=== design 1 ===
Design 1, congestion heat map:
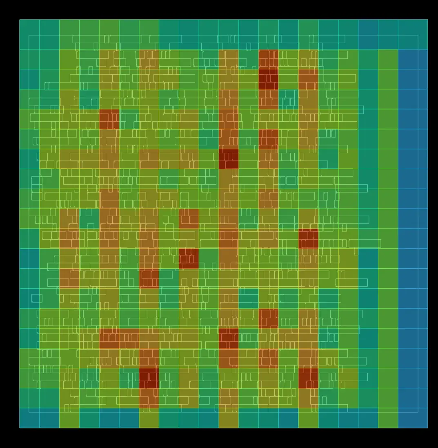

===== config.mk =====
export PLATFORM = sky130hd
export DESIGN_NAME = button_conditioner_flat
export DESIGN_NICKNAME = d
export VERILOG_FILES = /design/src/rtl/button_conditioner_if.sv /design/src/rtl/button_conditioner.sv /design/src/flat_wrapper.sv
export SDC_FILE = /design/constraint.sdc
export NUM_CORES = 1
export LEC_CHECK = 0
export CAP_MARGIN = 25
export CORE_MARGIN = 3
export CORE_UTILIZATION = 40
export DETAILED_ROUTE_END_ITERATION = 6
export PLACE_DENSITY = 0.62
export SYNTH_ARGS = -nofsm -noshare
export SYNTH_HDL_FRONTEND = slang
export SYNTH_SLANG_ARGS = --single-unit

===== constraint.sdc =====
create_clock -name clk -period 2.1 [get_ports clk]
set_input_delay 0.21 -clock clk [delete_from_list [all_inputs] [get_ports clk]]
set_output_delay 0.21 -clock clk [all_outputs]
set_load 0.005 [all_outputs]

===== src/rtl/button_conditioner_if.sv =====
// Button-to-FSM bundle: raw button levels in, conditioned press pulses and status out.
interface button_conditioner_if;
  logic       btnCenter;
  logic       btnTop;
  logic       btnBottom;
  logic       btnLeft;
  logic       btnRight;
  logic       pressCenter;
  logic       pressTop;
  logic       pressBottom;
  logic       pressLeft;
  logic       pressRight;
  logic [2:0] press_code;
  logic [4:0] held;
  logic       ready;

  modport slave (
    input  btnCenter, btnTop, btnBottom, btnLeft, btnRight,
    output pressCenter, pressTop, pressBottom, pressLeft, pressRight,
    output press_code, held, ready
  );

  modport master (
    output btnCenter, btnTop, btnBottom, btnLeft, btnRight,
    input  pressCenter, pressTop, pressBottom, pressLeft, pressRight,
    input  press_code, held, ready
  );
endinterface


===== src/rtl/button_conditioner.sv =====
// Synchronizes, debounces and edge-detects five push-buttons into single prioritized
// one-cycle press pulses, suppressing presses during a start-up lockout.
module button_conditioner #(
  parameter int unsigned DEBOUNCE_CYCLES = 1_000_000,
  parameter int unsigned SYNC_STAGES     = 2
) (
  input logic                 clk,
  input logic                 reset,
  button_conditioner_if.slave btn_if
);

  localparam int unsigned N_BTN        = 5;
  localparam int unsigned CNT_W        = $clog2(DEBOUNCE_CYCLES + 1);
  localparam int unsigned START_CYCLES = SYNC_STAGES + DEBOUNCE_CYCLES + 1;
  localparam int unsigned START_W      = $clog2(START_CYCLES + 1);
  localparam logic [CNT_W-1:0]   CNT_LAST   = CNT_W'(DEBOUNCE_CYCLES - 1);
  localparam logic [START_W-1:0] START_LAST = START_W'(START_CYCLES - 1);

  typedef enum logic {
    ST_STARTUP = 1'b0,
    ST_RUN     = 1'b1
  } state_t;

  logic [N_BTN-1:0]       btn_raw;
  logic [SYNC_STAGES-1:0] sync_q [N_BTN];
  logic [CNT_W-1:0]       cnt_q  [N_BTN];
  logic [N_BTN-1:0]       sync_out;
  logic [N_BTN-1:0]       stable_q;
  logic [N_BTN-1:0]       stable_d_q;
  logic [N_BTN-1:0]       rise_c;

  state_t             state_q, state_nxt;
  logic [START_W-1:0] start_cnt_q, start_cnt_nxt;
  logic [N_BTN-1:0]   press_q, press_nxt;
  logic [2:0]         code_q, code_nxt;
  logic               ready_q, ready_nxt;

  always_comb begin
    btn_raw = {btn_if.btnRight, btn_if.btnLeft, btn_if.btnBottom,
               btn_if.btnTop, btn_if.btnCenter};
  end

  always_comb begin
    sync_out = '0;
    for (int i = 0; i < N_BTN; i++) begin
      sync_out[i] = sync_q[i][SYNC_STAGES-1];
    end
  end

  // Per-button synchronizer and debounce filter; any return to the stable level restarts the count.
  always_ff @(posedge clk) begin
    if (reset) begin
      for (int i = 0; i < N_BTN; i++) begin
        sync_q[i] <= '0;
        cnt_q[i]  <= '0;
      end
      stable_q   <= '0;
      stable_d_q <= '0;
    end else begin
      stable_d_q <= stable_q;
      for (int i = 0; i < N_BTN; i++) begin
        sync_q[i] <= {sync_q[i][SYNC_STAGES-2:0], btn_raw[i]};
        if (sync_out[i] == stable_q[i]) begin
          cnt_q[i] <= '0;
        end else if (cnt_q[i] == CNT_LAST) begin
          stable_q[i] <= sync_out[i];
          cnt_q[i]    <= '0;
        end else begin
          cnt_q[i] <= cnt_q[i] + CNT_W'(1);
        end
      end
    end
  end

  always_comb begin
    rise_c = stable_q & ~stable_d_q;
  end

  always_ff @(posedge clk) begin
    if (reset) begin
      state_q     <= ST_STARTUP;
      start_cnt_q <= '0;
      press_q     <= '0;
      code_q      <= '0;
      ready_q     <= 1'b0;
    end else begin
      state_q     <= state_nxt;
      start_cnt_q <= start_cnt_nxt;
      press_q     <= press_nxt;
      code_q      <= code_nxt;
      ready_q     <= ready_nxt;
    end
  end

  // Lockout sequencing and fixed-priority pulse selection; losing requests are dropped.
  always_comb begin
    state_nxt     = state_q;
    start_cnt_nxt = start_cnt_q;
    press_nxt     = '0;
    code_nxt      = 3'd0;
    unique case (state_q)
      ST_STARTUP: begin
        if (start_cnt_q == START_LAST) begin
          state_nxt     = ST_RUN;
          start_cnt_nxt = '0;
        end else begin
          start_cnt_nxt = start_cnt_q + START_W'(1);
        end
      end
      ST_RUN: begin
        if (rise_c[0]) begin
          press_nxt = 5'b00001;
          code_nxt  = 3'd1;
        end else if (rise_c[1]) begin
          press_nxt = 5'b00010;
          code_nxt  = 3'd2;
        end else if (rise_c[2]) begin
          press_nxt = 5'b00100;
          code_nxt  = 3'd3;
        end else if (rise_c[3]) begin
          press_nxt = 5'b01000;
          code_nxt  = 3'd4;
        end else if (rise_c[4]) begin
          press_nxt = 5'b10000;
          code_nxt  = 3'd5;
        end
      end
      default: state_nxt = ST_STARTUP;
    endcase
    ready_nxt = (state_nxt == ST_RUN);
  end

  assign btn_if.pressCenter = press_q[0];
  assign btn_if.pressTop    = press_q[1];
  assign btn_if.pressBottom = press_q[2];
  assign btn_if.pressLeft   = press_q[3];
  assign btn_if.pressRight  = press_q[4];
  assign btn_if.press_code  = code_q;
  assign btn_if.held        = stable_q;
  assign btn_if.ready       = ready_q;

endmodule


===== src/flat_wrapper.sv =====
// flat-port wrapper written by rule: the top's interface ports become plain ports
module button_conditioner_flat 
#(
  parameter int unsigned DEBOUNCE_CYCLES = 1_000_000,
  parameter int unsigned SYNC_STAGES     = 2
)
  (clk, reset, btn_if_btnCenter, btn_if_btnTop, btn_if_btnBottom, btn_if_btnLeft, btn_if_btnRight, btn_if_pressCenter, btn_if_pressTop, btn_if_pressBottom, btn_if_pressLeft, btn_if_pressRight, btn_if_press_code, btn_if_held, btn_if_ready);
  button_conditioner_if btn_if_i ();
  input logic clk;
  input logic reset;
  input wire logic [$bits(btn_if_i.btnCenter)-1:0] btn_if_btnCenter;
  input wire logic [$bits(btn_if_i.btnTop)-1:0] btn_if_btnTop;
  input wire logic [$bits(btn_if_i.btnBottom)-1:0] btn_if_btnBottom;
  input wire logic [$bits(btn_if_i.btnLeft)-1:0] btn_if_btnLeft;
  input wire logic [$bits(btn_if_i.btnRight)-1:0] btn_if_btnRight;
  output wire logic [$bits(btn_if_i.pressCenter)-1:0] btn_if_pressCenter;
  output wire logic [$bits(btn_if_i.pressTop)-1:0] btn_if_pressTop;
  output wire logic [$bits(btn_if_i.pressBottom)-1:0] btn_if_pressBottom;
  output wire logic [$bits(btn_if_i.pressLeft)-1:0] btn_if_pressLeft;
  output wire logic [$bits(btn_if_i.pressRight)-1:0] btn_if_pressRight;
  output wire logic [$bits(btn_if_i.press_code)-1:0] btn_if_press_code;
  output wire logic [$bits(btn_if_i.held)-1:0] btn_if_held;
  output wire logic [$bits(btn_if_i.ready)-1:0] btn_if_ready;
  assign btn_if_i.btnCenter = btn_if_btnCenter;
  assign btn_if_i.btnTop = btn_if_btnTop;
  assign btn_if_i.btnBottom = btn_if_btnBottom;
  assign btn_if_i.btnLeft = btn_if_btnLeft;
  assign btn_if_i.btnRight = btn_if_btnRight;
  assign btn_if_pressCenter = btn_if_i.pressCenter;
  assign btn_if_pressTop = btn_if_i.pressTop;
  assign btn_if_pressBottom = btn_if_i.pressBottom;
  assign btn_if_pressLeft = btn_if_i.pressLeft;
  assign btn_if_pressRight = btn_if_i.pressRight;
  assign btn_if_press_code = btn_if_i.press_code;
  assign btn_if_held = btn_if_i.held;
  assign btn_if_ready = btn_if_i.ready;
  button_conditioner #(.DEBOUNCE_CYCLES(DEBOUNCE_CYCLES), .SYNC_STAGES(SYNC_STAGES)) u_core (.clk(clk), .reset(reset), .btn_if(btn_if_i));
endmodule

=== design 2 ===
<file path="src/rtl/descrambler_8bits_pkg.sv">
// Shared definitions for the 8-bit link scrambler and descrambler:
// control symbol codes, LFSR seed, lock-FSM states and the 8-bit-time LFSR update.
package scram_pkg;

  localparam logic [7:0]  K_COM     = 8'hBC;
  localparam logic [7:0]  K_SKP     = 8'h1C;
  localparam logic [15:0] LFSR_INIT = 16'hFFFF;

  typedef enum logic [1:0] {
    HUNT   = 2'd0,
    CHECK  = 2'd1,
    LOCKED = 2'd2
  } rx_lock_state_t;

  // Galois form of x^16+x^5+x^4+x^3+1: bit 15 feeds back into bits 0, 3, 4 and 5.
  function automatic logic [15:0] lfsr_adv8(input logic [15:0] lfsr);
    logic [15:0] s;
    logic        fb;
    s = lfsr;
    for (int i = 0; i < 8; i++) begin
      fb   = s[15];
      s    = {s[14:0], fb};
      s[3] = s[3] ^ fb;
      s[4] = s[4] ^ fb;
      s[5] = s[5] ^ fb;
    end
    return s;
  endfunction

endpackage

</file>
<file path="src/rtl/descrambler_8bits_if.sv">
// Symbol stream into and out of the descrambler.
// valid_in/valid_out are one-cycle strobes with no ready: the receiver must take every strobed symbol.
interface descrambler_8bits_if;
  logic [7:0] data_in;
  logic       k_in;
  logic       valid_in;
  logic       decode_err_in;
  logic [7:0] data_out;
  logic       k_out;
  logic       valid_out;

  modport master (
    output data_in, k_in, valid_in, decode_err_in,
    input  data_out, k_out, valid_out
  );

  modport slave (
    input  data_in, k_in, valid_in, decode_err_in,
    output data_out, k_out, valid_out
  );
endinterface

</file>
<file path="src/rtl/descrambler_8bits_lock_fsm.sv">
// COM-based lock state machine with COM gap timer, consecutive-error run
// counter and saturating decode-error counter.
module descram_lock_fsm
  import scram_pkg::*;
#(
  parameter int LOCK_TIMEOUT = 2048,
  parameter int ERR_THRESH   = 4
) (
  input  logic           clk,
  input  logic           rst,
  input  logic           sym_valid,
  input  logic           sym_com,
  input  logic           sym_err,
  output logic           locked,
  output logic [7:0]     err_count,
  output rx_lock_state_t state
);

  localparam int GW = $clog2(LOCK_TIMEOUT + 1);
  localparam int EW = $clog2(ERR_THRESH + 1);
  localparam logic [GW-1:0] GAP_MAX = GW'(LOCK_TIMEOUT);
  localparam logic [EW-1:0] RUN_MAX = EW'(ERR_THRESH);

  logic [GW-1:0] gap_cnt, gap_nxt;
  logic [EW-1:0] err_run, run_nxt;
  logic          timeout_hit, thresh_hit;

  always_comb begin
    gap_nxt = gap_cnt;
    if (sym_com)
      gap_nxt = '0;
    else if (gap_cnt != GAP_MAX)
      gap_nxt = gap_cnt + 1'b1;

    run_nxt = err_run;
    if (sym_err) begin
      if (err_run != RUN_MAX)
        run_nxt = err_run + 1'b1;
    end else if (sym_valid) begin
      run_nxt = '0;
    end

    // A clean COM zeroes gap_nxt, so it always beats a coincident timeout.
    timeout_hit = sym_valid && (gap_nxt == GAP_MAX);
    thresh_hit  = sym_err && (run_nxt == RUN_MAX);
  end

  always_ff @(posedge clk) begin
    if (rst) begin
      state     <= HUNT;
      locked    <= 1'b0;
      gap_cnt   <= '0;
      err_run   <= '0;
      err_count <= 8'd0;
    end else if (sym_valid) begin
      gap_cnt <= gap_nxt;
      err_run <= run_nxt;
      if (sym_err && err_count != 8'hFF)
        err_count <= err_count + 8'd1;
      case (state)
        HUNT: begin
          if (sym_com)
            state <= CHECK;
        end
        CHECK: begin
          if (sym_com) begin
            state  <= LOCKED;
            locked <= 1'b1;
          end else if (sym_err || timeout_hit) begin
            state <= HUNT;
          end
        end
        LOCKED: begin
          if (timeout_hit || thresh_hit) begin
            state  <= HUNT;
            locked <= 1'b0;
          end
        end
        default: begin
          state  <= HUNT;
          locked <= 1'b0;
        end
      endcase
    end
  end

endmodule

</file>
<file path="src/rtl/descrambler_8bits.sv">
// Receive descrambler: undoes the x^16+x^5+x^4+x^3+1 scrambling, re-seeds on COM,
// holds on SKP, and reports COM-based lock through descram_lock_fsm.
module descrambler_8bits
  import scram_pkg::*;
#(
  parameter int LOCK_TIMEOUT = 2048,
  parameter int ERR_THRESH   = 4
) (
  input  logic                 clk,
  input  logic                 rst,
  descrambler_8bits_if.slave   sym,
  input  logic                 disab_scram,
  output logic                 locked,
  output logic [7:0]           err_count,
  output rx_lock_state_t       lock_state
);

  logic [15:0] lfsr;
  logic [7:0]  key;
  logic        is_com, is_skp;

  assign is_com = sym.k_in && (sym.data_in == K_COM) && !sym.decode_err_in;
  assign is_skp = sym.k_in && (sym.data_in == K_SKP) && !sym.decode_err_in;

  // data bit i is XORed with lfsr[15-i], i.e. the bit-reversed top byte.
  always_comb begin
    key = {lfsr[8], lfsr[9], lfsr[10], lfsr[11], lfsr[12], lfsr[13], lfsr[14], lfsr[15]};
    if (sym.k_in || disab_scram)
      key = 8'h00;
  end

  always_ff @(posedge clk) begin
    if (rst) begin
      lfsr          <= LFSR_INIT;
      sym.data_out  <= 8'h00;
      sym.k_out     <= 1'b0;
      sym.valid_out <= 1'b0;
    end else begin
      sym.valid_out <= sym.valid_in;
      if (sym.valid_in) begin
        sym.data_out <= sym.data_in ^ key;
        sym.k_out    <= sym.k_in;
        if (!(disab_scram || is_skp))
          lfsr <= is_com ? LFSR_INIT : lfsr_adv8(lfsr);
      end
    end
  end

  descram_lock_fsm #(
    .LOCK_TIMEOUT (LOCK_TIMEOUT),
    .ERR_THRESH   (ERR_THRESH)
  ) u_lock_fsm (
    .clk       (clk),
    .rst       (rst),
    .sym_valid (sym.valid_in),
    .sym_com   (sym.valid_in && is_com),
    .sym_err   (sym.valid_in && sym.decode_err_in),
    .locked    (locked),
    .err_count (err_count),
    .state     (lock_state)
  );

endmodule

</file>
<file path="src/flat_wrapper.sv">
// flat-port wrapper written by rule: the top's interface ports become plain ports
module descrambler_8bits_flat import scram_pkg::*;
#(
  parameter int LOCK_TIMEOUT = 2048,
  parameter int ERR_THRESH   = 4
)
  (clk, rst, disab_scram, locked, err_count, lock_state, sym_data_in, sym_k_in, sym_valid_in, sym_decode_err_in, sym_data_out, sym_k_out, sym_valid_out);
  descrambler_8bits_if sym_i ();
  input  logic clk;
  input  logic rst;
  input  logic disab_scram;
  output logic locked;
  output logic [7:0] err_count;
  output rx_lock_state_t lock_state;
  input wire logic [$bits(sym_i.data_in)-1:0] sym_data_in;
  input wire logic [$bits(sym_i.k_in)-1:0] sym_k_in;
  input wire logic [$bits(sym_i.valid_in)-1:0] sym_valid_in;
  input wire logic [$bits(sym_i.decode_err_in)-1:0] sym_decode_err_in;
  output wire logic [$bits(sym_i.data_out)-1:0] sym_data_out;
  output wire logic [$bits(sym_i.k_out)-1:0] sym_k_out;
  output wire logic [$bits(sym_i.valid_out)-1:0] sym_valid_out;
  assign sym_i.data_in = sym_data_in;
  assign sym_i.k_in = sym_k_in;
  assign sym_i.valid_in = sym_valid_in;
  assign sym_i.decode_err_in = sym_decode_err_in;
  assign sym_data_out = sym_i.data_out;
  assign sym_k_out = sym_i.k_out;
  assign sym_valid_out = sym_i.valid_out;
  descrambler_8bits #(.LOCK_TIMEOUT(LOCK_TIMEOUT), .ERR_THRESH(ERR_THRESH)) u_core (.clk(clk), .rst(rst), .sym(sym_i), .disab_scram(disab_scram), .locked(locked), .err_count(err_count), .lock_state(lock_state));
endmodule
</file>
<file path="config.mk">
export PLATFORM = sky130hd
export DESIGN_NAME = descrambler_8bits_flat
export DESIGN_NICKNAME = d
export VERILOG_FILES = /design/src/rtl/descrambler_8bits_pkg.sv /design/src/rtl/descrambler_8bits_if.sv /design/src/rtl/descrambler_8bits_lock_fsm.sv /design/src/rtl/descrambler_8bits.sv /design/src/flat_wrapper.sv
export SDC_FILE = /design/constraint.sdc
export NUM_CORES = 1
export LEC_CHECK = 0
export CAP_MARGIN = 20
export CORE_UTILIZATION = 41
export CTS_BUF_LIST = sky130_fd_sc_hd__clkbuf_8
export DETAILED_ROUTE_END_ITERATION = 6
export SYNTH_ARGS = -nofsm -noshare
export SYNTH_HDL_FRONTEND = slang
export SYNTH_SLANG_ARGS = --single-unit
</file>
<file path="constraint.sdc">
create_clock -name clk -period 2.9 [get_ports clk]
set_clock_uncertainty 0.05 [all_clocks]
set_input_delay 0.58 -clock clk [delete_from_list [all_inputs] [get_ports clk]]
set_output_delay 0.58 -clock clk [all_outputs]
set_load 0.005 [all_outputs]
</file>
=== design 3 ===
**src/rtl/lc3_pkg.sv**
```systemverilog
// Shared LC-3 encodings: op classes, ALU/address-select codes, writeback codes
// and the Execute control-bus layout.
package lc3_pkg;

    localparam int unsigned WORD_W = 16;

    typedef enum logic [1:0] {
        OP_CTRL  = 2'b00,
        OP_ALU   = 2'b01,
        OP_LOAD  = 2'b10,
        OP_STORE = 2'b11
    } op_class_e;

    typedef enum logic [1:0] {
        ALU_ADD  = 2'd0,
        ALU_AND  = 2'd1,
        ALU_NOT  = 2'd2,
        ALU_ZERO = 2'd3
    } alu_op_e;

    typedef enum logic [1:0] {
        PCS_OFF11 = 2'd0,
        PCS_OFF9  = 2'd1,
        PCS_OFF6  = 2'd2,
        PCS_ZERO  = 2'd3
    } pcsel1_e;

    typedef enum logic [1:0] {
        W_ALU  = 2'd0,
        W_MEM  = 2'd1,
        W_ADDR = 2'd2
    } wsel_e;

    // E_Control bit positions
    localparam int unsigned EC_ALU_HI   = 5;
    localparam int unsigned EC_ALU_LO   = 4;
    localparam int unsigned EC_PCS1_HI  = 3;
    localparam int unsigned EC_PCS1_LO  = 2;
    localparam int unsigned EC_PCS2     = 1;
    localparam int unsigned EC_OP2SEL   = 0;
    localparam int unsigned EC_W        = 6;

    typedef struct packed {
        alu_op_e alu_control;
        pcsel1_e pcselect1;
        logic    pcselect2;
        logic    op2select;
    } e_ctrl_t;

endpackage

```
**src/rtl/exec_alu.sv**
```systemverilog
// Combinational LC-3 ALU: ADD, AND, NOT, or zero.
module exec_alu
    import lc3_pkg::*;
#(
    parameter int unsigned WIDTH = 16
) (
    input  logic [WIDTH-1:0] op1_i,
    input  logic [WIDTH-1:0] op2_i,
    input  alu_op_e          alu_control_i,
    output logic [WIDTH-1:0] result_c
);

    always_comb begin
        result_c = '0;
        case (alu_control_i)
            ALU_ADD:  result_c = op1_i + op2_i;
            ALU_AND:  result_c = op1_i & op2_i;
            ALU_NOT:  result_c = ~op1_i;
            default:  result_c = '0;
        endcase
    end

endmodule

```
**src/rtl/execute_stage.sv**
```systemverilog
// LC-3 Execute stage: operand forwarding, ALU, address generation, NZP mask.
// Forwarding muxes are built only when EXEC_BYPASS_EN is defined.
module execute_stage
    import lc3_pkg::*;
#(
    parameter int unsigned WIDTH = 16
) (
    input  logic             clock,
    input  logic             reset,
    input  logic             enable_execute,
    input  logic [5:0]       E_Control,
    input  logic [WIDTH-1:0] IR,
    input  logic [WIDTH-1:0] npc_in,
    input  logic [1:0]       W_Control_in,
    input  logic             Mem_Control_in,
    input  logic [WIDTH-1:0] VSR1,
    input  logic [WIDTH-1:0] VSR2,
    input  logic             bypass_alu_1,
    input  logic             bypass_alu_2,
    input  logic             bypass_mem_1,
    input  logic             bypass_mem_2,
    input  logic [WIDTH-1:0] Mem_Bypass_Val,
    output logic [2:0]       sr1,
    output logic [2:0]       sr2,
    output logic [WIDTH-1:0] aluout,
    output logic [WIDTH-1:0] pcout,
    output logic [WIDTH-1:0] M_Data,
    output logic [2:0]       NZP,
    output logic [2:0]       dr,
    output logic [WIDTH-1:0] IR_Exec,
    output logic [1:0]       W_Control_out,
    output logic             Mem_Control_out
);

    e_ctrl_t          ec;
    op_class_e        op_class;
    logic [WIDTH-1:0] op1, vsr2f, op2, alu_res;
    logic [WIDTH-1:0] addr_op, base_op;

    logic [WIDTH-1:0] aluout_q, aluout_d;
    logic [WIDTH-1:0] pcout_q, pcout_d;
    logic [WIDTH-1:0] mdata_q, mdata_d;
    logic [2:0]       nzp_q, nzp_d;
    logic [2:0]       dr_q, dr_d;
    logic [WIDTH-1:0] ir_q, ir_d;
    logic [1:0]       wctl_q, wctl_d;
    logic             mctl_q, mctl_d;

    assign ec       = e_ctrl_t'(E_Control);
    assign op_class = op_class_e'(IR[13:12]);

    // Register-file read indices; stores read the source value from IR[11:9]
    assign sr1 = IR[8:6];
    assign sr2 = (op_class == OP_STORE) ? IR[11:9] : IR[2:0];

`ifdef EXEC_BYPASS_EN
    // Youngest value wins: own aluout, then Memory-stage result, then regfile
    assign op1   = bypass_alu_1 ? aluout_q : (bypass_mem_1 ? Mem_Bypass_Val : VSR1);
    assign vsr2f = bypass_alu_2 ? aluout_q : (bypass_mem_2 ? Mem_Bypass_Val : VSR2);
`else
    logic unused_bypass_c;
    assign op1             = VSR1;
    assign vsr2f           = VSR2;
    assign unused_bypass_c = ^{bypass_alu_1, bypass_alu_2, bypass_mem_1,
                               bypass_mem_2, Mem_Bypass_Val};
`endif

    assign op2 = ec.op2select ? vsr2f : {{(WIDTH-5){IR[4]}}, IR[4:0]};

    exec_alu #(.WIDTH(WIDTH)) u_alu (
        .op1_i         (op1),
        .op2_i         (op2),
        .alu_control_i (ec.alu_control),
        .result_c      (alu_res)
    );

    always_comb begin
        addr_op = '0;
        case (ec.pcselect1)
            PCS_OFF11: addr_op = {{(WIDTH-11){IR[10]}}, IR[10:0]};
            PCS_OFF9:  addr_op = {{(WIDTH-9){IR[8]}},   IR[8:0]};
            PCS_OFF6:  addr_op = {{(WIDTH-6){IR[5]}},   IR[5:0]};
            default:   addr_op = '0;
        endcase
    end

    assign base_op = ec.pcselect2 ? npc_in : op1;

    // Next-state for the pipeline register bank
    always_comb begin
        aluout_d = aluout_q;
        pcout_d  = pcout_q;
        mdata_d  = mdata_q;
        nzp_d    = nzp_q;
        dr_d     = dr_q;
        ir_d     = ir_q;
        wctl_d   = wctl_q;
        mctl_d   = mctl_q;
        if (enable_execute) begin
            if (op_class == OP_ALU) begin
                aluout_d = alu_res;
            end
            pcout_d = addr_op + base_op;
            mdata_d = vsr2f;
            if (IR[15:12] == 4'b0000) begin
                nzp_d = IR[11:9];
            end else if (IR[15:12] == 4'b1100) begin
                nzp_d = 3'b111;
            end else begin
                nzp_d = 3'b000;
            end
            dr_d   = IR[11:9];
            ir_d   = IR;
            wctl_d = W_Control_in;
            mctl_d = Mem_Control_in;
        end
    end

    always_ff @(posedge clock) begin
        if (reset) begin
            aluout_q <= '0;
            pcout_q  <= '0;
            mdata_q  <= '0;
            nzp_q    <= '0;
            dr_q     <= '0;
            ir_q     <= '0;
            wctl_q   <= '0;
            mctl_q   <= 1'b0;
        end else begin
            aluout_q <= aluout_d;
            pcout_q  <= pcout_d;
            mdata_q  <= mdata_d;
            nzp_q    <= nzp_d;
            dr_q     <= dr_d;
            ir_q     <= ir_d;
            wctl_q   <= wctl_d;
            mctl_q   <= mctl_d;
        end
    end

    assign aluout          = aluout_q;
    assign pcout           = pcout_q;
    assign M_Data          = mdata_q;
    assign NZP             = nzp_q;
    assign dr              = dr_q;
    assign IR_Exec         = ir_q;
    assign W_Control_out   = wctl_q;
    assign Mem_Control_out = mctl_q;

endmodule

```
**config.mk**
```make
export PLATFORM = sky130hd
export DESIGN_NAME = execute_stage
export DESIGN_NICKNAME = d
export VERILOG_FILES = /design/src/rtl/lc3_pkg.sv /design/src/rtl/exec_alu.sv /design/src/rtl/execute_stage.sv
export SDC_FILE = /design/constraint.sdc
export NUM_CORES = 1
export LEC_CHECK = 0
export CAP_MARGIN = 20
export CORE_MARGIN = 2
export CORE_UTILIZATION = 28
export CTS_BUF_LIST = sky130_fd_sc_hd__clkbuf_4 sky130_fd_sc_hd__clkbuf_8
export DETAILED_ROUTE_END_ITERATION = 10
export PLACE_DENSITY = 0.61
export RECOVER_POWER = 50
export SLEW_MARGIN = 25
export SYNTH_ARGS = -nofsm -noshare
export SYNTH_HDL_FRONTEND = slang
export SYNTH_HIERARCHICAL = 1
export SYNTH_SLANG_ARGS = --single-unit
```
**constraint.sdc**
```tcl
create_clock -name clock -period 10.6 [get_ports clock]
set_input_delay 2.12 -clock clock [delete_from_list [all_inputs] [get_ports clock]]
set_output_delay 2.12 -clock clock [all_outputs]
set_load 0.005 [all_outputs]
```
Design 2, congestion heat map:
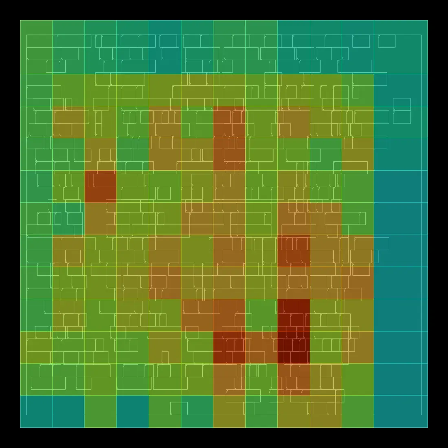
GR met1 Demand/Resource: 0.222
GR Util All Layers: 0.185
met3 Use GR: 0.0303
grt met2 use: 0.342
Util after Layout: 0.511

==> flow_summary_export.csv, design 2 <==
group,metric,value,unit
clock_network,clkLatencyLatePin,0.30,ns
clock_network,cts-root-buf,"clkbuf_8",
pwr,intPower,1.20,mW
outcome,status,"finished, final reports clean",
detailed_routing,drc,0,
setup_path,rrSetupSlack,0.51,ns
detailed_routing,wire_per_inst,14.1,um
sta,finalHoldWorstSlack,0.423,ns
global_routing,grt_pass1_wl,11300,um
clock_network,cts_hold_buf,0,
die,rows,30,
setup_path,crit_arrival,2.72,ns
setup_path,worstSetupStartpointType,"input port",
sta,finalSetupViolations,0,
synthesis,ys_sh_simple,0.239,
cells_and_area,largest_reg_flops,16,
synthesis,synth_seq_share,0.348,
setup_path,r2r-start,"u_core.u_lock_fsm.gap_cnt[0]",
cells_and_area,antenna_cells,0,
synthesis,logic_family,"simple AND/OR/NAND/NOR gates",
sta,fmax,392,MHz
synthesis,yosys_warnings,0,
placed_design,hpwl,4670,um
placed_design,place_ws,0.0322,ns
cells_and_area,final_cells,477,
pwr,seq_power_share,0.494,
placed_design,dpl.cell_count,470,
setup_path,worst_setup_path_end_kind,"flop",
pwr,switching_power,371,uW
sta,setup_tns,0,ns
synthesis,ys_sh_xor,0.114,
detailed_routing,first_pass_iters,4,
detailed_routing,num_vias,2552,
pwr,p_comb,213,uW
design 2: layout make-up:
class	count	area (um^2)
tap	96	120
fill	696	3380
inverter	8	30.0
timing repair buffer	43	423
multi-input combinational	271	1780
clock buffer	5	68.8
clock inverter	2	60.1
sequential	52	1040
design 2: worst max path at each step:
stage,startpoint,to,slack (ns)
global placement,sym_data_in[1],u_core.u_lock_fsm.locked,0.07
floorplan,sym_data_in[1],u_core.lfsr[8],0.57
global route,sym_data_in[1],u_core.u_lock_fsm.locked,0.27
CTS,sym_data_in[1],u_core.u_lock_fsm.locked,0.34
detailed placement,sym_data_in[1],u_core.u_lock_fsm.state[1],0.03
finish,sym_data_in[1],u_core.u_lock_fsm.locked,0.35
design 2: metal layers:
layer	track usage	part of all wire	up-vias
met5	0	0	-
met4	0.0417	0.0070	0
met3	0.0303	0.026	4
met2	0.342	0.51	30
met1	0.222	0.46	1208
li1	-	-	1310
design 2: critical path, stage by stage:
cell and delay (ns):
clkdlybuf4s50_1 0.43, or4b_4 0.57, or3_1 0.38, buf_4 0.19, nand2_8 0.08, nand4b_4 0.15
o21ai_2 0.07, a311oi_2 0.26
Design 3, routed metal, one color a layer:
Scale bar: 50 um.
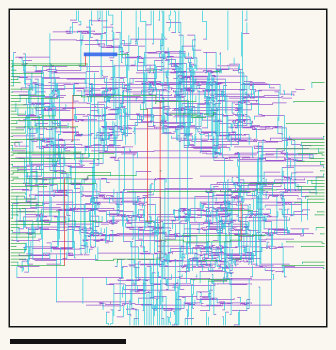
layer	color	wire length
M5	blue	12.9 um
M3	green	1,400 um
M4	red	194 um
M2	cyan	6,870 um
M1	purple	7,660 um

Design 3, congestion heat map:
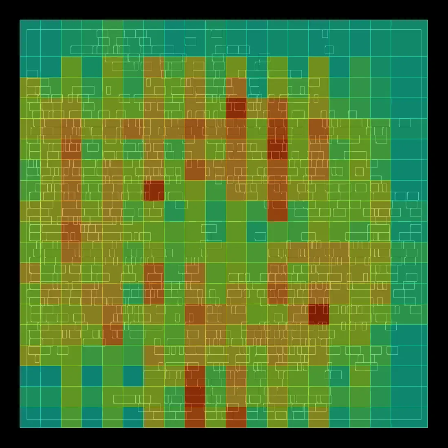
met3 Use GR: 0.0623
GRT busiest layer: met2
grt met2 use: 0.275
GR met1 Demand/Resource: 0.240
WL per Instance: 16.6 um

==> flow_summary_export.csv, design 3 <==
group,metric,value,unit
outcome,status,"finished, violations left",
outcome,violations,"capacitance limit, slew limit",
cells_and_area,fin_nets,874,
sta,finalMaxSlewViolations,58,
sta,slew_headroom,-1.42,
global_routing,grt_pass1_wl,25600,um
synthesis,common_cells,"nand2_1, dfxtp_1, nor2_1, a21oi_1, mux2i_1",
synthesis,mux_share,0.145,
synthesis,syn_area,4910,um^2
pwr,seq_power_share,0.356,
synthesis,top_cell,"nand2_1",
flow_run,warning_count,46,
detailed_routing,drt-met1-wl,7660,um
global_routing,gr-total-overflow,0,
clock_network,cts-root-buf,"clkbuf_8",
sta,worst_pin_slew,3.63,ns
setup_path,crit_type,"in2reg",
clock_network,cts.clk_slew.worst_paths,0.08,ns
pwr,p_comb,272,uW
setup_path,required,10.90,ns
sta,hold_violations,0,
worst_hold_path,hp-class,"reg2reg",
synthesis,yosys.area.top_type,"dfxtp_1",
cells_and_area,inverters,14,
sta,post-route-min-period,6.80,ns
synthesis,ys_top_cells_by_area,"dfxtp_1, mux2i_1, nand2_1",
clock_network,clk_path_buf_depth,2,
synthesis,yosysUniqueCellTypes,64,
pwr,p_per_area,120,nW/um^2
detailed_routing,drtIter0Drc,266,
cells_and_area,flop_area,1400,um^2
synthesis,ys_cells,615,
clock_network,cts_tree,"yes",
sta,finalHoldWorstSlack,0.455,ns
detailed_routing,postRouteAntennaNets,0,
detailed_routing,wl_met2,6870,um
die,boundaryPins,175,
synthesis,synthArstFlopShare,0,
flow_run,cap_violations,1,
design 3: logic make-up after synthesis:
logic type,after synthesis
and+or+nand+nor,233
AOI/OAI and AO/OA,142
DFF,70
muxes,68
buffers and inverters,52
adders and majority gates,33
xor gates and xnor gates,17
design 3: final timing paths:
check | startpoint | to | slack, ns | cells past startpoint
max reg2reg | pcout[12] | pcout[12] | 9.65 | 3
min reg2reg | aluout[6] | aluout[6] | 0.45 | 2
max | enable_execute | pcout[12] | 3.80 | 6
min | aluout[6] | aluout[6] | 0.45 | 2
design 3: critical path, stage by stage:
cell      delay, ns
buf_2          0.07
clkbuf_1       2.55
inv_1          1.29
or4b_1         0.78
nor3_1         0.14
nand3b_1       0.12
design 3: through the flow:
| step | instance area, um^2 | std cells | worst slack [ns] | power (mW) | util |
|---|---|---|---|---|---|
| finish | 6780 | 975 | 3.80 | 0.810 | 0.393 |
| CTS | 6780 | 975 | 4.83 | 0.827 | 0.393 |
| floorplan | 4910 | 615 | 5.82 | 0.459 | - |
| global placement | 6560 | 959 | 4.80 | 0.568 | 0.381 |
| detailed placement | 6560 | 959 | 4.75 | 0.569 | 0.381 |
| global route | 6780 | 975 | 3.29 | 0.867 | 0.393 |
Design 1, gate families picked out:
Scale bar: 50 um.
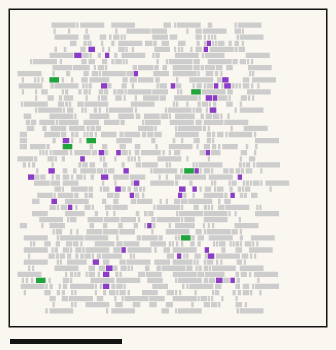
family	color	cells
and/or cells	purple	45
fa/ha/maj cells	green	7

Design 1, zoomed window:
Scale bar: 5 um. Window x 61 to 81, y 89 to 109 um. Cells in gray, sequential cells in the stronger gray; small squares are vias.
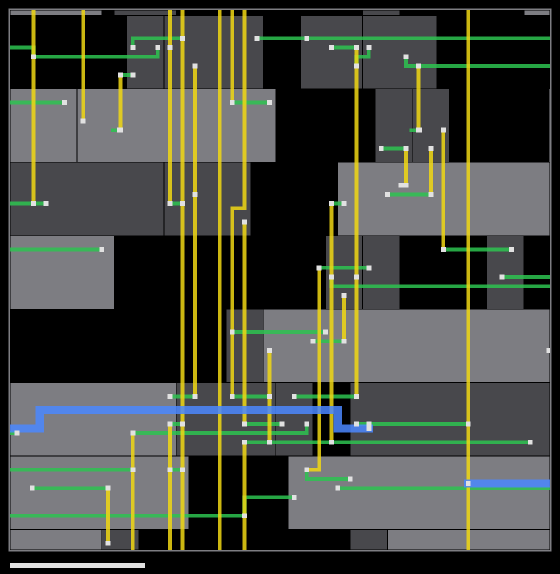
layer	color
M3	blue
M1	green
M2	yellow
sequential cells in the window	6
cells with their middle in the window	21
netlist names of flops here include	`u_core.cnt_q` (3), `u_core.btn_if.held` (2)

## Picture notes: 'congestion heat map' of design 1
GR Util All Layers: 0.136
met3 Use GR: 0.0374

==> flow_summary_export.csv, design 1 <==
group,metric,value,unit
placed_design,place_ws,0.118,ns
cells_and_area,area_delta_synth_final,21.2,%
clock_network,clkLatencyLatePin,0.42,ns
cells_and_area,logic_area,3540,um^2
detailed_routing,via_per_inst,4.65,
outcome,status,"finished, final reports clean",
sta,hold_violations,0,
cells_and_area,final_cells,1090,
cells_and_area,top_regs,"u_core.cnt_q (100), u_core.start_cnt_q (20), u_core.sync_q (10)",
sta,post-route-min-period,1.97,ns
synthesis,synth_seq_share,0.543,
clock_network,htreeDepth,4,
pwr,leakage,3.22,nW
synthesis,ys_cells,707,
global_routing,antenna_found_initial,0,
synthesis,logic_family,"simple AND/OR/NAND/NOR gates",
cells_and_area,antenna_cells,0,
setup_path,crit_fanout,19,
detailed_routing,drc,0,
cells_and_area,sh_comb_area,0.398,
sta,worst_pin_slew,0.559,ns
die,design.core.area,17600,um^2
synthesis,ys_top_cells_by_area,"edfxtp_1, dfxtp_1, xor2_1",
synthesis,adder_share,0.0119,
synthesis,synthFlopType,"edfxtp_1",
sta,setup_tns,0,ns
global_routing,grt_pass1_wl,22200,um
placed_design,dpl.cell_count,1057,
cells_and_area,fillerInstances,1622,
global_routing,gr-total-overflow,0,
die,rows,48,
detailed_routing,postRouteAntennaNets,0,
setup_path,critical_path.top_delay_family,"simple AND/OR/NAND/NOR gates",
synthesis,ys_sh_xor,0.124,
synthesis,mux_share,0.00683,
## design 1: path summary, 6_finish.rpt
kind / start / endpoint / cells past startpoint
hold / removal: btn_if_btnTop / u_core.sync_q[1][0] / 2
setup / recovery: u_core.cnt_q[3][0] / u_core.cnt_q[3][14] / 7
setup reg to reg: u_core.cnt_q[3][0] / u_core.cnt_q[3][14] / 7
hold reg to reg: u_core.sync_q[4][0] / u_core.sync_q[4][1] / 1
## design 1: power breakdown
part           total [mW]  switching (mW)  internal, mW
clock                2.98            1.17          1.81
combinational       0.244           0.132         0.112
sequential           3.32          0.0931          3.23
## design 1: cells in the final DEF, fill, tap and decap left out, drive strengths merged, types with 20 or more instances in the layout
| cell | n |
|---|---|
| xnor2 | 41 |
| xor2 | 63 |
| edfxtp | 100 |
| nand4 | 22 |
| nand2 | 49 |
| inv | 23 |
| dfxtp | 49 |
| conb | 100 |
| buf | 26 |
| nor2 | 145 |
| nand3 | 60 |
| clkdlybuf4s50 | 20 |
## design 1: layer usage
metal	track usage	routed length (um)	vias up
met1	0.187	6380	2337
met2	0.208	5910	45
met3	0.0374	330	8
li1	-	-	2675
met5	0	0	-
met4	0.0485	127	0

=== design 4 ===
Design 4, routed metal, one color a layer:
Scale bar: 20 um.
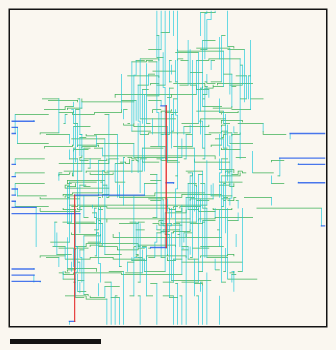

<file path="config.mk">
export PLATFORM = sky130hd
export DESIGN_NAME = sm83_irq_ctrl_flat
export DESIGN_NICKNAME = d
export VERILOG_FILES = /design/src/rtl/sm83_irq_ctrl_if.sv /design/src/rtl/sm83_irq_ctrl.sv /design/src/flat_wrapper.sv
export SDC_FILE = /design/constraint.sdc
export NUM_CORES = 1
export LEC_CHECK = 0
export CORE_MARGIN = 4
export CORE_UTILIZATION = 30
export DETAILED_ROUTE_END_ITERATION = 10
export HOLD_SLACK_MARGIN = 0.06
export PLACE_DENSITY = 0.63
export SYNTH_ARGS = -nofsm -noshare
export SYNTH_HDL_FRONTEND = slang
export SYNTH_SLANG_ARGS = --single-unit
</file>
<file path="constraint.sdc">
create_clock -name CLK -period 1.1 [get_ports CLK]
set_input_delay 0.22 -clock CLK [delete_from_list [all_inputs] [get_ports CLK]]
set_output_delay 0.22 -clock CLK [all_outputs]
set_load 0.02 [all_outputs]
</file>
<file path="src/rtl/sm83_irq_ctrl_if.sv">
// sm83_irq_ctrl_if: bus bundle between the SM83 sequencer/peripherals and
// the interrupt controller. The master side drives triggers, register
// accesses and IME/dispatch strobes; the slave side (the controller)
// returns read data, request, wake, vector and acknowledge.
interface sm83_irq_ctrl_if #(
  parameter int NUM_IRQ = 5
);
  logic [NUM_IRQ-1:0] CPU_IRQ_TRIG;
  logic               REG_SEL;
  logic               REG_WR;
  logic [7:0]         DL;
  logic [7:0]         DV;
  logic               IME_SET;
  logic               IME_CLR;
  logic               LoadIR;
  logic               IRQ_ACK_REQ;
  logic               IRQ_REQ;
  logic               WAKE;
  logic [7:0]         VECTOR;
  logic [NUM_IRQ-1:0] CPU_IRQ_ACK;

  modport master (
    output CPU_IRQ_TRIG, REG_SEL, REG_WR, DL, IME_SET, IME_CLR, LoadIR, IRQ_ACK_REQ,
    input  DV, IRQ_REQ, WAKE, VECTOR, CPU_IRQ_ACK
  );

  modport slave (
    input  CPU_IRQ_TRIG, REG_SEL, REG_WR, DL, IME_SET, IME_CLR, LoadIR, IRQ_ACK_REQ,
    output DV, IRQ_REQ, WAKE, VECTOR, CPU_IRQ_ACK
  );
endinterface

</file>
<file path="src/rtl/sm83_irq_ctrl.sv">
// sm83_irq_ctrl: parametrised SM83 interrupt controller. Owns IF, IE, IME
// (with the one-instruction EI delay), the lowest-index priority pick,
// vector generation, the one-cycle acknowledge pulse and HALT wake.
//
// Build option: define SM83_IRQ_EDGE_DETECT_EN to make trigger lines
// edge-sensitive (0->1 against a registered history). Without it the
// lines are level-sensitive and no history register exists.
module sm83_irq_ctrl #(
  parameter int         NUM_IRQ    = 5,      // 1..8 channels
  parameter logic [7:0] VEC_BASE   = 8'h40,
  parameter logic [7:0] VEC_STRIDE = 8'd8
) (
  input logic            CLK,
  input logic            SYNC_RESET,
  sm83_irq_ctrl_if.slave bus
);

  typedef enum logic [1:0] {
    ST_IDLE,
    ST_REQ,
    ST_DISPATCH
  } state_t;

  state_t             state_q, state_d;
  logic [NUM_IRQ-1:0] if_q, if_d;
  logic [7:0]         ie_q;
  logic               ime_q, ime_d;
  logic               ime_pend_q, ime_pend_d;
  logic [7:0]         vector_q, vector_d;
  logic [NUM_IRQ-1:0] ack_q, ack_d;

  logic [NUM_IRQ-1:0] trig_event;
  logic [NUM_IRQ-1:0] pending;
  logic               win_found;
  logic [2:0]         win_idx;
  logic [NUM_IRQ-1:0] win_onehot;
  logic               take;       // dispatch accepted this cycle
  logic               win_valid;  // dispatch accepted and a channel wins
  logic [7:0]         dv_if;

`ifdef SM83_IRQ_EDGE_DETECT_EN
  logic [NUM_IRQ-1:0] hist_q;

  // Trigger history; cleared by reset so a line high at release fires once.
  always_ff @(posedge CLK) begin
    if (SYNC_RESET) hist_q <= '0;
    else            hist_q <= bus.CPU_IRQ_TRIG;
  end

  assign trig_event = bus.CPU_IRQ_TRIG & ~hist_q;
`else
  assign trig_event = bus.CPU_IRQ_TRIG;
`endif

  assign pending = if_q & ie_q[NUM_IRQ-1:0];

  // Lowest set index of IF&IE wins; scanning downward leaves the lowest.
  // NOTE: every always_comb output gets a default first so no path can
  // leave it unassigned and infer a latch.
  always_comb begin
    win_found = 1'b0;
    win_idx   = '0;
    for (int i = NUM_IRQ - 1; i >= 0; i--) begin
      if (pending[i]) begin
        win_found = 1'b1;
        win_idx   = 3'(i);
      end
    end
  end

  assign win_onehot = NUM_IRQ'(1) << win_idx;
  assign take       = bus.IRQ_ACK_REQ && (state_q != ST_DISPATCH);
  // A dispatch accepted from IDLE has no winner even if IF&IE is set.
  assign win_valid  = bus.IRQ_ACK_REQ && (state_q == ST_REQ) && win_found;

  // Next-state logic for the request/dispatch sequencer handshake.
  always_comb begin
    state_d = state_q;
    unique case (state_q)
      ST_IDLE: begin
        if (bus.IRQ_ACK_REQ)          state_d = ST_DISPATCH;
        else if (ime_q && win_found)  state_d = ST_REQ;
      end
      ST_REQ: begin
        if (bus.IRQ_ACK_REQ)          state_d = ST_DISPATCH;
        else if (!(ime_q && win_found)) state_d = ST_IDLE;
      end
      ST_DISPATCH:                    state_d = ST_IDLE;
      default:                        state_d = ST_IDLE;
    endcase
  end

  // IF update order: software write, then dispatch clear, then trigger set
  // so a new event always survives a same-cycle clear.
  always_comb begin
    if_d = if_q;
    if (bus.REG_WR && !bus.REG_SEL) if_d = bus.DL[NUM_IRQ-1:0];
    if (win_valid)                  if_d = if_d & ~win_onehot;
    if_d = if_d | trig_event;
  end

  // IME with EI delay: a pending EI is promoted only by a LoadIR that sees
  // it already pending; DI and dispatch both drop IME and the pending EI.
  always_comb begin
    ime_d      = ime_q;
    ime_pend_d = ime_pend_q;
    if (bus.LoadIR && ime_pend_q) begin
      ime_d      = 1'b1;
      ime_pend_d = 1'b0;
    end
    if (bus.IME_SET) ime_pend_d = 1'b1;
    if (bus.IME_CLR || take) begin
      ime_d      = 1'b0;
      ime_pend_d = 1'b0;
    end
  end

  // Vector and acknowledge are captured on the dispatch edge; the vector
  // then holds until the next dispatch, the acknowledge lasts one cycle.
  always_comb begin
    vector_d = vector_q;
    ack_d    = '0;
    if (take) vector_d = win_valid ? 8'(VEC_BASE + ({5'b0, win_idx} * VEC_STRIDE)) : 8'h00;
    if (win_valid) ack_d = win_onehot;
  end

  // Architectural state registers.
  // NOTE: sequential state uses non-blocking assignments so every register
  // samples pre-edge values regardless of statement order.
  always_ff @(posedge CLK) begin
    if (SYNC_RESET) begin
      state_q    <= ST_IDLE;
      if_q       <= '0;
      ie_q       <= 8'h00;
      ime_q      <= 1'b0;
      ime_pend_q <= 1'b0;
      vector_q   <= 8'h00;
      ack_q      <= '0;
    end else begin
      state_q    <= state_d;
      if_q       <= if_d;
      if (bus.REG_WR && bus.REG_SEL) ie_q <= bus.DL;
      ime_q      <= ime_d;
      ime_pend_q <= ime_pend_d;
      vector_q   <= vector_d;
      ack_q      <= ack_d;
    end
  end

  // IF reads back with the unimplemented upper bits forced high.
  always_comb begin
    dv_if              = 8'hFF;
    dv_if[NUM_IRQ-1:0] = if_q;
  end

  assign bus.DV          = bus.REG_SEL ? ie_q : dv_if;
  assign bus.IRQ_REQ     = (state_q == ST_REQ);
  assign bus.WAKE        = |pending;
  assign bus.VECTOR      = vector_q;
  assign bus.CPU_IRQ_ACK = ack_q;

endmodule

</file>
<file path="src/flat_wrapper.sv">
// flat-port wrapper written by rule: the top's interface ports become plain ports
module sm83_irq_ctrl_flat 
#(
  parameter int         NUM_IRQ    = 5,                      
  parameter logic [7:0] VEC_BASE   = 8'h40,
  parameter logic [7:0] VEC_STRIDE = 8'd8
)
  (CLK, SYNC_RESET, bus_CPU_IRQ_TRIG, bus_REG_SEL, bus_REG_WR, bus_DL, bus_IME_SET, bus_IME_CLR, bus_LoadIR, bus_IRQ_ACK_REQ, bus_DV, bus_IRQ_REQ, bus_WAKE, bus_VECTOR, bus_CPU_IRQ_ACK);
  sm83_irq_ctrl_if #(.NUM_IRQ(NUM_IRQ)) bus_i ();
  input logic CLK;
  input logic SYNC_RESET;
  input wire logic [$bits(bus_i.CPU_IRQ_TRIG)-1:0] bus_CPU_IRQ_TRIG;
  input wire logic [$bits(bus_i.REG_SEL)-1:0] bus_REG_SEL;
  input wire logic [$bits(bus_i.REG_WR)-1:0] bus_REG_WR;
  input wire logic [$bits(bus_i.DL)-1:0] bus_DL;
  input wire logic [$bits(bus_i.IME_SET)-1:0] bus_IME_SET;
  input wire logic [$bits(bus_i.IME_CLR)-1:0] bus_IME_CLR;
  input wire logic [$bits(bus_i.LoadIR)-1:0] bus_LoadIR;
  input wire logic [$bits(bus_i.IRQ_ACK_REQ)-1:0] bus_IRQ_ACK_REQ;
  output wire logic [$bits(bus_i.DV)-1:0] bus_DV;
  output wire logic [$bits(bus_i.IRQ_REQ)-1:0] bus_IRQ_REQ;
  output wire logic [$bits(bus_i.WAKE)-1:0] bus_WAKE;
  output wire logic [$bits(bus_i.VECTOR)-1:0] bus_VECTOR;
  output wire logic [$bits(bus_i.CPU_IRQ_ACK)-1:0] bus_CPU_IRQ_ACK;
  assign bus_i.CPU_IRQ_TRIG = bus_CPU_IRQ_TRIG;
  assign bus_i.REG_SEL = bus_REG_SEL;
  assign bus_i.REG_WR = bus_REG_WR;
  assign bus_i.DL = bus_DL;
  assign bus_i.IME_SET = bus_IME_SET;
  assign bus_i.IME_CLR = bus_IME_CLR;
  assign bus_i.LoadIR = bus_LoadIR;
  assign bus_i.IRQ_ACK_REQ = bus_IRQ_ACK_REQ;
  assign bus_DV = bus_i.DV;
  assign bus_IRQ_REQ = bus_i.IRQ_REQ;
  assign bus_WAKE = bus_i.WAKE;
  assign bus_VECTOR = bus_i.VECTOR;
  assign bus_CPU_IRQ_ACK = bus_i.CPU_IRQ_ACK;
  sm83_irq_ctrl #(.NUM_IRQ(NUM_IRQ), .VEC_BASE(VEC_BASE), .VEC_STRIDE(VEC_STRIDE)) u_core (.CLK(CLK), .SYNC_RESET(SYNC_RESET), .bus(bus_i));
endmodule
</file>
=== design 5 ===
File: config.mk
export PLATFORM = sky130hd
export DESIGN_NAME = load_unit_ctrl
export DESIGN_NICKNAME = d
export VERILOG_FILES = /design/src/rtl/load_unit_ctrl.sv
export SDC_FILE = /design/constraint.sdc
export NUM_CORES = 1
export LEC_CHECK = 0
export CELL_PAD_IN_SITES_DETAIL_PLACEMENT = 1
export CELL_PAD_IN_SITES_GLOBAL_PLACEMENT = 1
export CORE_MARGIN = 2
export CORE_UTILIZATION = 29
export CTS_CLUSTER_SIZE = 40
export DETAILED_ROUTE_END_ITERATION = 8
export HOLD_SLACK_MARGIN = 0.02
export PLACE_DENSITY_LB_ADDON = 0.1
export SETUP_SLACK_MARGIN = 0.3
export SLEW_MARGIN = 10
export SYNTH_ARGS = -nofsm -noshare
export SYNTH_HDL_FRONTEND = slang
export SYNTH_SLANG_ARGS = --single-unit
File: constraint.sdc
create_clock -name clk -period 1.6 [get_ports clk]
set_input_delay 0.48 -clock clk [delete_from_list [all_inputs] [get_ports clk]]
set_output_delay 0.48 -clock clk [all_outputs]
set_load 0.02 [all_outputs]
File: src/rtl/load_unit_ctrl.sv
// Load sequencer for the multicycle datapath: issues one word-aligned read,
// waits MEM_LAT cycles, then extracts and extends the addressed byte/halfword/word.
module load_unit_ctrl #(
  parameter int unsigned MEM_LAT = 1
) (
  input  logic        clk,
  input  logic        reset_n,
  input  logic        start,
  input  logic [2:0]  op,
  input  logic [31:0] addr,
  input  logic [31:0] mem_rdata,
  output logic        mem_rd,
  output logic [31:0] mem_addr,
  output logic        busy,
  output logic        done,
  output logic        err,
  output logic [31:0] result
);

  localparam int unsigned CNT_W  = 4;
  localparam int unsigned DATA_W = 32;

  localparam logic [2:0] OP_LB  = 3'b000;
  localparam logic [2:0] OP_LH  = 3'b001;
  localparam logic [2:0] OP_LW  = 3'b010;
  localparam logic [2:0] OP_LBU = 3'b100;
  localparam logic [2:0] OP_LHU = 3'b101;

  typedef enum logic [2:0] {
    S_IDLE,
    S_READ,
    S_WAIT,
    S_CAPTURE,
    S_DONE,
    S_ERR
  } state_t;

  state_t              state_q, state_d;
  logic [2:0]          op_q, op_d;
  logic [DATA_W-1:0]   addr_q, addr_d;
  logic [CNT_W-1:0]    cnt_q, cnt_d;
  logic [DATA_W-1:0]   result_q, result_d;
  logic                mem_rd_q, mem_rd_d;
  logic [DATA_W-1:0]   mem_addr_q, mem_addr_d;
  logic                busy_q, busy_d;
  logic                done_q, done_d;
  logic                err_q, err_d;

  logic                req_bad;
  logic [7:0]          lane_b;
  logic [15:0]         lane_h;
  logic [DATA_W-1:0]   load_data;

  // Request screening: illegal opcode or misaligned halfword/word
  always_comb begin
    req_bad = 1'b0;
    case (op)
      OP_LB, OP_LBU: req_bad = 1'b0;
      OP_LH, OP_LHU: req_bad = addr[0];
      OP_LW:         req_bad = (addr[1:0] != 2'b00);
      default:       req_bad = 1'b1;
    endcase
  end

  // Lane select and size extension of the returned word
  always_comb begin
    lane_b    = 8'h00;
    lane_h    = 16'h0000;
    load_data = mem_rdata;
    case (addr_q[1:0])
      2'd0:    lane_b = mem_rdata[7:0];
      2'd1:    lane_b = mem_rdata[15:8];
      2'd2:    lane_b = mem_rdata[23:16];
      default: lane_b = mem_rdata[31:24];
    endcase
    lane_h = addr_q[1] ? mem_rdata[31:16] : mem_rdata[15:0];
    case (op_q)
      OP_LB:   load_data = {{24{lane_b[7]}}, lane_b};
      OP_LBU:  load_data = {24'h000000, lane_b};
      OP_LH:   load_data = {{16{lane_h[15]}}, lane_h};
      OP_LHU:  load_data = {16'h0000, lane_h};
      default: load_data = mem_rdata;
    endcase
  end

  // Next state; outputs are decoded from the next state so they register with it
  always_comb begin
    state_d  = state_q;
    op_d     = op_q;
    addr_d   = addr_q;
    cnt_d    = cnt_q;
    result_d = result_q;
    case (state_q)
      S_IDLE: begin
        if (start) begin
          op_d    = op;
          addr_d  = addr;
          state_d = req_bad ? S_ERR : S_READ;
        end
      end
      S_READ: begin
        if (MEM_LAT == 1) begin
          state_d = S_CAPTURE;
        end else begin
          cnt_d   = CNT_W'(MEM_LAT - 2);
          state_d = S_WAIT;
        end
      end
      S_WAIT: begin
        if (cnt_q == '0) state_d = S_CAPTURE;
        else             cnt_d   = cnt_q - CNT_W'(1);
      end
      S_CAPTURE: begin
        result_d = load_data;
        state_d  = S_DONE;
      end
      S_DONE:  state_d = S_IDLE;
      S_ERR:   state_d = S_IDLE;
      default: state_d = S_IDLE;
    endcase

    mem_rd_d   = (state_d == S_READ);
    mem_addr_d = (state_d == S_READ) ? {addr_d[31:2], 2'b00} : '0;
    busy_d     = (state_d != S_IDLE);
    done_d     = (state_d == S_DONE) || (state_d == S_ERR);
    err_d      = (state_d == S_ERR);
  end

  always_ff @(posedge clk or negedge reset_n) begin
    if (!reset_n) begin
      state_q    <= S_IDLE;
      op_q       <= '0;
      addr_q     <= '0;
      cnt_q      <= '0;
      result_q   <= '0;
      mem_rd_q   <= 1'b0;
      mem_addr_q <= '0;
      busy_q     <= 1'b0;
      done_q     <= 1'b0;
      err_q      <= 1'b0;
    end else begin
      state_q    <= state_d;
      op_q       <= op_d;
      addr_q     <= addr_d;
      cnt_q      <= cnt_d;
      result_q   <= result_d;
      mem_rd_q   <= mem_rd_d;
      mem_addr_q <= mem_addr_d;
      busy_q     <= busy_d;
      done_q     <= done_d;
      err_q      <= err_d;
    end
  end

  assign mem_rd   = mem_rd_q;
  assign mem_addr = mem_addr_q;
  assign busy     = busy_q;
  assign done     = done_q;
  assign err      = err_q;
  assign result   = result_q;

endmodule

=== design 6 ===
<file path="src/rtl/adc_pkg.sv">
// Shared types and frame constants for the dual-channel ADC sampler.
package adc_pkg;

  typedef enum logic [1:0] {IDLE, SHIFT, LATCH} adc_state_t;

  localparam int NBITS      = 17;
  localparam int DATA_FIRST = 5;

  localparam logic MOSI_START = 1'b1;
  localparam logic MOSI_SGL   = 1'b1;
  localparam logic MOSI_MSBF  = 1'b1;

  // Command bit driven on mosi for frame bit b; ch selects the input channel.
  function automatic logic mosi_bit(input logic [4:0] b, input logic ch);
    case (b)
      5'd0:    return MOSI_START;
      5'd1:    return MOSI_SGL;
      5'd2:    return ch;
      5'd3:    return MOSI_MSBF;
      default: return 1'b0;
    endcase
  endfunction

endpackage

</file>
<file path="src/rtl/spi_bit_timer.sv">
// SPI mode-0 bit clock: sclk low then high for SCLK_DIV clks each, with edge strobes and bit index.
module spi_bit_timer #(
  parameter int SCLK_DIV = 24
) (
  input  logic       clk,
  input  logic       reset,
  input  logic       run,
  output logic       sclk,
  output logic       rise,
  output logic       fall,
  output logic [4:0] bit_idx
);

  localparam logic [7:0] DIV_M1 = 8'(SCLK_DIV - 1);

  logic [7:0] div_cnt;
  logic       strike;

  // rise/fall mark the clk edge on which sclk toggles
  assign strike = run && (div_cnt == DIV_M1);
  assign rise   = strike && !sclk;
  assign fall   = strike && sclk;

  always_ff @(posedge clk or posedge reset) begin
    if (reset) begin
      div_cnt <= '0;
      sclk    <= 1'b0;
      bit_idx <= '0;
    end else if (!run) begin
      div_cnt <= '0;
      sclk    <= 1'b0;
      bit_idx <= '0;
    end else if (strike) begin
      div_cnt <= '0;
      sclk    <= ~sclk;
      if (sclk) bit_idx <= bit_idx + 5'd1;
    end else begin
      div_cnt <= div_cnt + 8'd1;
    end
  end

endmodule

</file>
<file path="src/rtl/adc_dual_sampler.sv">
// SPI master alternately converting both channels of an MCP3202-style ADC.
// Define ADC_AVG_EN to present a 4-sample running average instead of raw samples.
module adc_dual_sampler
  import adc_pkg::*;
#(
  parameter int SCLK_DIV = 24,
  parameter int CS_IDLE  = 48,
  parameter int DATA_W   = 12
) (
  input  logic              clk,
  input  logic              reset,
  input  logic              enable,
  input  logic              miso,
  output logic              sclk,
  output logic              cs_n,
  output logic              mosi,
  output logic [DATA_W-1:0] p1data,
  output logic [DATA_W-1:0] p2data,
  output logic              sample_valid
);

  localparam logic [7:0] IDLE_M1    = 8'(CS_IDLE - 1);
  localparam logic [4:0] LAST_BIT   = 5'(NBITS - 1);
  localparam logic [4:0] FIRST_DATA = 5'(DATA_FIRST);

  adc_state_t        state_q, state_d;
  logic [7:0]        idle_cnt;
  logic              idle_done;
  logic              ch;
  logic              rise, fall;
  logic [4:0]        bit_idx;
  logic [DATA_W-1:0] shreg;

  spi_bit_timer #(.SCLK_DIV(SCLK_DIV)) u_timer (
    .clk     (clk),
    .reset   (reset),
    .run     (state_q == SHIFT),
    .sclk    (sclk),
    .rise    (rise),
    .fall    (fall),
    .bit_idx (bit_idx)
  );

  // Idle counter saturates, so a late enable starts the next frame at once.
  assign idle_done = (idle_cnt == IDLE_M1);

  always_comb begin
    state_d = state_q;
    case (state_q)
      IDLE:    if (idle_done && enable) state_d = SHIFT;
      SHIFT:   if (fall && (bit_idx == LAST_BIT)) state_d = LATCH;
      LATCH:   state_d = IDLE;
      default: state_d = IDLE;
    endcase
  end

  always_ff @(posedge clk or posedge reset) begin
    if (reset) begin
      state_q  <= IDLE;
      idle_cnt <= '0;
      cs_n     <= 1'b1;
      mosi     <= 1'b0;
    end else begin
      state_q  <= state_d;
      idle_cnt <= (state_q != IDLE) ? 8'd0 : (idle_done ? idle_cnt : idle_cnt + 8'd1);
      if (state_q == IDLE && state_d == SHIFT) begin
        cs_n <= 1'b0;
        mosi <= mosi_bit(5'd0, ch);
      end else if (state_q == SHIFT && fall) begin
        if (bit_idx == LAST_BIT) begin
          cs_n <= 1'b1;
          mosi <= 1'b0;
        end else begin
          mosi <= mosi_bit(bit_idx + 5'd1, ch);
        end
      end
    end
  end

  // Capture: data bits arrive MSB first after the null bit
  always_ff @(posedge clk) begin
    if (state_q == IDLE) shreg <= '0;
    else if (state_q == SHIFT && rise && bit_idx >= FIRST_DATA)
      shreg <= {shreg[DATA_W-2:0], miso};
  end

  always_ff @(posedge clk or posedge reset) begin
    if (reset) begin
      ch           <= 1'b0;
      sample_valid <= 1'b0;
    end else begin
      sample_valid <= (state_q == LATCH) && ch;
      if (state_q == LATCH) ch <= ~ch;
    end
  end

`ifdef ADC_AVG_EN
  localparam int SW = DATA_W + 2;

  logic [SW-1:0]     sum1, sum2;
  logic [DATA_W-1:0] hist1 [4];
  logic [DATA_W-1:0] hist2 [4];

  // Output: running sum of the last four samples, divided by four
  always_ff @(posedge clk or posedge reset) begin
    if (reset) begin
      sum1 <= '0;
      sum2 <= '0;
      for (int i = 0; i < 4; i++) begin
        hist1[i] <= '0;
        hist2[i] <= '0;
      end
    end else if (state_q == LATCH) begin
      if (!ch) begin
        sum1     <= sum1 + SW'(shreg) - SW'(hist1[3]);
        for (int i = 3; i > 0; i--) hist1[i] <= hist1[i-1];
        hist1[0] <= shreg;
      end else begin
        sum2     <= sum2 + SW'(shreg) - SW'(hist2[3]);
        for (int i = 3; i > 0; i--) hist2[i] <= hist2[i-1];
        hist2[0] <= shreg;
      end
    end
  end

  assign p1data = sum1[SW-1:2];
  assign p2data = sum2[SW-1:2];
`else
  logic [DATA_W-1:0] raw1, raw2;

  // Output: latest raw sample per channel
  always_ff @(posedge clk or posedge reset) begin
    if (reset) begin
      raw1 <= '0;
      raw2 <= '0;
    end else if (state_q == LATCH) begin
      if (!ch) raw1 <= shreg;
      else     raw2 <= shreg;
    end
  end

  assign p1data = raw1;
  assign p2data = raw2;
`endif

endmodule

</file>
<file path="config.mk">
export PLATFORM = sky130hd
export DESIGN_NAME = adc_dual_sampler
export DESIGN_NICKNAME = d
export VERILOG_FILES = /design/src/rtl/adc_pkg.sv /design/src/rtl/spi_bit_timer.sv /design/src/rtl/adc_dual_sampler.sv
export SDC_FILE = /design/constraint.sdc
export NUM_CORES = 1
export LEC_CHECK = 0
export CAP_MARGIN = 0
export CORE_UTILIZATION = 60
export DETAILED_ROUTE_END_ITERATION = 6
export DONT_BUFFER_PORTS = 1
export HOLD_SLACK_MARGIN = 0.1
export PLACE_DENSITY = 0.83
export SLEW_MARGIN = 40
export SYNTH_ARGS = -nofsm -noshare
export SYNTH_HDL_FRONTEND = slang
export SYNTH_SLANG_ARGS = --single-unit
</file>
<file path="constraint.sdc">
create_clock -name clk -period 2.3 [get_ports clk]
set_input_delay 0.23 -clock clk [delete_from_list [all_inputs] [get_ports clk]]
set_output_delay 0.23 -clock clk [all_outputs]
set_load 0.01 [all_outputs]
</file>
Design 5, gate families picked out:
Scale bar: 20 um.
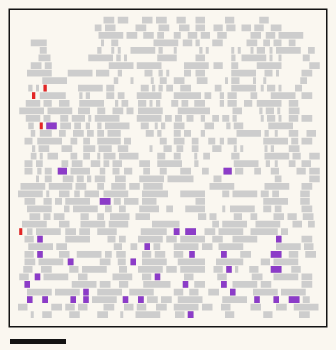
family	color	cells
and/or cells	purple	34
inv cells	red	4

Design 5, routed metal, one color a layer:
Scale bar: 20 um.
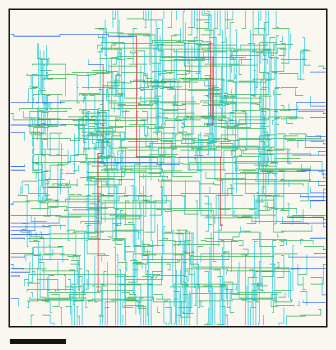
layer	color	wire length
M1	green	5,470 um
M4	red	202 um
M3	blue	533 um
M2	cyan	5,970 um

==> flow_summary_export.csv, design 5 <==
group,metric,value,unit
setup_path,crit_buf_inv,3,
clock_network,post_cts_buffers,30,
die,rows,40,
setup_path,crit_fanout,6,
outcome,status,"finished, final reports clean",
global_routing,met2_usage,0.322,
sta,finalHoldWorstSlack,0.0896,ns
worst_hold_path,hp-class,"in2async",
cells_and_area,n_sequential_cell,78,
setup_path,required,1.82,ns
synthesis,synth_seq_share,0.558,
setup_path,worst_setup_path_end_kind,"flop",
global_routing,antenna_found_initial,0,
clock_network,clk_path_buf_depth,2,
global_routing,grt_pass1_vias,3401,
synthesis,top_cell,"dfrtp_1",
sta,finalMaxSlewViolations,0,
cells_and_area,area_delta_synth_final,81.9,%
flow_run,warning_count,29,
placed_design,port-buffer-count,135,
detailed_routing,met3WireLength,533,um
synthesis,avgSynthCellArea,10.9,um^2
global_routing,grt_util_met1,0.252,
cells_and_area,layout-drive-gt1-share,0.438,
die,die_height,114,um
placed_design,dpl-instance-area,5190,um^2
cells_and_area,buf_share,0.372,
flow_run,cap_violations,0,
sta,rsz0062_at_grt,"yes",
detailed_routing,first_pass_iters,4,
detailed_routing,num_vias,3159,
cells_and_area,inverters,4,
synthesis,yosysUniqueCellTypes,40,
cells_and_area,post-route-util,0.535,
synthesis,syn_area,3500,um^2
die,well_tap_count,147,
sta,post-route-min-period,1.55,ns
detailed_routing,postRouteAntennaNets,0,
die,boundaryPins,138,
synthesis,edf_count,0,
cells_and_area,n_multi_input_combinational_cell,209,
die,fp_util,0.294,
[design 5: cell families (layout without fill, tap and decap cells)]
| family | count (synthesis) | count (layout) | synth area share |
|---|---|---|---|
| DFF | 78 | 78 | 0.558 |
| buffers and inverters | 34 | 240 | 0.0529 |
| other | 1 | 2 | 0.00107 |
| xor gates and xnor gates | 3 | 3 | 0.00751 |
| muxes | 25 | 25 | 0.0765 |
| adders and majority gates | 1 | 1 | 0.00357 |
| AOI/OAI and AO/OA | 70 | 70 | 0.130 |
| and+or+nand+nor | 108 | 108 | 0.171 |
[design 5: power by group]
group          internal, mW  leakage [nW]  switching [mW]
Combinational          3.53          1.90            2.91
Sequential             2.62         0.977           0.516
Clock                  1.08         0.129           0.779
Total                  7.24          3.00            4.20
[design 5: final timing paths]
path | from | end | slack, ns | cells after the start
max in group asynchronous | reset_n | mem_addr[19] | 0.94 | 2
min in group clk | cnt_q[1] | cnt_q[1] | 0.53 | 2
hold reg to reg | cnt_q[1] | cnt_q[1] | 0.53 | 2
setup / recovery | state_q[0] | addr_q[1] | 0.05 | 5
setup reg to reg | state_q[0] | addr_q[1] | 0.05 | 5
hold / removal | reset_n | mem_addr[9] | 0.09 | 1
Design 4, sequential cells grouped by signal name:
Scale bar: 20 um. Other sequential cells in the stronger gray, the rest of the logic in the fainter gray.
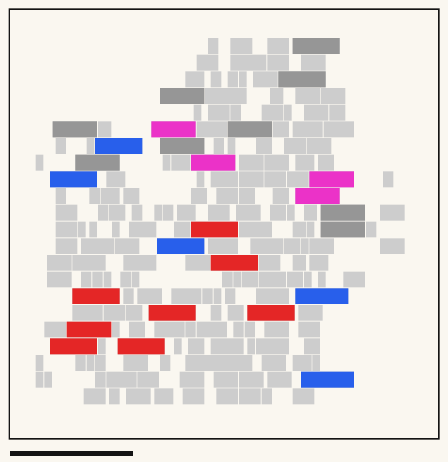
netlist name	color	sequential cells
`u_core.bus.VECTOR`	magenta	4
`u_core.if_q`	blue	5
`u_core.ie_q`	red	8
not colored	9

About 'routed metal, one color a layer' of design 4:
layer	color	wire length
M2	cyan	1,700 um
M1	green	1,340 um
M4	red	59.2 um
M3	blue	99.1 um

==> flow_summary_export.csv, design 4 <==
group,metric,value,unit
global_routing,grt_use_total,0.136,
outcome,violations,"setup timing",
cells_and_area,fillerInstances,343,
sta,post-route-min-period,1.37,ns
synthesis,ys_sh_simple,0.235,
setup_path,reg2regPathDepth,4,
sta,finalWorstSetupSlack,-0.266,ns
synthesis,adder_share,0,
sta,finalSetupViolations,23,
detailed_routing,first_pass_iters,4,
cells_and_area,clk_share,0.0353,
die,design.core.area,3660,um^2
detailed_routing,drc,0,
clock_network,cts-buffers-inserted,3,
sta,hold_violations,0,
synthesis,ys_top_cells_by_area,"dfxtp_1, mux2_2, a21oi_1",
worst_hold_path,worstHoldStart,"bus_REG_SEL",
synthesis,logic_family,"simple AND/OR/NAND/NOR gates",
synthesis,synthAoiAreaFrac,0.139,
outcome,status,"finished, violations left",
clock_network,post_cts_buffers,7,
global_routing,grt_max_degree,16,
sta,fmax,732,MHz
synthesis,netlist_instances,126,
placed_design,port-buffer-count,39,
synthesis,yosys_warnings,0,
global_routing,antenna_found_initial,0,
clock_network,clk_path_buf_depth,2,
cells_and_area,fin_nets,216,
synthesis,synth.top_cell.area_share,0.455,
synthesis,ys_cells,126,
placed_design,place.gp.congestion,0.782,
setup_path,crit_fanout,4,
detailed_routing,drtIter0Drc,58,
setup_path,cp-startpoint,"u_core.ie_q[0]",
clock_network,clkLatencyLatePin,0.28,ns
cells_and_area,mostFrequentLayoutCell,"buf_6",
==> design 4: metrics by stage <==
step	worst slack [ns]	TNS (ns)	utilization	hold slack (ns)	cells
2_1_floorplan	-0.00779	-0.00779	-	0.289	129
3_3_place_gp	-0.827	-16.44	0.469	0.440	229
3_5_place_dp	-0.851	-17.16	0.469	0.447	229
4_1_cts	-0.274	-2.28	0.535	0.351	240
5_1_grt	-0.303	-3.61	0.552	0.382	242
6_report	-0.266	-2.38	0.552	0.348	242
==> design 4: state kept, by name, summed over array words and instances (netlist names) <==
name                    flops
u_core.ime_q                1
u_core.state_q              2
u_core.bus.CPU_IRQ_ACK      5
u_core.bus.VECTOR           4
u_core.if_q                 5
u_core.ime_pend_q           1
u_core.ie_q                 8
==> design 4: power by group <==
part / internal, mW / switching [mW]
clock network: 0.488 / 0.326
registers: 0.976 / 0.0335
logic: 0.267 / 0.194
total: 1.73 / 0.553
==> design 4: critical path, cell delays in order, from the launching register on <==
cell     delay [ns]
dfxtp_2        0.36
buf_6          0.12
mux2_4         0.26
buf_6          0.13
==> design 4: layer usage <==
layer	track usage	wire, um
met1	0.157	1340
met2	0.241	1700
met3	0.0246	99
met4	0.0596	59
met5	0	0
Design 6, sequential cells grouped by signal name:
Scale bar: 20 um. Other sequential cells in the stronger gray, the rest of the logic in the fainter gray.
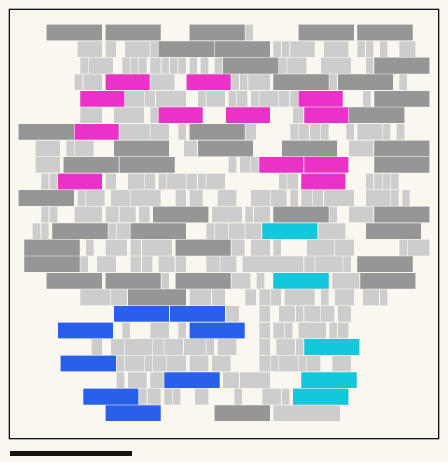
netlist name	color	sequential cells
`shreg`	magenta	12
`u_timer.div_cnt`	blue	8
`u_timer.bit_idx`	cyan	5
not colored	39

==> flow_summary_export.csv, design 6 <==
group,metric,value,unit
clock_network,post_cts_buffers,0,
sta,finalHoldWorstSlack,0.158,ns
flow_run,warning_count,30,
flow_run,cap_violations,0,
cells_and_area,antenna_cells,0,
setup_path,crit_type,"reg2reg",
setup_path,slowest_delay,0.69,ns
clock_network,htreeDepth,3,
pwr,leakage,1.44,nW
clock_network,cts_tree,"yes",
sta,fmax,492,MHz
global_routing,grt_use_total,0.229,
synthesis,syn_area,2800,um^2
setup_path,crit_arrival,2.28,ns
pwr,max-vdd-ir-drop,0.377,mV
cells_and_area,final_cells,335,
global_routing,grt_pass1_vias,1817,
synthesis,synth_flops,64,
clock_network,cts_hold_buf,2,
detailed_routing,drc,0,
synthesis,ys_area,2800,um^2
cells_and_area,inverters,7,
cells_and_area,largest_cell_class,"sequential cells",
cells_and_area,fin_nets,289,
placed_design,port-buffer-count,0,
setup_path,cp.depth,5,
sta,hold_violations,0,
global_routing,antenna_found_initial,0,
die,fp_util,0.635,
cells_and_area,area_delta_synth_final,9.42,%
clock_network,clock-sinks,64,
sta,finalWorstSetupSlack,0.269,ns
synthesis,synthArstFlopShare,0.813,
cells_and_area,n_sequential_cell,64,
cells_and_area,nNonClkBuffers,8,
synthesis,top_cell,"nand2_1",
sta,finalClockSkew,0.00644,ns
synthesis,edf_count,0,
synthesis,avgSynthCellArea,10.3,um^2
sta,setup_tns,0,ns
sta,finalMaxSlewViolations,0,
clock_network,cts-buffers-inserted,9,
cells_and_area,n_multi_input_combinational_cell,188,
outcome,status,"finished, final reports clean",
synthesis,synth_seq_share,0.550,
clock_network,cts-resized-gates,0,
placed_design,hpwl,3320,um
detailed_routing,wire_per_inst,15.1,um
global_routing,grt_pass1_wl,8670,um
design 6: cell usage in the layout, fill, tap and decap left out, types with 7 or more instances in the layout:
cell / count
clkbuf_8: 11
dfrtp_1: 51
dfxtp_1: 12
ha_1: 7
mux2_2: 12
nand2_1: 55
nand3_1: 16
nor2_1: 22
o21ai_2: 8
xor2_1: 9
design 6: path summary, 6_finish.rpt:
path / startpoint / end / slack (ns)
min in group asynchronous: reset / p1data[1] / 0.45
setup reg to reg: u_timer.div_cnt[3] / shreg[1] / 0.27
max in group asynchronous: reset / cs_n / 1.17
hold / removal: enable / state_q[0] / 0.16
hold reg to reg: shreg[4] / p2data[4] / 0.47
setup / recovery: u_timer.div_cnt[3] / shreg[1] / 0.27
design 6: power breakdown:
group	switching [mW]	total (mW)	internal [mW]
logic	0.0184	0.0231	0.00468
registers	0	1.12	1.12
clock network	0.406	0.965	0.559
total	0.424	2.11	1.69
design 6: layer usage:
| layer | global-route usage | vias to the layer above | part of all wire |
|---|---|---|---|
| li1 | - | 929 | - |
| met1 | 0.329 | 938 | 0.47 |
| met2 | 0.325 | 51 | 0.47 |
| met3 | 0.0592 | 2 | 0.047 |
| met4 | 0.107 | 0 | 0.0053 |
| met5 | 0 | - | 0 |

==> notes/layouts.md <==
Pictures saved along the way, in no particular order.

Zoomed window.
picture 1
Scale bar: 5 um. Window x 47 to 67, y 70 to 90 um. Cells in gray, sequential cells in the stronger gray; small squares are vias.
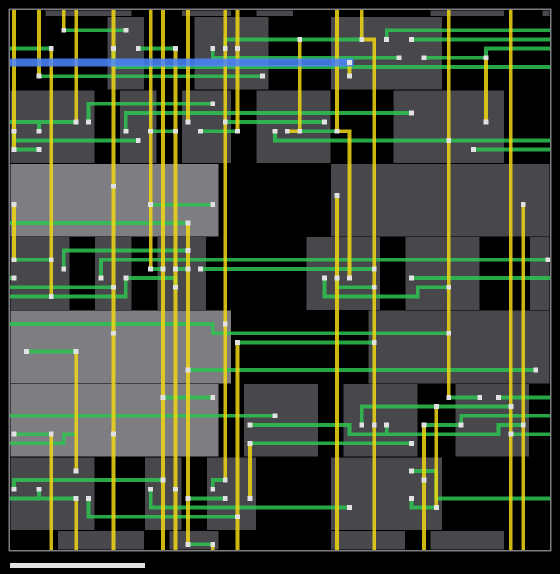
picture 2
Scale bar: 5 um. Window x 25 to 45, y 39 to 59 um. Cells in gray, sequential cells in the stronger gray; small squares are vias.
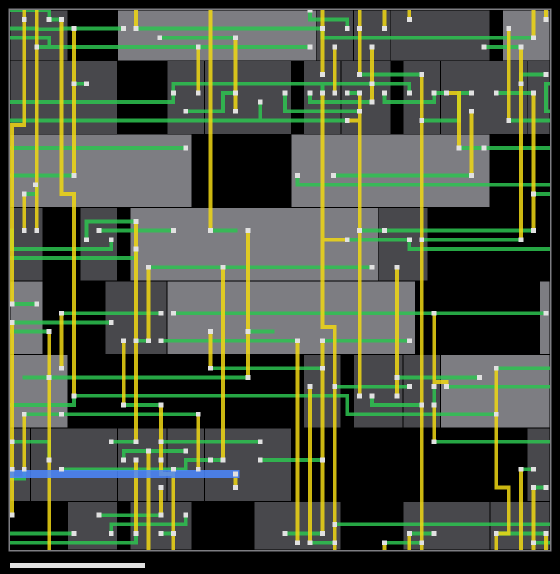
picture 3
Scale bar: 5 um. Window x 25 to 45, y 39 to 59 um. Cells in gray, sequential cells in the stronger gray; small squares are vias.
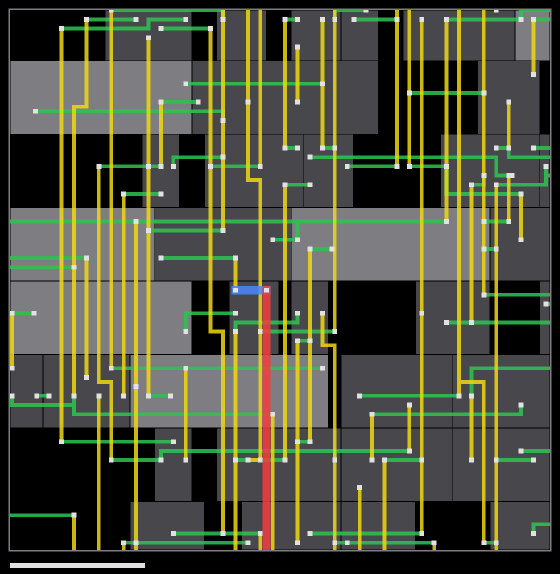
design 5 -> picture 1
design 4 -> picture 3
design 6 -> picture 2
Of these, largest die: picture 1


=== design 7 ===
<file path="src/rtl/ons_pkg.sv">
// Shared definitions for the ons BCD conversion stage: FSM encoding,
// digit count and the double-dabble correction threshold.
package ons_pkg;

    typedef enum logic [1:0] {
        S_IDLE  = 2'd0,
        S_SHIFT = 2'd1,
        S_DONE  = 2'd2
    } state_t;

    localparam int         DIGITS      = 4;
    localparam logic [3:0] ADD3_THRESH = 4'd5;

endpackage

</file>
<file path="src/rtl/ons_bcd_adj4.sv">
// Per-digit double-dabble correction: add 3 to a BCD digit of 5 or more
// so that the following left shift carries correctly into the next digit.
module ons_bcd_adj4
    import ons_pkg::*;
(
    input  logic [3:0] i_dig,
    output logic [3:0] o_dig
);

    assign o_dig = (i_dig >= ADD3_THRESH) ? i_dig + 4'd3 : i_dig;

endmodule

</file>
<file path="src/rtl/ons_bcd_conv.sv">
// Sequential binary-to-BCD converter (double dabble), one bit per clock,
// valid/ready on both sides. Optional leading-zero mask via ONS_BCD_BLANK_EN.
module ons_bcd_conv
    import ons_pkg::*;
#(
    parameter int W = 11
) (
    input  logic         clk,
    input  logic         rst_n,
    input  logic         in_valid,
    output logic         in_ready,
    input  logic [W-1:0] bin,
    output logic         out_valid,
    input  logic         out_ready,
    output logic [15:0]  bcd,
    output logic [3:0]   blank
);

    localparam int CW = $clog2(W + 1);

    state_t              r_state;
    logic [CW-1:0]       r_cnt;
    logic [15:0]         r_scr;
    logic [W-1:0]        r_sh;
    logic [15:0]         r_bcd;
    logic                r_in_ready;
    logic                r_out_valid;
    logic [15:0]         w_adj;
    logic [15:0]         w_scr_nxt;
    logic                w_last;

    for (genvar g = 0; g < DIGITS; g++) begin : g_dig
        ons_bcd_adj4 u_adj (
            .i_dig (r_scr[4*g +: 4]),
            .o_dig (w_adj[4*g +: 4])
        );
    end

    // Corrected digits shift left with the next binary MSB entering at bit 0.
    assign w_scr_nxt = {w_adj[14:0], r_sh[W-1]};
    assign w_last    = (r_state == S_SHIFT) && (r_cnt == CW'(1));

    always_ff @(posedge clk or negedge rst_n) begin
        if (!rst_n) begin
            r_state     <= S_IDLE;
            r_cnt       <= '0;
            r_scr       <= '0;
            r_sh        <= '0;
            r_bcd       <= '0;
            r_in_ready  <= 1'b1;
            r_out_valid <= 1'b0;
        end else begin
            case (r_state)
                S_IDLE: begin
                    if (in_valid && r_in_ready) begin
                        r_sh       <= bin;
                        r_scr      <= '0;
                        r_cnt      <= CW'(W);
                        r_in_ready <= 1'b0;
                        r_state    <= S_SHIFT;
                    end
                end
                S_SHIFT: begin
                    r_scr <= w_scr_nxt;
                    r_sh  <= r_sh << 1;
                    r_cnt <= r_cnt - 1'b1;
                    if (w_last) begin
                        r_bcd       <= w_scr_nxt;
                        r_out_valid <= 1'b1;
                        r_state     <= S_DONE;
                    end
                end
                S_DONE: begin
                    if (out_ready) begin
                        r_out_valid <= 1'b0;
                        r_in_ready  <= 1'b1;
                        r_state     <= S_IDLE;
                    end
                end
                default: begin
                    r_out_valid <= 1'b0;
                    r_in_ready  <= 1'b1;
                    r_state     <= S_IDLE;
                end
            endcase
        end
    end

`ifdef ONS_BCD_BLANK_EN
    logic [3:0] r_blank;
    logic [3:0] w_blank_nxt;

    // Units digit is never blanked so a zero result still shows "0".
    always_comb begin
        w_blank_nxt    = 4'h0;
        w_blank_nxt[3] = (w_scr_nxt[15:12] == 4'd0);
        w_blank_nxt[2] = w_blank_nxt[3] && (w_scr_nxt[11:8] == 4'd0);
        w_blank_nxt[1] = w_blank_nxt[2] && (w_scr_nxt[7:4] == 4'd0);
    end

    always_ff @(posedge clk or negedge rst_n) begin
        if (!rst_n)      r_blank <= 4'hE;
        else if (w_last) r_blank <= w_blank_nxt;
    end

    assign blank = r_blank;
`else
    assign blank = 4'h0;
`endif

    assign in_ready  = r_in_ready;
    assign out_valid = r_out_valid;
    assign bcd       = r_bcd;

endmodule

</file>
<file path="config.mk">
export PLATFORM = sky130hd
export DESIGN_NAME = ons_bcd_conv
export DESIGN_NICKNAME = d
export VERILOG_FILES = /design/src/rtl/ons_pkg.sv /design/src/rtl/ons_bcd_adj4.sv /design/src/rtl/ons_bcd_conv.sv
export SDC_FILE = /design/constraint.sdc
export NUM_CORES = 1
export LEC_CHECK = 0
export CORE_MARGIN = 2
export CORE_UTILIZATION = 49
export CTS_CLUSTER_SIZE = 14
export DETAILED_ROUTE_END_ITERATION = 12
export PLACE_DENSITY = 0.87
export SLEW_MARGIN = 20
export SYNTH_ARGS = -nofsm -noshare
export SYNTH_HDL_FRONTEND = slang
export SYNTH_HIERARCHICAL = 1
export SYNTH_SLANG_ARGS = --single-unit
</file>
<file path="constraint.sdc">
create_clock -name clk -period 1.7 [get_ports clk]
set_clock_uncertainty 0.2 [all_clocks]
set_input_delay 0.17 -clock clk [delete_from_list [all_inputs] [get_ports clk]]
set_output_delay 0.17 -clock clk [all_outputs]
set_load 0.02 [all_outputs]
</file>
=== design 8 ===
`config.mk`:
```
export PLATFORM = sky130hd
export DESIGN_NAME = obstacle_scroller
export DESIGN_NICKNAME = d
export VERILOG_FILES = /design/src/rtl/obstacle_scroller.sv
export SDC_FILE = /design/constraint.sdc
export NUM_CORES = 1
export LEC_CHECK = 0
export CAP_MARGIN = 5
export CORE_MARGIN = 1
export CORE_UTILIZATION = 58
export CTS_CLUSTER_SIZE = 8
export DETAILED_ROUTE_END_ITERATION = 12
export MAX_ROUTING_LAYER = met4
export PLACE_DENSITY_LB_ADDON = 0.08
export SYNTH_ARGS = -nofsm -noshare
export SYNTH_HDL_FRONTEND = slang
export SYNTH_SLANG_ARGS = --single-unit
```
`constraint.sdc`:
```
create_clock -name CLK -period 4.4 [get_ports CLK]
set_clock_uncertainty 0.05 [all_clocks]
set_input_delay 0.66 -clock CLK [delete_from_list [all_inputs] [get_ports CLK]]
set_output_delay 0.66 -clock CLK [all_outputs]
set_load 0.03 [all_outputs]
```
`src/rtl/obstacle_scroller.sv`:
```
// Obstacle field for the runner game: spawns, scrolls and scores up to two obstacles, flags dino hits.
// Optional: define SPEEDUP_EN to double the scroll speed once score reaches SPEEDUP_SCORE.
`timescale 1ns/1ps
module obstacle_scroller #(
   parameter int          TICK_DIV      = 250000,
   parameter int          SCREEN_W      = 640,
   parameter int          DINO_X        = 64,
   parameter int          DINO_W        = 16,
   parameter int          OBS_W         = 8,
   parameter int          MIN_GAP       = 160,
   parameter logic [15:0] LFSR_SEED     = 16'hACE1,
   parameter int          SPEEDUP_SCORE = 50
) (
   input  logic       CLK,
   input  logic       RST,
   input  logic       game_status,
   input  logic [5:0] dinosaur_height,
   output logic       obs0_valid,
   output logic       obs1_valid,
   output logic [9:0] obs0_x,
   output logic [9:0] obs1_x,
   output logic [5:0] obs0_h,
   output logic [5:0] obs1_h,
   output logic [13:0] score,
   output logic       tick,
   output logic       collision
);

   localparam int CNT_W = (TICK_DIV > 2) ? $clog2(TICK_DIV) : 1;
   localparam logic [10:0] DINO_L = 11'(DINO_X);
   localparam logic [10:0] DINO_R = 11'(DINO_X + DINO_W);
`ifdef SPEEDUP_EN
   localparam bit SPEEDUP_ON = 1'b1;
`else
   localparam bit SPEEDUP_ON = 1'b0;
`endif

   typedef enum logic [1:0] {IDLE, RUN, HIT} state_t;

   state_t           state;
   logic [15:0]      lfsr;
   logic [CNT_W-1:0] tick_cnt;
   logic [9:0]       gap;
   logic             valid [2];
   logic [9:0]       x     [2];
   logic [5:0]       h     [2];

   logic             wrap;
   logic [1:0]       hit;
   logic [1:0]       speed;
   logic             nx_valid [2];
   logic [9:0]       nx_x     [2];
   logic [5:0]       nx_h     [2];
   logic [13:0]      nx_score;
   logic [10:0]      gap_sum;
   logic [9:0]       nx_gap;
   logic             spawn;

   assign wrap      = (tick_cnt == CNT_W'(TICK_DIV - 1));
   assign tick      = (state == RUN) && wrap;
   assign collision = (state == RUN) && (|hit);
   assign speed     = (SPEEDUP_ON && (score >= 14'(SPEEDUP_SCORE))) ? 2'd2 : 2'd1;

   // Overlap test on registered slots; right edges computed at 11 bits so they cannot wrap.
   always_comb begin
      for (int i = 0; i < 2; i++) begin
         hit[i] = valid[i] && ({1'b0, x[i]} < DINO_R) &&
                  (({1'b0, x[i]} + 11'(OBS_W)) > DINO_L) && (dinosaur_height < h[i]);
      end
   end

   // Outcome of one scroll tick: exits/scroll, gap accumulation, then spawn into a pre-tick free slot.
   always_comb begin
      nx_score = score;
      for (int i = 0; i < 2; i++) begin
         nx_valid[i] = valid[i];
         nx_x[i]     = x[i];
         nx_h[i]     = h[i];
         if (valid[i]) begin
            if (x[i] < 10'(speed)) begin
               nx_valid[i] = 1'b0;
               if (nx_score != 14'd9999) nx_score = nx_score + 14'd1;
            end else begin
               nx_x[i] = x[i] - 10'(speed);
            end
         end
      end
      gap_sum = {1'b0, gap} + 11'(speed);
      nx_gap  = gap_sum[10] ? 10'd1023 : gap_sum[9:0];
      spawn   = ({1'b0, nx_gap} >= (11'(MIN_GAP) + {5'd0, lfsr[5:0]})) && (!valid[0] || !valid[1]);
      if (spawn) begin
         if (!valid[0]) begin
            nx_valid[0] = 1'b1;
            nx_x[0]     = 10'(SCREEN_W - 1);
            nx_h[0]     = lfsr[6] ? 6'd12 : 6'd8;
         end else begin
            nx_valid[1] = 1'b1;
            nx_x[1]     = 10'(SCREEN_W - 1);
            nx_h[1]     = lfsr[6] ? 6'd12 : 6'd8;
         end
         nx_gap = 10'd0;
      end
   end

   always_ff @(posedge CLK or posedge RST) begin
      if (RST) begin
         state    <= IDLE;
         lfsr     <= LFSR_SEED;
         tick_cnt <= '0;
         gap      <= '0;
         score    <= '0;
         for (int i = 0; i < 2; i++) begin
            valid[i] <= 1'b0;
            x[i]     <= '0;
            h[i]     <= '0;
         end
      end else begin
         lfsr <= {lfsr[14:0], lfsr[15] ^ lfsr[13] ^ lfsr[12] ^ lfsr[10]};
         case (state)
            IDLE: begin
               if (game_status) begin
                  state    <= RUN;
                  score    <= '0;
                  tick_cnt <= '0;
                  gap      <= 10'd1023;
                  for (int i = 0; i < 2; i++) valid[i] <= 1'b0;
               end
            end
            RUN: begin
               // A hit freezes everything, including a tick landing in the same cycle.
               if (collision) begin
                  state <= HIT;
               end else if (!game_status) begin
                  state <= IDLE;
                  for (int i = 0; i < 2; i++) valid[i] <= 1'b0;
               end else begin
                  tick_cnt <= wrap ? '0 : tick_cnt + 1'b1;
                  if (wrap) begin
                     score <= nx_score;
                     gap   <= nx_gap;
                     for (int i = 0; i < 2; i++) begin
                        valid[i] <= nx_valid[i];
                        x[i]     <= nx_x[i];
                        h[i]     <= nx_h[i];
                     end
                  end
               end
            end
            HIT: begin
               if (!game_status) begin
                  state <= IDLE;
                  for (int i = 0; i < 2; i++) valid[i] <= 1'b0;
               end
            end
            default: state <= IDLE;
         endcase
      end
   end

   assign obs0_valid = valid[0];
   assign obs1_valid = valid[1];
   assign obs0_x     = x[0];
   assign obs1_x     = x[1];
   assign obs0_h     = h[0];
   assign obs1_h     = h[1];

endmodule

```
=== design 9 ===
===== config.mk =====
export PLATFORM = sky130hd
export DESIGN_NAME = cond_unit
export DESIGN_NICKNAME = d
export VERILOG_FILES = /design/src/rtl/cond_pkg.sv /design/src/rtl/cond_check.sv /design/src/rtl/cond_unit.sv
export SDC_FILE = /design/constraint.sdc
export NUM_CORES = 1
export LEC_CHECK = 0
export CELL_PAD_IN_SITES_DETAIL_PLACEMENT = 1
export CELL_PAD_IN_SITES_GLOBAL_PLACEMENT = 1
export CORE_MARGIN = 2
export CORE_UTILIZATION = 35
export CTS_CLUSTER_DIAMETER = 80
export CTS_CLUSTER_SIZE = 28
export DETAILED_ROUTE_END_ITERATION = 12
export HOLD_SLACK_MARGIN = 0.06
export PLACE_DENSITY = 0.75
export RECOVER_POWER = 25
export SYNTH_ARGS = -nofsm -noshare
export SYNTH_HDL_FRONTEND = slang
export SYNTH_SLANG_ARGS = --single-unit

===== constraint.sdc =====
create_clock -name clk -period 4.56 [get_ports clk]
set_input_delay 1.368 -clock clk [delete_from_list [all_inputs] [get_ports clk]]
set_output_delay 1.368 -clock clk [all_outputs]
set_load 0.02 [all_outputs]

===== src/rtl/cond_pkg.sv =====
// Shared definitions for the ARM condition unit.
//   cond_e          : the 16 instruction condition encodings (Cond[31:28])
//   FLAG_N..FLAG_V  : bit positions of N,Z,C,V in a 4-bit flag vector,
//                     shared with the ALU so both sides agree on ordering
package cond_pkg;

  typedef enum logic [3:0] {
    COND_EQ = 4'b0000,
    COND_NE = 4'b0001,
    COND_CS = 4'b0010,
    COND_CC = 4'b0011,
    COND_MI = 4'b0100,
    COND_PL = 4'b0101,
    COND_VS = 4'b0110,
    COND_VC = 4'b0111,
    COND_HI = 4'b1000,
    COND_LS = 4'b1001,
    COND_GE = 4'b1010,
    COND_LT = 4'b1011,
    COND_GT = 4'b1100,
    COND_LE = 4'b1101,
    COND_AL = 4'b1110,
    COND_NV = 4'b1111
  } cond_e;

  localparam int unsigned FLAG_N = 3;
  localparam int unsigned FLAG_Z = 2;
  localparam int unsigned FLAG_C = 1;
  localparam int unsigned FLAG_V = 0;

endpackage


===== src/rtl/cond_check.sv =====
// Purely combinational condition evaluator.
// Ports:
//   Cond   in  [3:0] instruction condition field
//   Flags  in  [3:0] N,Z,C,V flags to test against
//   CondEx out       1 when the condition passes
module cond_check
  import cond_pkg::*;
(
  input  logic [3:0] Cond,
  input  logic [3:0] Flags,
  output logic       CondEx
);

  logic n, z, c, v;

  always_comb begin
    n = Flags[FLAG_N];
    z = Flags[FLAG_Z];
    c = Flags[FLAG_C];
    v = Flags[FLAG_V];
    CondEx = 1'b0;
    case (cond_e'(Cond))
      COND_EQ: CondEx = z;
      COND_NE: CondEx = ~z;
      COND_CS: CondEx = c;
      COND_CC: CondEx = ~c;
      COND_MI: CondEx = n;
      COND_PL: CondEx = ~n;
      COND_VS: CondEx = v;
      COND_VC: CondEx = ~v;
      COND_HI: CondEx = c & ~z;
      COND_LS: CondEx = ~c | z;
      COND_GE: CondEx = ~(n ^ v);
      COND_LT: CondEx = n ^ v;
      COND_GT: CondEx = ~z & ~(n ^ v);
      COND_LE: CondEx = z | (n ^ v);
      COND_AL: CondEx = 1'b1;
      COND_NV: CondEx = 1'b0;
      default: CondEx = 1'b0;
    endcase
  end

endmodule


===== src/rtl/cond_unit.sv =====
// Condition unit for the single-cycle ARM datapath: holds the NZCV flag
// register, evaluates the current instruction's condition against it,
// gates the architectural writes, and counts executed/squashed instructions.
// Ports:
//   clk, rst_n            clock, asynchronous active-low reset
//   en                    stage enable (low = stall, state holds)
//   flush                 squash the current instruction
//   in_valid              current instruction is valid
//   Cond[3:0]             condition field
//   FlagW[1:0]            bit1 writes N,Z; bit0 writes C,V
//   PCS, RegW, MemW       ungated write requests from the decoder
//   NoWrite               CMP-class: suppress RegWrite, flags still update
//   ALUFlags[3:0]         N,Z,C,V produced by the ALU this cycle
//   cnt_clr               synchronous clear of both counters
//   CondEx                condition passes against the registered Flags
//   PCSrc, RegWrite, MemWrite  gated writes (combinational)
//   Flags[3:0]            architectural flag register
//   exec_count, squash_count   performance counters (wrap, CNT_W bits)
module cond_unit
  import cond_pkg::*;
#(
  parameter int unsigned CNT_W = 16
) (
  input  logic             clk,
  input  logic             rst_n,
  input  logic             en,
  input  logic             flush,
  input  logic             in_valid,
  input  logic [3:0]       Cond,
  input  logic [1:0]       FlagW,
  input  logic             PCS,
  input  logic             RegW,
  input  logic             MemW,
  input  logic             NoWrite,
  input  logic [3:0]       ALUFlags,
  input  logic             cnt_clr,
  output logic             CondEx,
  output logic             PCSrc,
  output logic             RegWrite,
  output logic             MemWrite,
  output logic [3:0]       Flags,
  output logic [CNT_W-1:0] exec_count,
  output logic [CNT_W-1:0] squash_count
);

  logic [3:0]       flags_q, flags_d;
  logic [CNT_W-1:0] exec_q, exec_d;
  logic [CNT_W-1:0] squash_q, squash_d;
  logic             go;

  // Condition is tested against the flags from before this instruction;
  // there is deliberately no bypass from ALUFlags.
  cond_check u_check (
    .Cond   (Cond),
    .Flags  (flags_q),
    .CondEx (CondEx)
  );

  assign go       = in_valid & CondEx & ~flush;
  assign PCSrc    = PCS & go;
  assign RegWrite = RegW & ~NoWrite & go;
  assign MemWrite = MemW & go;

  always_comb begin
    flags_d  = flags_q;
    exec_d   = exec_q;
    squash_d = squash_q;

    if (en && go) begin
      if (FlagW[1]) begin
        flags_d[FLAG_N] = ALUFlags[FLAG_N];
        flags_d[FLAG_Z] = ALUFlags[FLAG_Z];
      end
      if (FlagW[0]) begin
        flags_d[FLAG_C] = ALUFlags[FLAG_C];
        flags_d[FLAG_V] = ALUFlags[FLAG_V];
      end
    end

    // Clear has priority and works even while stalled.
    if (cnt_clr) begin
      exec_d   = '0;
      squash_d = '0;
    end else if (en && go) begin
      exec_d = exec_q + CNT_W'(1);
    end else if (en && in_valid) begin
      // valid but not executed: failed condition or flushed
      squash_d = squash_q + CNT_W'(1);
    end
  end

  always_ff @(posedge clk or negedge rst_n) begin
    if (!rst_n) begin
      flags_q  <= 4'b0000;
      exec_q   <= '0;
      squash_q <= '0;
    end else begin
      flags_q  <= flags_d;
      exec_q   <= exec_d;
      squash_q <= squash_d;
    end
  end

  assign Flags        = flags_q;
  assign exec_count   = exec_q;
  assign squash_count = squash_q;

endmodule


=== design 10 ===
`src/rtl/fifo_burst_arbiter.sv`:
```
// fifo_burst_arbiter: round-robin burst drain of NUM_CHN fill-level FIFOs
// onto one valid/ready channel. Optional stats: FIFO_BURST_ARB_STATS_EN.
// Ports: rst (async, high), clk, sync_rst; en gates new grants only;
//   chn_fill/chn_nempty/chn_data/chn_flush: per-FIFO status and data;
//   chn_re: per-FIFO read enable; out_data/out_valid/out_ready/out_last:
//   word stream; out_chn/out_start/out_len: burst header; busy: not IDLE;
//   stat_bursts/stat_stall: counters, present only with the stats macro.
module fifo_burst_arbiter #(
    parameter int NUM_CHN    = 4,
    parameter int DATA_WIDTH = 16,
    parameter int FILL_WIDTH = 5,
    parameter int BURST_LEN  = 8,
    parameter int CNT_WIDTH  = 4
) (
    input  logic                          rst,
    input  logic                          clk,
    input  logic                          sync_rst,
    input  logic                          en,
    input  logic [NUM_CHN*FILL_WIDTH-1:0] chn_fill,
    input  logic [NUM_CHN-1:0]            chn_nempty,
    input  logic [NUM_CHN*DATA_WIDTH-1:0] chn_data,
    input  logic [NUM_CHN-1:0]            chn_flush,
    output logic [NUM_CHN-1:0]            chn_re,
    output logic [DATA_WIDTH-1:0]         out_data,
    output logic                          out_valid,
    input  logic                          out_ready,
    output logic [2:0]                    out_chn,
    output logic                          out_start,
    output logic [CNT_WIDTH-1:0]          out_len,
    output logic                          out_last,
    output logic                          busy
`ifdef FIFO_BURST_ARB_STATS_EN
    ,
    output logic [15:0]                   stat_bursts,
    output logic [15:0]                   stat_stall
`endif
);
    localparam int IW = $clog2(NUM_CHN);
    localparam int AW = FILL_WIDTH + 1;
    localparam logic [AW-1:0] BL_A = AW'(BURST_LEN);
    localparam logic [CNT_WIDTH-1:0] BL_C = CNT_WIDTH'(BURST_LEN);
    localparam logic [CNT_WIDTH-1:0] ONE_C = CNT_WIDTH'(1);
    localparam logic [IW:0] NCH = (IW+1)'(NUM_CHN);
    localparam logic [IW-1:0] PTR_RST = IW'(NUM_CHN - 1);

    typedef enum logic [1:0] {IDLE, GRANT, XFER, GAP} state_t;

    state_t               state;
    logic [IW-1:0]        ptr;
    logic [IW-1:0]        cur;
    logic [IW-1:0]        sel;
    logic [CNT_WIDTH-1:0] remaining;
    logic [CNT_WIDTH-1:0] sel_len;
    logic                 gap_cnt;
    logic                 any_elig;
    logic                 fire;
    logic [NUM_CHN-1:0]   elig;
    logic [AW-1:0]        avail  [NUM_CHN];
    logic [DATA_WIDTH-1:0] data_a [NUM_CHN];

    // avail counts the RAM words plus the word sitting on the FIFO output
    for (genvar i = 0; i < NUM_CHN; i++) begin : g_chn
        assign avail[i] = {1'b0, chn_fill[i*FILL_WIDTH +: FILL_WIDTH]}
                        + AW'(chn_nempty[i]);
        assign data_a[i] = chn_data[i*DATA_WIDTH +: DATA_WIDTH];
        assign elig[i] = (avail[i] >= BL_A)
                       || (chn_flush[i] && (avail[i] != '0));
    end

    // first eligible channel strictly after ptr, wrapping
    always_comb begin
        logic [IW:0] idx;
        any_elig = 1'b0;
        sel = '0;
        idx = '0;
        for (int k = 1; k <= NUM_CHN; k++) begin
            idx = {1'b0, ptr} + (IW+1)'(k);
            if (idx >= NCH) idx = idx - NCH;
            if (!any_elig && elig[idx[IW-1:0]]) begin
                any_elig = 1'b1;
                sel = idx[IW-1:0];
            end
        end
    end

    always_comb begin
        if (avail[sel] >= BL_A) sel_len = BL_C;
        else                    sel_len = CNT_WIDTH'(avail[sel]);
    end

    assign busy      = (state != IDLE);
    assign out_valid = (state == XFER) && chn_nempty[cur];
    assign out_data  = (state == XFER) ? data_a[cur] : '0;
    assign fire      = out_valid && out_ready;
    assign chn_re    = fire ? (NUM_CHN'(1) << cur) : '0;
    assign out_last  = out_valid && (remaining == ONE_C);

    always_ff @(posedge clk or posedge rst) begin
        if (rst) begin
            state     <= IDLE;
            ptr       <= PTR_RST;
            cur       <= '0;
            remaining <= '0;
            gap_cnt   <= 1'b0;
            out_chn   <= '0;
            out_len   <= '0;
            out_start <= 1'b0;
        end else if (sync_rst) begin
            state     <= IDLE;
            ptr       <= PTR_RST;
            cur       <= '0;
            remaining <= '0;
            gap_cnt   <= 1'b0;
            out_chn   <= '0;
            out_len   <= '0;
            out_start <= 1'b0;
        end else begin
            unique case (state)
                IDLE: begin
                    if (en && any_elig) begin
                        cur       <= sel;
                        ptr       <= sel;
                        out_chn   <= 3'(sel);
                        out_len   <= sel_len;
                        remaining <= sel_len;
                        out_start <= 1'b1;
                        state     <= GRANT;
                    end
                end
                GRANT: begin
                    out_start <= 1'b0;
                    state     <= XFER;
                end
                XFER: begin
                    if (fire) begin
                        remaining <= remaining - ONE_C;
                        if (remaining <= ONE_C) begin
                            gap_cnt <= 1'b0;
                            state   <= GAP;
                        end
                    end
                end
                GAP: begin
                    // two quiet cycles let the FIFO status registers settle
                    gap_cnt <= 1'b1;
                    if (gap_cnt) state <= IDLE;
                end
                default: state <= IDLE;
            endcase
        end
    end

`ifdef FIFO_BURST_ARB_STATS_EN
    always_ff @(posedge clk or posedge rst) begin
        if (rst) begin
            stat_bursts <= '0;
            stat_stall  <= '0;
        end else if (sync_rst) begin
            stat_bursts <= '0;
            stat_stall  <= '0;
        end else begin
            if (fire && out_last)
                stat_bursts <= stat_bursts + 16'd1;
            if ((state == XFER) && !out_valid && (stat_stall != 16'hFFFF))
                stat_stall <= stat_stall + 16'd1;
        end
    end
`endif

endmodule

```
`config.mk`:
```
export PLATFORM = sky130hd
export DESIGN_NAME = fifo_burst_arbiter
export DESIGN_NICKNAME = d
export VERILOG_FILES = /design/src/rtl/fifo_burst_arbiter.sv
export SDC_FILE = /design/constraint.sdc
export NUM_CORES = 1
export LEC_CHECK = 0
export ABC_CLOCK_PERIOD_IN_PS = 2200
export CAP_MARGIN = 15
export CORE_MARGIN = 10
export CORE_UTILIZATION = 33
export DETAILED_ROUTE_END_ITERATION = 8
export GPL_TIMING_DRIVEN = 0
export PLACE_DENSITY = 0.76
export SETUP_SLACK_MARGIN = 0.4
export SYNTH_ARGS = -nofsm -noshare
export SYNTH_HDL_FRONTEND = slang
export SYNTH_SLANG_ARGS = --single-unit
```
`constraint.sdc`:
```
create_clock -name clk -period 2.2 [get_ports clk]
set_input_delay 0.44 -clock clk [delete_from_list [all_inputs] [get_ports clk]]
set_output_delay 0.44 -clock clk [all_outputs]
set_load 0.005 [all_outputs]
```
Design 7, congestion heat map:
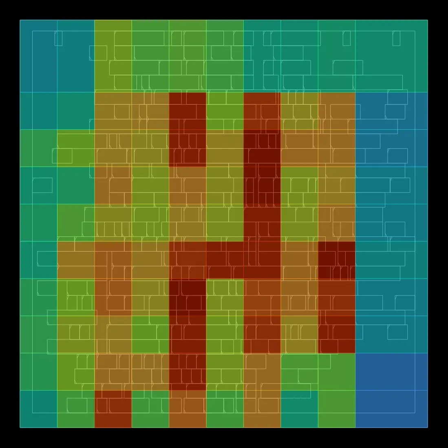
GRT busiest layer: met2
GR met1 Demand/Resource: 0.274
met3 Use GR: 0.0450

==> flow_summary_export.csv, design 7 <==
group,metric,value,unit
sta,period_used_share,1.02,
placed_design,place.gp.congestion,0.798,
clock_network,cts-root-buf,"clkbuf_8",
cells_and_area,clk_share,0.0261,
global_routing,grt_pass1_wl,9250,um
sta,post-route-min-period,1.73,ns
sta,finalWorstSetupSlack,-0.0349,ns
outcome,status,"finished, violations left",
sta,finalSetupViolations,18,
detailed_routing,via_per_inst,5.44,
clock_network,clk_path_buf_depth,2,
synthesis,syn_area,2500,um^2
cells_and_area,buf_share,0.184,
die,die_w,75.5,um
clock_network,cts.clk_slew.worst_paths,0.08,ns
flow_run,warning_count,34,
die,fp_util,0.500,
cells_and_area,flop_area,1280,um^2
setup_path,crit_type,"reg2reg",
global_routing,grt_use_total,0.216,
cells_and_area,seq_area_frac,0.366,
detailed_routing,top_layer_used,"met4",
detailed_routing,drtIter0Drc,123,
cells_and_area,n_multi_input_combinational_cell,153,
cells_and_area,largest_cell_class,"logic gates",
outcome,violations,"setup timing",
cells_and_area,antenna_cells,0,
die,die_height,75.5,um
cells_and_area,logic_area,1360,um^2
detailed_routing,drc,0,
cells_and_area,fillerInstances,341,
pwr,seq_power_share,0.349,
pwr,p_per_area,1600,nW/um^2
pwr,maxPowerGroup,"combinational cells",
cells_and_area,nNonClkBuffers,67,
cells_and_area,mostFrequentLayoutCell,"dfrtp_1",
pwr,switching_power,2.14,mW
global_routing,antenna_found_initial,0,
pwr,finalPower,5.59,mW
detailed_routing,wl,6100,um
detailed_routing,num_vias,1952,
detailed_routing,postRouteAntennaNets,0,
worst_hold_path,hp-class,"in2async",
detailed_routing,first_pass_iters,4,
cells_and_area,n_sequential_cell,51,
cells_and_area,layout-drive-gt1-share,0.332,
sta,setup_tns,-0.329,ns
design 7: path summary, 6_finish.rpt:
| kind | from | end | depth (start not counted) | slack [ns] |
|---|---|---|---|---|
| worst max-delay path | r_cnt[1] | r_cnt[3] | 3 | -0.03 |
| worst min-delay path | rst_n | r_sh[2] | 3 | 0.19 |
| worst max register to register | r_cnt[1] | r_cnt[3] | 3 | -0.03 |
| worst min register to register | bcd[4] | bcd[4] | 1 | 0.31 |
| max in group asynchronous | rst_n | r_scr[4] | 3 | 0.85 |
| min in group clk | bin[0] | r_sh[0] | 2 | 0.27 |
design 7: critical path, cell delays in order, from the launching register on:
cell and delay, ns:
dfrtp_1 0.41, or4_4 0.55, o21a_1 0.18, or3_1 0.29
design 7: timing repair:
item                                    CTS  global route
gates resized                            13            38
hold buffers                              1             0
hold endpoints to repair                 51             0
gates cloned                              2             0
pin swaps                                 6            11
endpoints found under the setup margin   21            45
setup buffers                             6             7
design 7: state kept, by name (all words and copies together), names as in the netlist:
register / flops
bcd: 16
r_scr: 16
r_sh: 11
r_cnt: 4
r_state: 2
in_ready: 1
out_valid: 1
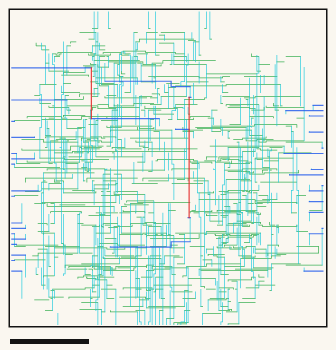
Design 9: routed metal, one color a layer
Scale bar: 20 um.
layer	color	wire length
M2	cyan	2,450 um
M1	green	2,450 um
M3	blue	199 um
M4	red	43.5 um

==> flow_summary_export.csv, design 9 <==
group,metric,value,unit
outcome,status,"finished, violations left",
synthesis,ys_sh_xor,0.125,
flow_run,warning_count,26,
cells_and_area,nNonClkBuffers,74,
sta,post-route-min-period,4.42,ns
sta,finalMaxSlewViolations,37,
die,fp_util,0.366,
sta,slew_headroom,-0.283,
pwr,maxPowerGroup,"registers",
outcome,violations,"capacitance limit, slew limit",
synthesis,synthArstFlopShare,1.00,
pwr,p_per_area,316,nW/um^2
pwr,intPower,655,uW
placed_design,dpl-instance-area,2750,um^2
global_routing,top_usage_layer,"met2",
detailed_routing,postRouteAntennaNets,0,
sta,hold_violations,0,
synthesis,floorplan.nets,232,
die,die_height,80.3,um
flow_run,cap_violations,1,
setup_path,crit_type,"in2out",
cells_and_area,n_sequential_cell,36,
pwr,finalPower,926,uW
clock_network,clk_path_buf_depth,2,
cells_and_area,final_cells,353,
cells_and_area,sh_comb_area,0.378,
clock_network,cts-root-buf,"clkbuf_8",
cells_and_area,final_cell_mix,"clkdlybuf4s50_1, dfrtp_1, nor2_1, xor2_1, buf_4",
detailed_routing,wl_met2,2450,um
design 9: timing repair:
action / 4_1_cts / 5_1_grt
resized: 27 / 2
endpoints found under the hold margin: 0 / 0
hold buffers: 0 / 0
pin swaps: 5 / 3
setup endpoints to repair: 4 / 4
setup buffers: 3 / 0
design 9: final timing paths:
kind                                    endpoint  cells past startpoint              from  slack [ns]
worst max-delay path                    RegWrite                      7           Cond[0]        0.14
worst min-delay path            squash_count[15]                      3  squash_count[15]        0.57
worst max register to register          Flags[1]                      9          Flags[2]        1.86
worst min register to register  squash_count[15]                      3  squash_count[15]        0.57
max in group asynchronous               Flags[3]                      1             rst_n        1.85
min in group asynchronous       squash_count[14]                      1             rst_n        1.60
design 9: through the flow:
step / utilization / hold WS (ns)
detailed placement: 0.494 / 0.555
global route: 0.525 / 0.599
floorplan: - / 0.641
global placement: 0.494 / 0.534
finish: 0.525 / 0.568
CTS: 0.524 / 0.580
design 9: registers in the layout (all words and copies together), names as in the netlist:
signal / cells
squash_count: 16
exec_count: 16
Flags: 4
design 9: critical path: stages:
cell           delay (ns)
dlygate4sd2_1        0.24
buf_6                0.13
or4_1                0.50
a31o_1               0.27
a31oi_4              0.18
and4b_1              0.23
buf_6                0.12
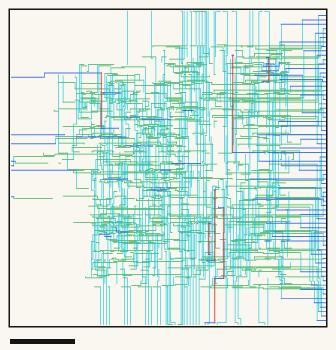
Design 10: routed metal, one color a layer
Scale bar: 20 um.
layer	color	wire length
M4	red	121 um
M2	cyan	5,190 um
M1	green	3,890 um
M3	blue	687 um

Design 10, gate families picked out:
Scale bar: 20 um.
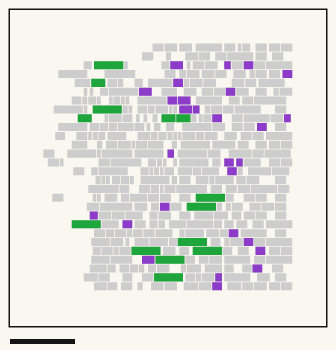
family	color	cells
fa/ha/maj cells	green	14
and/or cells	purple	28

==> flow_summary_export.csv, design 10 <==
group,metric,value,unit
clock_network,htreeDepth,1,
global_routing,grt_max_degree,17,
outcome,violations,"setup timing",
pwr,clkPwrFrac,0.075,
detailed_routing,wire_per_inst,21.8,um
cells_and_area,fillerInstances,365,
pwr,intPower,2.17,mW
sta,finalWorstSetupSlack,-0.479,ns
sta,finalClockSkew,0.00367,ns
clock_network,cts-resized-gates,238,
setup_path,cp-endpoint,"out_len[2]",
sta,finalMaxSlewViolations,0,
cells_and_area,post-route-util,0.727,
sta,finalSetupViolations,30,
sta,fmax,373,MHz
outcome,status,"finished, violations left",
-- design 10: worst min-delay path by stage --
stage | endpoint | slack (ns) | cells past startpoint
floorplan | gap_cnt | 0.35 | 1
global placement | out_start | 0.46 | 2
detailed placement | out_start | 0.46 | 2
CTS | out_start | 0.48 | 2
global route | out_start | 0.50 | 2
finish | out_start | 0.49 | 2
-- design 10: cells in the mapped netlist, types with 3 or more instances --
cell / count / area share
a41oi_1: 3 / 0.013
nand2_1: 16 / 0.031
o31a_1: 3 / 0.013
dfrtp_1: 14 / 0.18
buf_1: 3 / 0.0057
a21oi_1: 5 / 0.013
inv_1: 11 / 0.021
a311oi_1: 3 / 0.013
nor3b_1: 6 / 0.023
and3_1: 3 / 0.0095
o21ai_0: 11 / 0.028
mux4_2: 17 / 0.19
nor2_1: 11 / 0.021
mux2i_1: 10 / 0.051
a31oi_1: 3 / 0.0095
xor2_1: 4 / 0.018
ha_1: 14 / 0.089
clkbuf_1: 5 / 0.0095
and2_1: 17 / 0.054
o31ai_1: 3 / 0.011
-- design 10: state kept, by name, indices dropped and copies added, names as in the netlist --
name / count
out_len: 4
remaining: 4
out_chn: 2
ptr: 2
state: 2
gap_cnt: 1
out_start: 1
Design 8, routed metal, one color a layer:
Scale bar: 20 um.
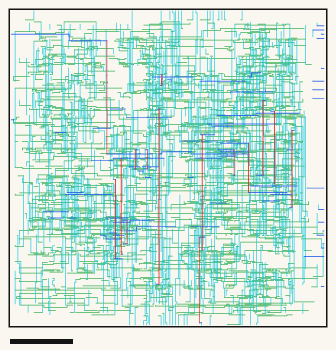
layer	color	wire length
M2	cyan	7,000 um
M4	red	330 um
M3	blue	498 um
M1	green	6,140 um

==> flow_summary_export.csv, design 8 <==
group,metric,value,unit
cells_and_area,antenna_cells,0,
synthesis,synthFlopType,"dfrtp_1",
setup_path,worstSetupStartpointType,"input port",
detailed_routing,via_per_inst,6.08,
cells_and_area,fin_nets,723,
flow_run,warning_count,29,
cells_and_area,largest_cell_class,"logic gates",
synthesis,avgSynthCellArea,8.61,um^2
cells_and_area,clk_share,0.0313,
synthesis,synthArstFlopShare,1.00,
worst_hold_path,worstHoldStart,"lfsr[6]",
cells_and_area,n_multi_input_combinational_cell,507,
clock_network,clock-sinks,86,
setup_path,cp-startpoint,"dinosaur_height[3]",
global_routing,gr-total-overflow,0,
pwr,pg_clk,559,uW
pwr,finalPower,1.62,mW
synthesis,edf_count,0,
detailed_routing,wire_per_inst,16.8,um
cells_and_area,final_cell_mix,"dfrtp_1, nand2_1, nor2_1, clkdlybuf4s50_1",
placed_design,place_ws,0.318,ns
setup_path,crit_arrival,3.36,ns
pwr,p_comb_frac,0.130,
setup_path,crit_type,"in2out",
pwr,p_comb,211,uW
synthesis,logic_family,"simple AND/OR/NAND/NOR gates",
die,design.core.area,9330,um^2
clock_network,cts_hold_buf,0,
setup_path,cp-endpoint,"collision",
placed_design,dpl-instance-area,6200,um^2
setup_path,required,3.69,ns
setup_path,rrSetupSlack,0.39,ns
sta,setup_tns,0,ns
cells_and_area,postLayoutCellArea,6400,um^2
sta,finalMaxSlewViolations,0,
sta,finalSetupViolations,0,
synthesis,yosysUniqueCellTypes,77,
outcome,status,"finished, final reports clean",
sta,post-route-min-period,4.07,ns
setup_path,critical_path.top_delay_family,"buffers and inverters",
[design 8: logic make-up after synthesis]
group / after synthesis
mux: 5
other cells: 1
buf+inv: 68
flops: 86
compound gates: 132
fa+ha+maj: 17
xor+xnor: 35
simple gates: 310
[design 8: cells in the mapped netlist, types with 7 or more instances]
library cell | number | area [um^2]
ha_1 | 17 | 213
xnor2_1 | 22 | 193
o211ai_1 | 7 | 52.6
and3_1 | 11 | 68.8
buf_4 | 9 | 67.6
clkbuf_1 | 22 | 82.6
nor4_1 | 21 | 131
nand3_1 | 33 | 165
nor2_1 | 53 | 199
nand2_1 | 74 | 278
dfstp_2 | 8 | 210
nand4b_1 | 7 | 61.3
nand4_1 | 10 | 62.6
a21oi_1 | 33 | 165
nor3_1 | 27 | 135
dfrtp_1 | 78 | 1950
o31ai_1 | 9 | 67.6
buf_2 | 7 | 35.0
nor3b_1 | 8 | 60.1
o21ai_0 | 28 | 140
xor2_1 | 13 | 114
inv_1 | 24 | 90.1
or3_1 | 12 | 75.1
nand2b_1 | 16 | 100
[design 8: routing by layer]
layer,vias to the layer above,routed length [um]
li1,2448,-
met1,2435,6140
met2,140,7000
met3,32,497
met4,0,329
met5,-,0

=== design 11 ===
## src/rtl/usb_data_buffer.sv

```systemverilog
// ---------------------------------------------------------------------------
// usb_data_buffer
//
// Shared byte FIFO between the USB RX control unit, the TX encoder and the
// AHB-Lite slave.
//
// Writers (RX wins if both strobe in the same cycle):
//   rx_store_packet_data / rx_packet_data   RX control unit (received bytes)
//   store_tx_data        / tx_data          AHB side (bytes to transmit)
// Readers (TX wins if both strobe in the same cycle):
//   get_tx_packet_data -> tx_packet_data    TX encoder, registered
//   get_rx_data        -> rx_data           AHB side, registered
// Control:
//   clk, rst (synchronous, active-high)
//   flush (RX control, on DATA PID), clear (AHB software request)
//   Both reset the pointers; the read-data registers keep their values.
// Status:
//   buffer_occupancy  bytes stored, 0..DEPTH (registered)
//   full, empty       decoded from buffer_occupancy
//
// Optional build macro USB_BUFFER_ERR_EN adds sticky error flags:
//   overflow   write strobe while full, or both write strobes at once
//   underflow  read strobe while empty
// Both are cleared by rst, flush or clear.
// ---------------------------------------------------------------------------
module usb_data_buffer #(
  parameter int DEPTH = 64,
  parameter int OCC_W = $clog2(DEPTH) + 1
) (
  input  logic             clk,
  input  logic             rst,
  input  logic             rx_store_packet_data,
  input  logic [7:0]       rx_packet_data,
  input  logic             store_tx_data,
  input  logic [7:0]       tx_data,
  input  logic             get_rx_data,
  input  logic             get_tx_packet_data,
  input  logic             flush,
  input  logic             clear,
  output logic [7:0]       rx_data,
  output logic [7:0]       tx_packet_data,
  output logic [OCC_W-1:0] buffer_occupancy,
  output logic             full,
  output logic             empty
`ifdef USB_BUFFER_ERR_EN
  ,
  output logic             overflow,
  output logic             underflow
`endif
);

  localparam int IDX_W = $clog2(DEPTH);

  logic [7:0]       mem [DEPTH];

  logic [OCC_W-1:0] wptr_q, wptr_d;
  logic [OCC_W-1:0] rptr_q, rptr_d;
  logic [OCC_W-1:0] occ_q, occ_d;
  logic [7:0]       rx_data_q, rx_data_d;
  logic [7:0]       tx_data_q, tx_data_d;

  logic             ptr_reset;
  logic             wr_req, rd_req;
  logic             wr_en, rd_en;
  logic [7:0]       wr_byte;
  logic [7:0]       rd_byte;

  // Status is decoded from the registered occupancy, so a read and a write in
  // the same cycle both see the pre-edge level: at full the read wins, at
  // empty the write wins.
  always_comb begin
    // NOTE: every signal assigned in this block gets a default first so no
    // path leaves it unassigned, which would infer a latch.
    full      = (occ_q == OCC_W'(DEPTH));
    empty     = (occ_q == '0);
    ptr_reset = flush | clear;
    wr_req    = rx_store_packet_data | store_tx_data;
    rd_req    = get_tx_packet_data | get_rx_data;
    wr_en     = wr_req && !full  && !ptr_reset;
    rd_en     = rd_req && !empty && !ptr_reset;
    wr_byte   = rx_store_packet_data ? rx_packet_data : tx_data;
    rd_byte   = mem[rptr_q[IDX_W-1:0]];

    wptr_d    = wptr_q;
    rptr_d    = rptr_q;
    rx_data_d = rx_data_q;
    tx_data_d = tx_data_q;

    if (ptr_reset) begin
      wptr_d = '0;
      rptr_d = '0;
    end else begin
      if (wr_en) wptr_d = wptr_q + OCC_W'(1);
      if (rd_en) begin
        rptr_d = rptr_q + OCC_W'(1);
        if (get_tx_packet_data) tx_data_d = rd_byte;
        else                    rx_data_d = rd_byte;
      end
    end

    // The wrap bit makes the modular difference exact for 0..DEPTH.
    occ_d = wptr_d - rptr_d;
  end

  // NOTE: sequential state is updated only with non-blocking assignments so
  // every flop samples its pre-edge inputs regardless of block ordering.
  always_ff @(posedge clk) begin
    if (rst) begin
      wptr_q    <= '0;
      rptr_q    <= '0;
      occ_q     <= '0;
      rx_data_q <= '0;
      tx_data_q <= '0;
    end else begin
      wptr_q    <= wptr_d;
      rptr_q    <= rptr_d;
      occ_q     <= occ_d;
      rx_data_q <= rx_data_d;
      tx_data_q <= tx_data_d;
    end
  end

  // NOTE: the storage array has no reset; its contents are only observable
  // through pointers that reset, so resetting it would only cost logic.
  always_ff @(posedge clk) begin
    if (wr_en && !rst) mem[wptr_q[IDX_W-1:0]] <= wr_byte;
  end

  assign rx_data          = rx_data_q;
  assign tx_packet_data   = tx_data_q;
  assign buffer_occupancy = occ_q;

`ifdef USB_BUFFER_ERR_EN
  logic overflow_q, overflow_d;
  logic underflow_q, underflow_d;

  // A collision of both writers counts as overflow because the AHB byte is
  // lost. A pointer reset in the same cycle wins over a new error.
  always_comb begin
    overflow_d  = overflow_q  | (wr_req && full)
                              | (rx_store_packet_data && store_tx_data);
    underflow_d = underflow_q | (rd_req && empty);
    if (ptr_reset) begin
      overflow_d  = 1'b0;
      underflow_d = 1'b0;
    end
  end

  always_ff @(posedge clk) begin
    if (rst) begin
      overflow_q  <= 1'b0;
      underflow_q <= 1'b0;
    end else begin
      overflow_q  <= overflow_d;
      underflow_q <= underflow_d;
    end
  end

  assign overflow  = overflow_q;
  assign underflow = underflow_q;
`endif

endmodule

```

## config.mk

```make
export PLATFORM = sky130hd
export DESIGN_NAME = usb_data_buffer
export DESIGN_NICKNAME = d
export VERILOG_FILES = /design/src/rtl/usb_data_buffer.sv
export SDC_FILE = /design/constraint.sdc
export NUM_CORES = 1
export LEC_CHECK = 0
export ABC_AREA = 1
export CORE_UTILIZATION = 35
export CTS_BUF_LIST = sky130_fd_sc_hd__clkbuf_4 sky130_fd_sc_hd__clkbuf_8 sky130_fd_sc_hd__clkbuf_16
export CTS_CLUSTER_DIAMETER = 100
export DETAILED_ROUTE_END_ITERATION = 8
export PLACE_DENSITY = 0.56
export SLEW_MARGIN = 10
export SYNTH_ARGS = -nofsm -noshare
export SYNTH_HDL_FRONTEND = slang
export SYNTH_SLANG_ARGS = --single-unit
```

## constraint.sdc

```tcl
create_clock -name clk -period 2.4 [get_ports clk]
set_input_delay 0.36 -clock clk [delete_from_list [all_inputs] [get_ports clk]]
set_output_delay 0.36 -clock clk [all_outputs]
set_load 0.01 [all_outputs]
```

==> flow_summary_export.csv <==
group,metric,value,unit
setup_path,rrSetupSlack,0.02,ns
cells_and_area,n_multi_input_combinational_cell,1359,
clock_network,htreeDepth,2,
cells_and_area,flop_area,16100,um^2
placed_design,port-buffer-count,48,
worst_hold_path,hp-class,"reg2reg",
synthesis,yosys.area.top_type,"edfxtp_1",
sta,hold_violations,0,
clock_network,clk_path_buf_depth,3,
die,rows,94,
synthesis,edf_count,512,
cells_and_area,antenna_cells,0,
detailed_routing,wire_per_inst,19.0,um
die,boundaryPins,49,
synthesis,synth.top_cell.area_share,0.651,
cells_and_area,area_delta_synth_final,19.5,%
cells_and_area,buf_share,0.0752,
synthesis,avgSynthCellArea,10.7,um^2
clock_network,clock-sinks,549,
pwr,p_per_area,723,nW/um^2
worst_hold_path,worstHoldStart,"tx_packet_data[7]",
synthesis,top_cell,"nand2_1",
cells_and_area,logic_area,6260,um^2
cells_and_area,clk_share,0.0700,
global_routing,gr-total-overflow,0,
sta,fmax,420,MHz
outcome,status,"finished, final reports clean",
pwr,max-vdd-ir-drop,0.618,mV
detailed_routing,wl,62100,um
setup_path,r2r-end,"buffer_occupancy[6]",
setup_path,cp-startpoint,"buffer_occupancy[0]",
synthesis,common_cells,"nand2_1, edfxtp_1, nand3_1, inv_1, nor2_1",
cells_and_area,n_sequential_cell,549,
clock_network,cts_tree,"yes",
synthesis,synth_seq_share,0.682,
setup_path,reg2regPathDepth,17,
synthesis,ys_top_cells_by_area,"edfxtp_1, nand2_1, nand3_1",
setup_path,cp-endpoint,"buffer_occupancy[6]",
setup_path,crit_arrival,2.89,ns
detailed_routing,first_pass_iters,6,
cells_and_area,final_cell_mix,"nand2_1, edfxtp_1, nand3_1, inv_1, buf_4",
sta,period_used_share,0.992,
pwr,finalPower,20.4,mW
clock_network,cts-buffers-inserted,57,
global_routing,grt_max_degree,113,
sta,worst_pin_slew,0.696,ns
pwr,switching_power,4.15,mW
cells_and_area,post-route-util,0.426,
pwr,seq_power_share,0.517,
detailed_routing,num_vias,16300,
cells_and_area,sh_comb_area,0.222,
sta,slew_headroom,0.536,
clock_network,clkLatencyLatePin,0.62,ns
flow_run,cap_violations,0,
synthesis,yosysUniqueCellTypes,35,
sta,post-route-min-period,2.38,ns
die,well_tap_count,864,
detailed_routing,via_per_inst,4.98,
-- metrics by stage --
step	area (um^2)	setup WS (ns)
4_1_cts	28100	-0.00216
3_3_place_gp	26100	-0.583
2_1_floorplan	23600	0.0230
6_report	28200	0.0195
3_5_place_dp	26100	-0.575
5_1_grt	28200	-0.221
-- registers in the layout, indices dropped and copies added, names as in the netlist --
name / cells
buffer_occupancy: 7
mem: 512
rptr_q: 7
rx_data: 8
tx_packet_data: 8
wptr_q: 7
-- layer usage --
layer / share of wire / vias up / GRT usage
li1: - / 7773 / -
met1: 0.43 / 7974 / 0.246
met2: 0.49 / 484 / 0.307
met3: 0.052 / 96 / 0.0254
met4: 0.030 / 0 / 0.0636
met5: 0 / - / 0
-- timing repair --
| action | in CTS | in global routing |
|---|---|---|
| buffers inserted | 4 | 3 |
| pin swaps | 13 | 15 |
| endpoints found under the setup margin | 4 | 6 |
| hold buffers | 0 | 0 |
| resized | 13 | 20 |
-- cells by family (layout without fill, tap and decap cells) --
kind of cell,after synthesis,count (layout),share of synthesized area
buf+inv,290,504,0.0575
simple gates,1274,1274,0.233
fa+ha+maj,9,9,0.00509
xor+xnor,1,1,0.000371
compound gates,67,67,0.0183
mux,8,8,0.00381
flops,549,549,0.682
Design 11, sequential cells grouped by signal name:
Scale bar: 100 um. Other sequential cells in the stronger gray, the rest of the logic in the fainter gray.
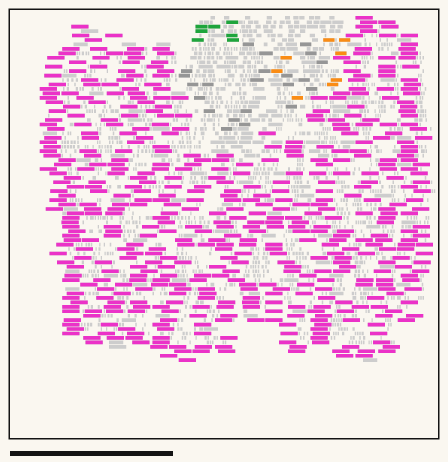
netlist name	color	sequential cells
`rx_data`	orange	8
`buffer_occupancy`	green	7
`mem`	magenta	512
not colored	22

Design 11, routed metal, one color a layer:
Scale bar: 100 um.
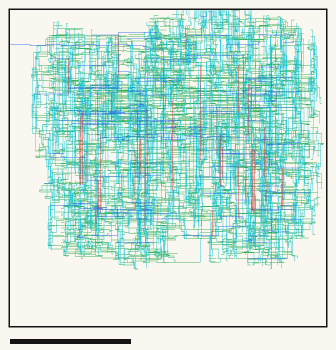
layer	color	wire length
M1	green	26.8 mm
M4	red	1,840 um
M2	cyan	30.3 mm
M3	blue	3,210 um



==> notes/layouts.md <==
Pictures saved along the way, in no particular order.

Congestion heat map.
Plate I
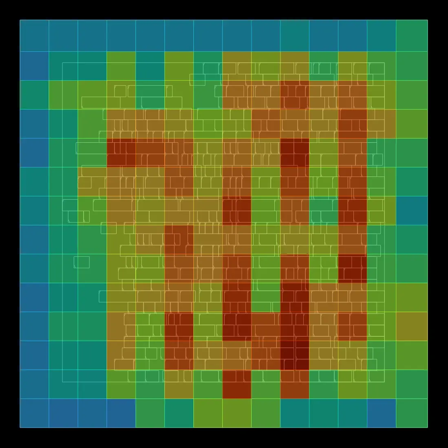
Plate II
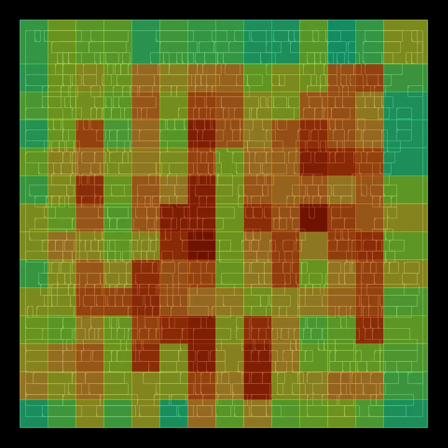
Plate III
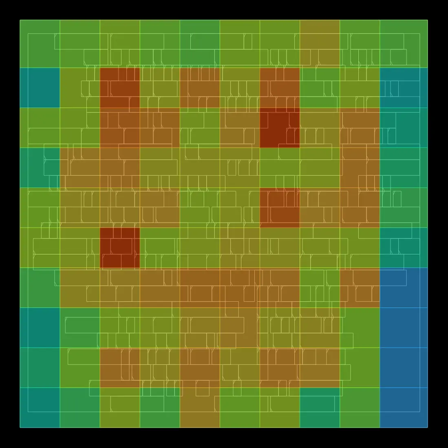
Plate IV
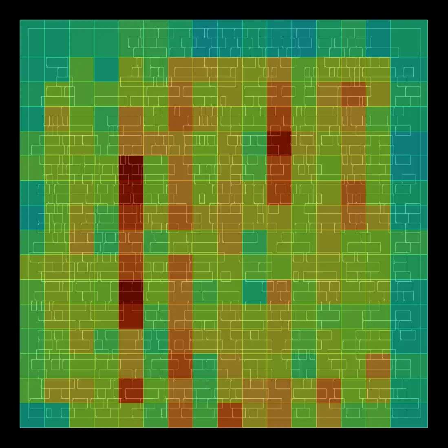
Plate V
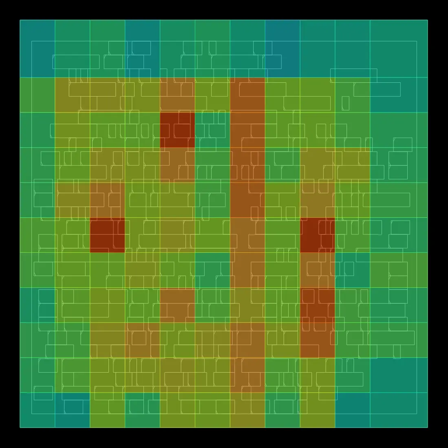
Plate VI
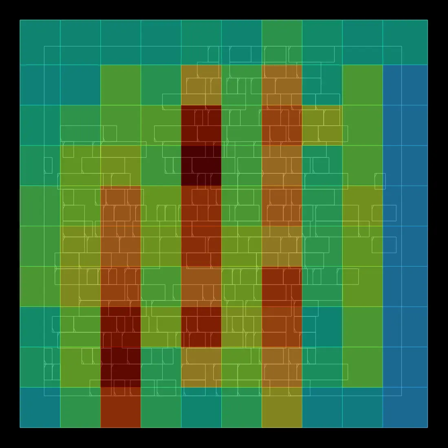
Design 5 is Plate IV.
Design 8 is Plate II.
Design 9 is Plate V.
Design 10 is Plate I.
Design 4 is Plate VI.
Design 6 is Plate III.
- highest track usage: Plate II
- most wire per cell: Plate I


## Gallery

Routed metal, one color a layer.
image #1
Scale bar: 20 um.
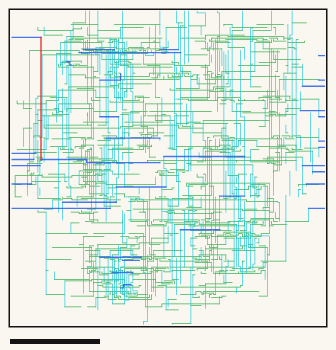
image #2
Scale bar: 20 um.
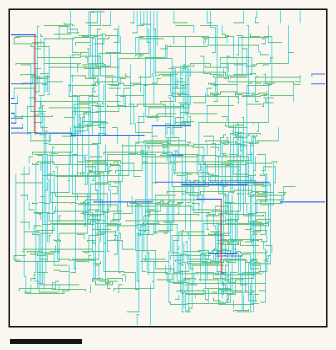
image #3
Scale bar: 50 um.
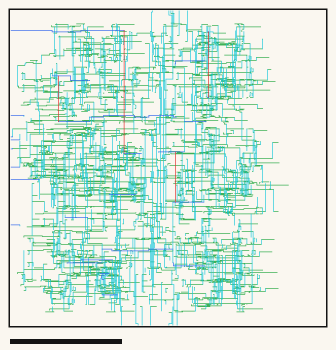
image #4
Scale bar: 20 um.
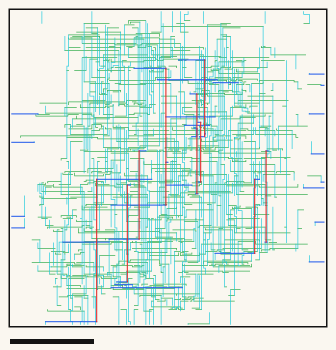
- smallest die: image #1
- largest die: image #3
- image #1 = design 6
- image #3 = design 1
- image #2 = design 2
- image #4 = design 7

Power and IR drop assume default switching activity.
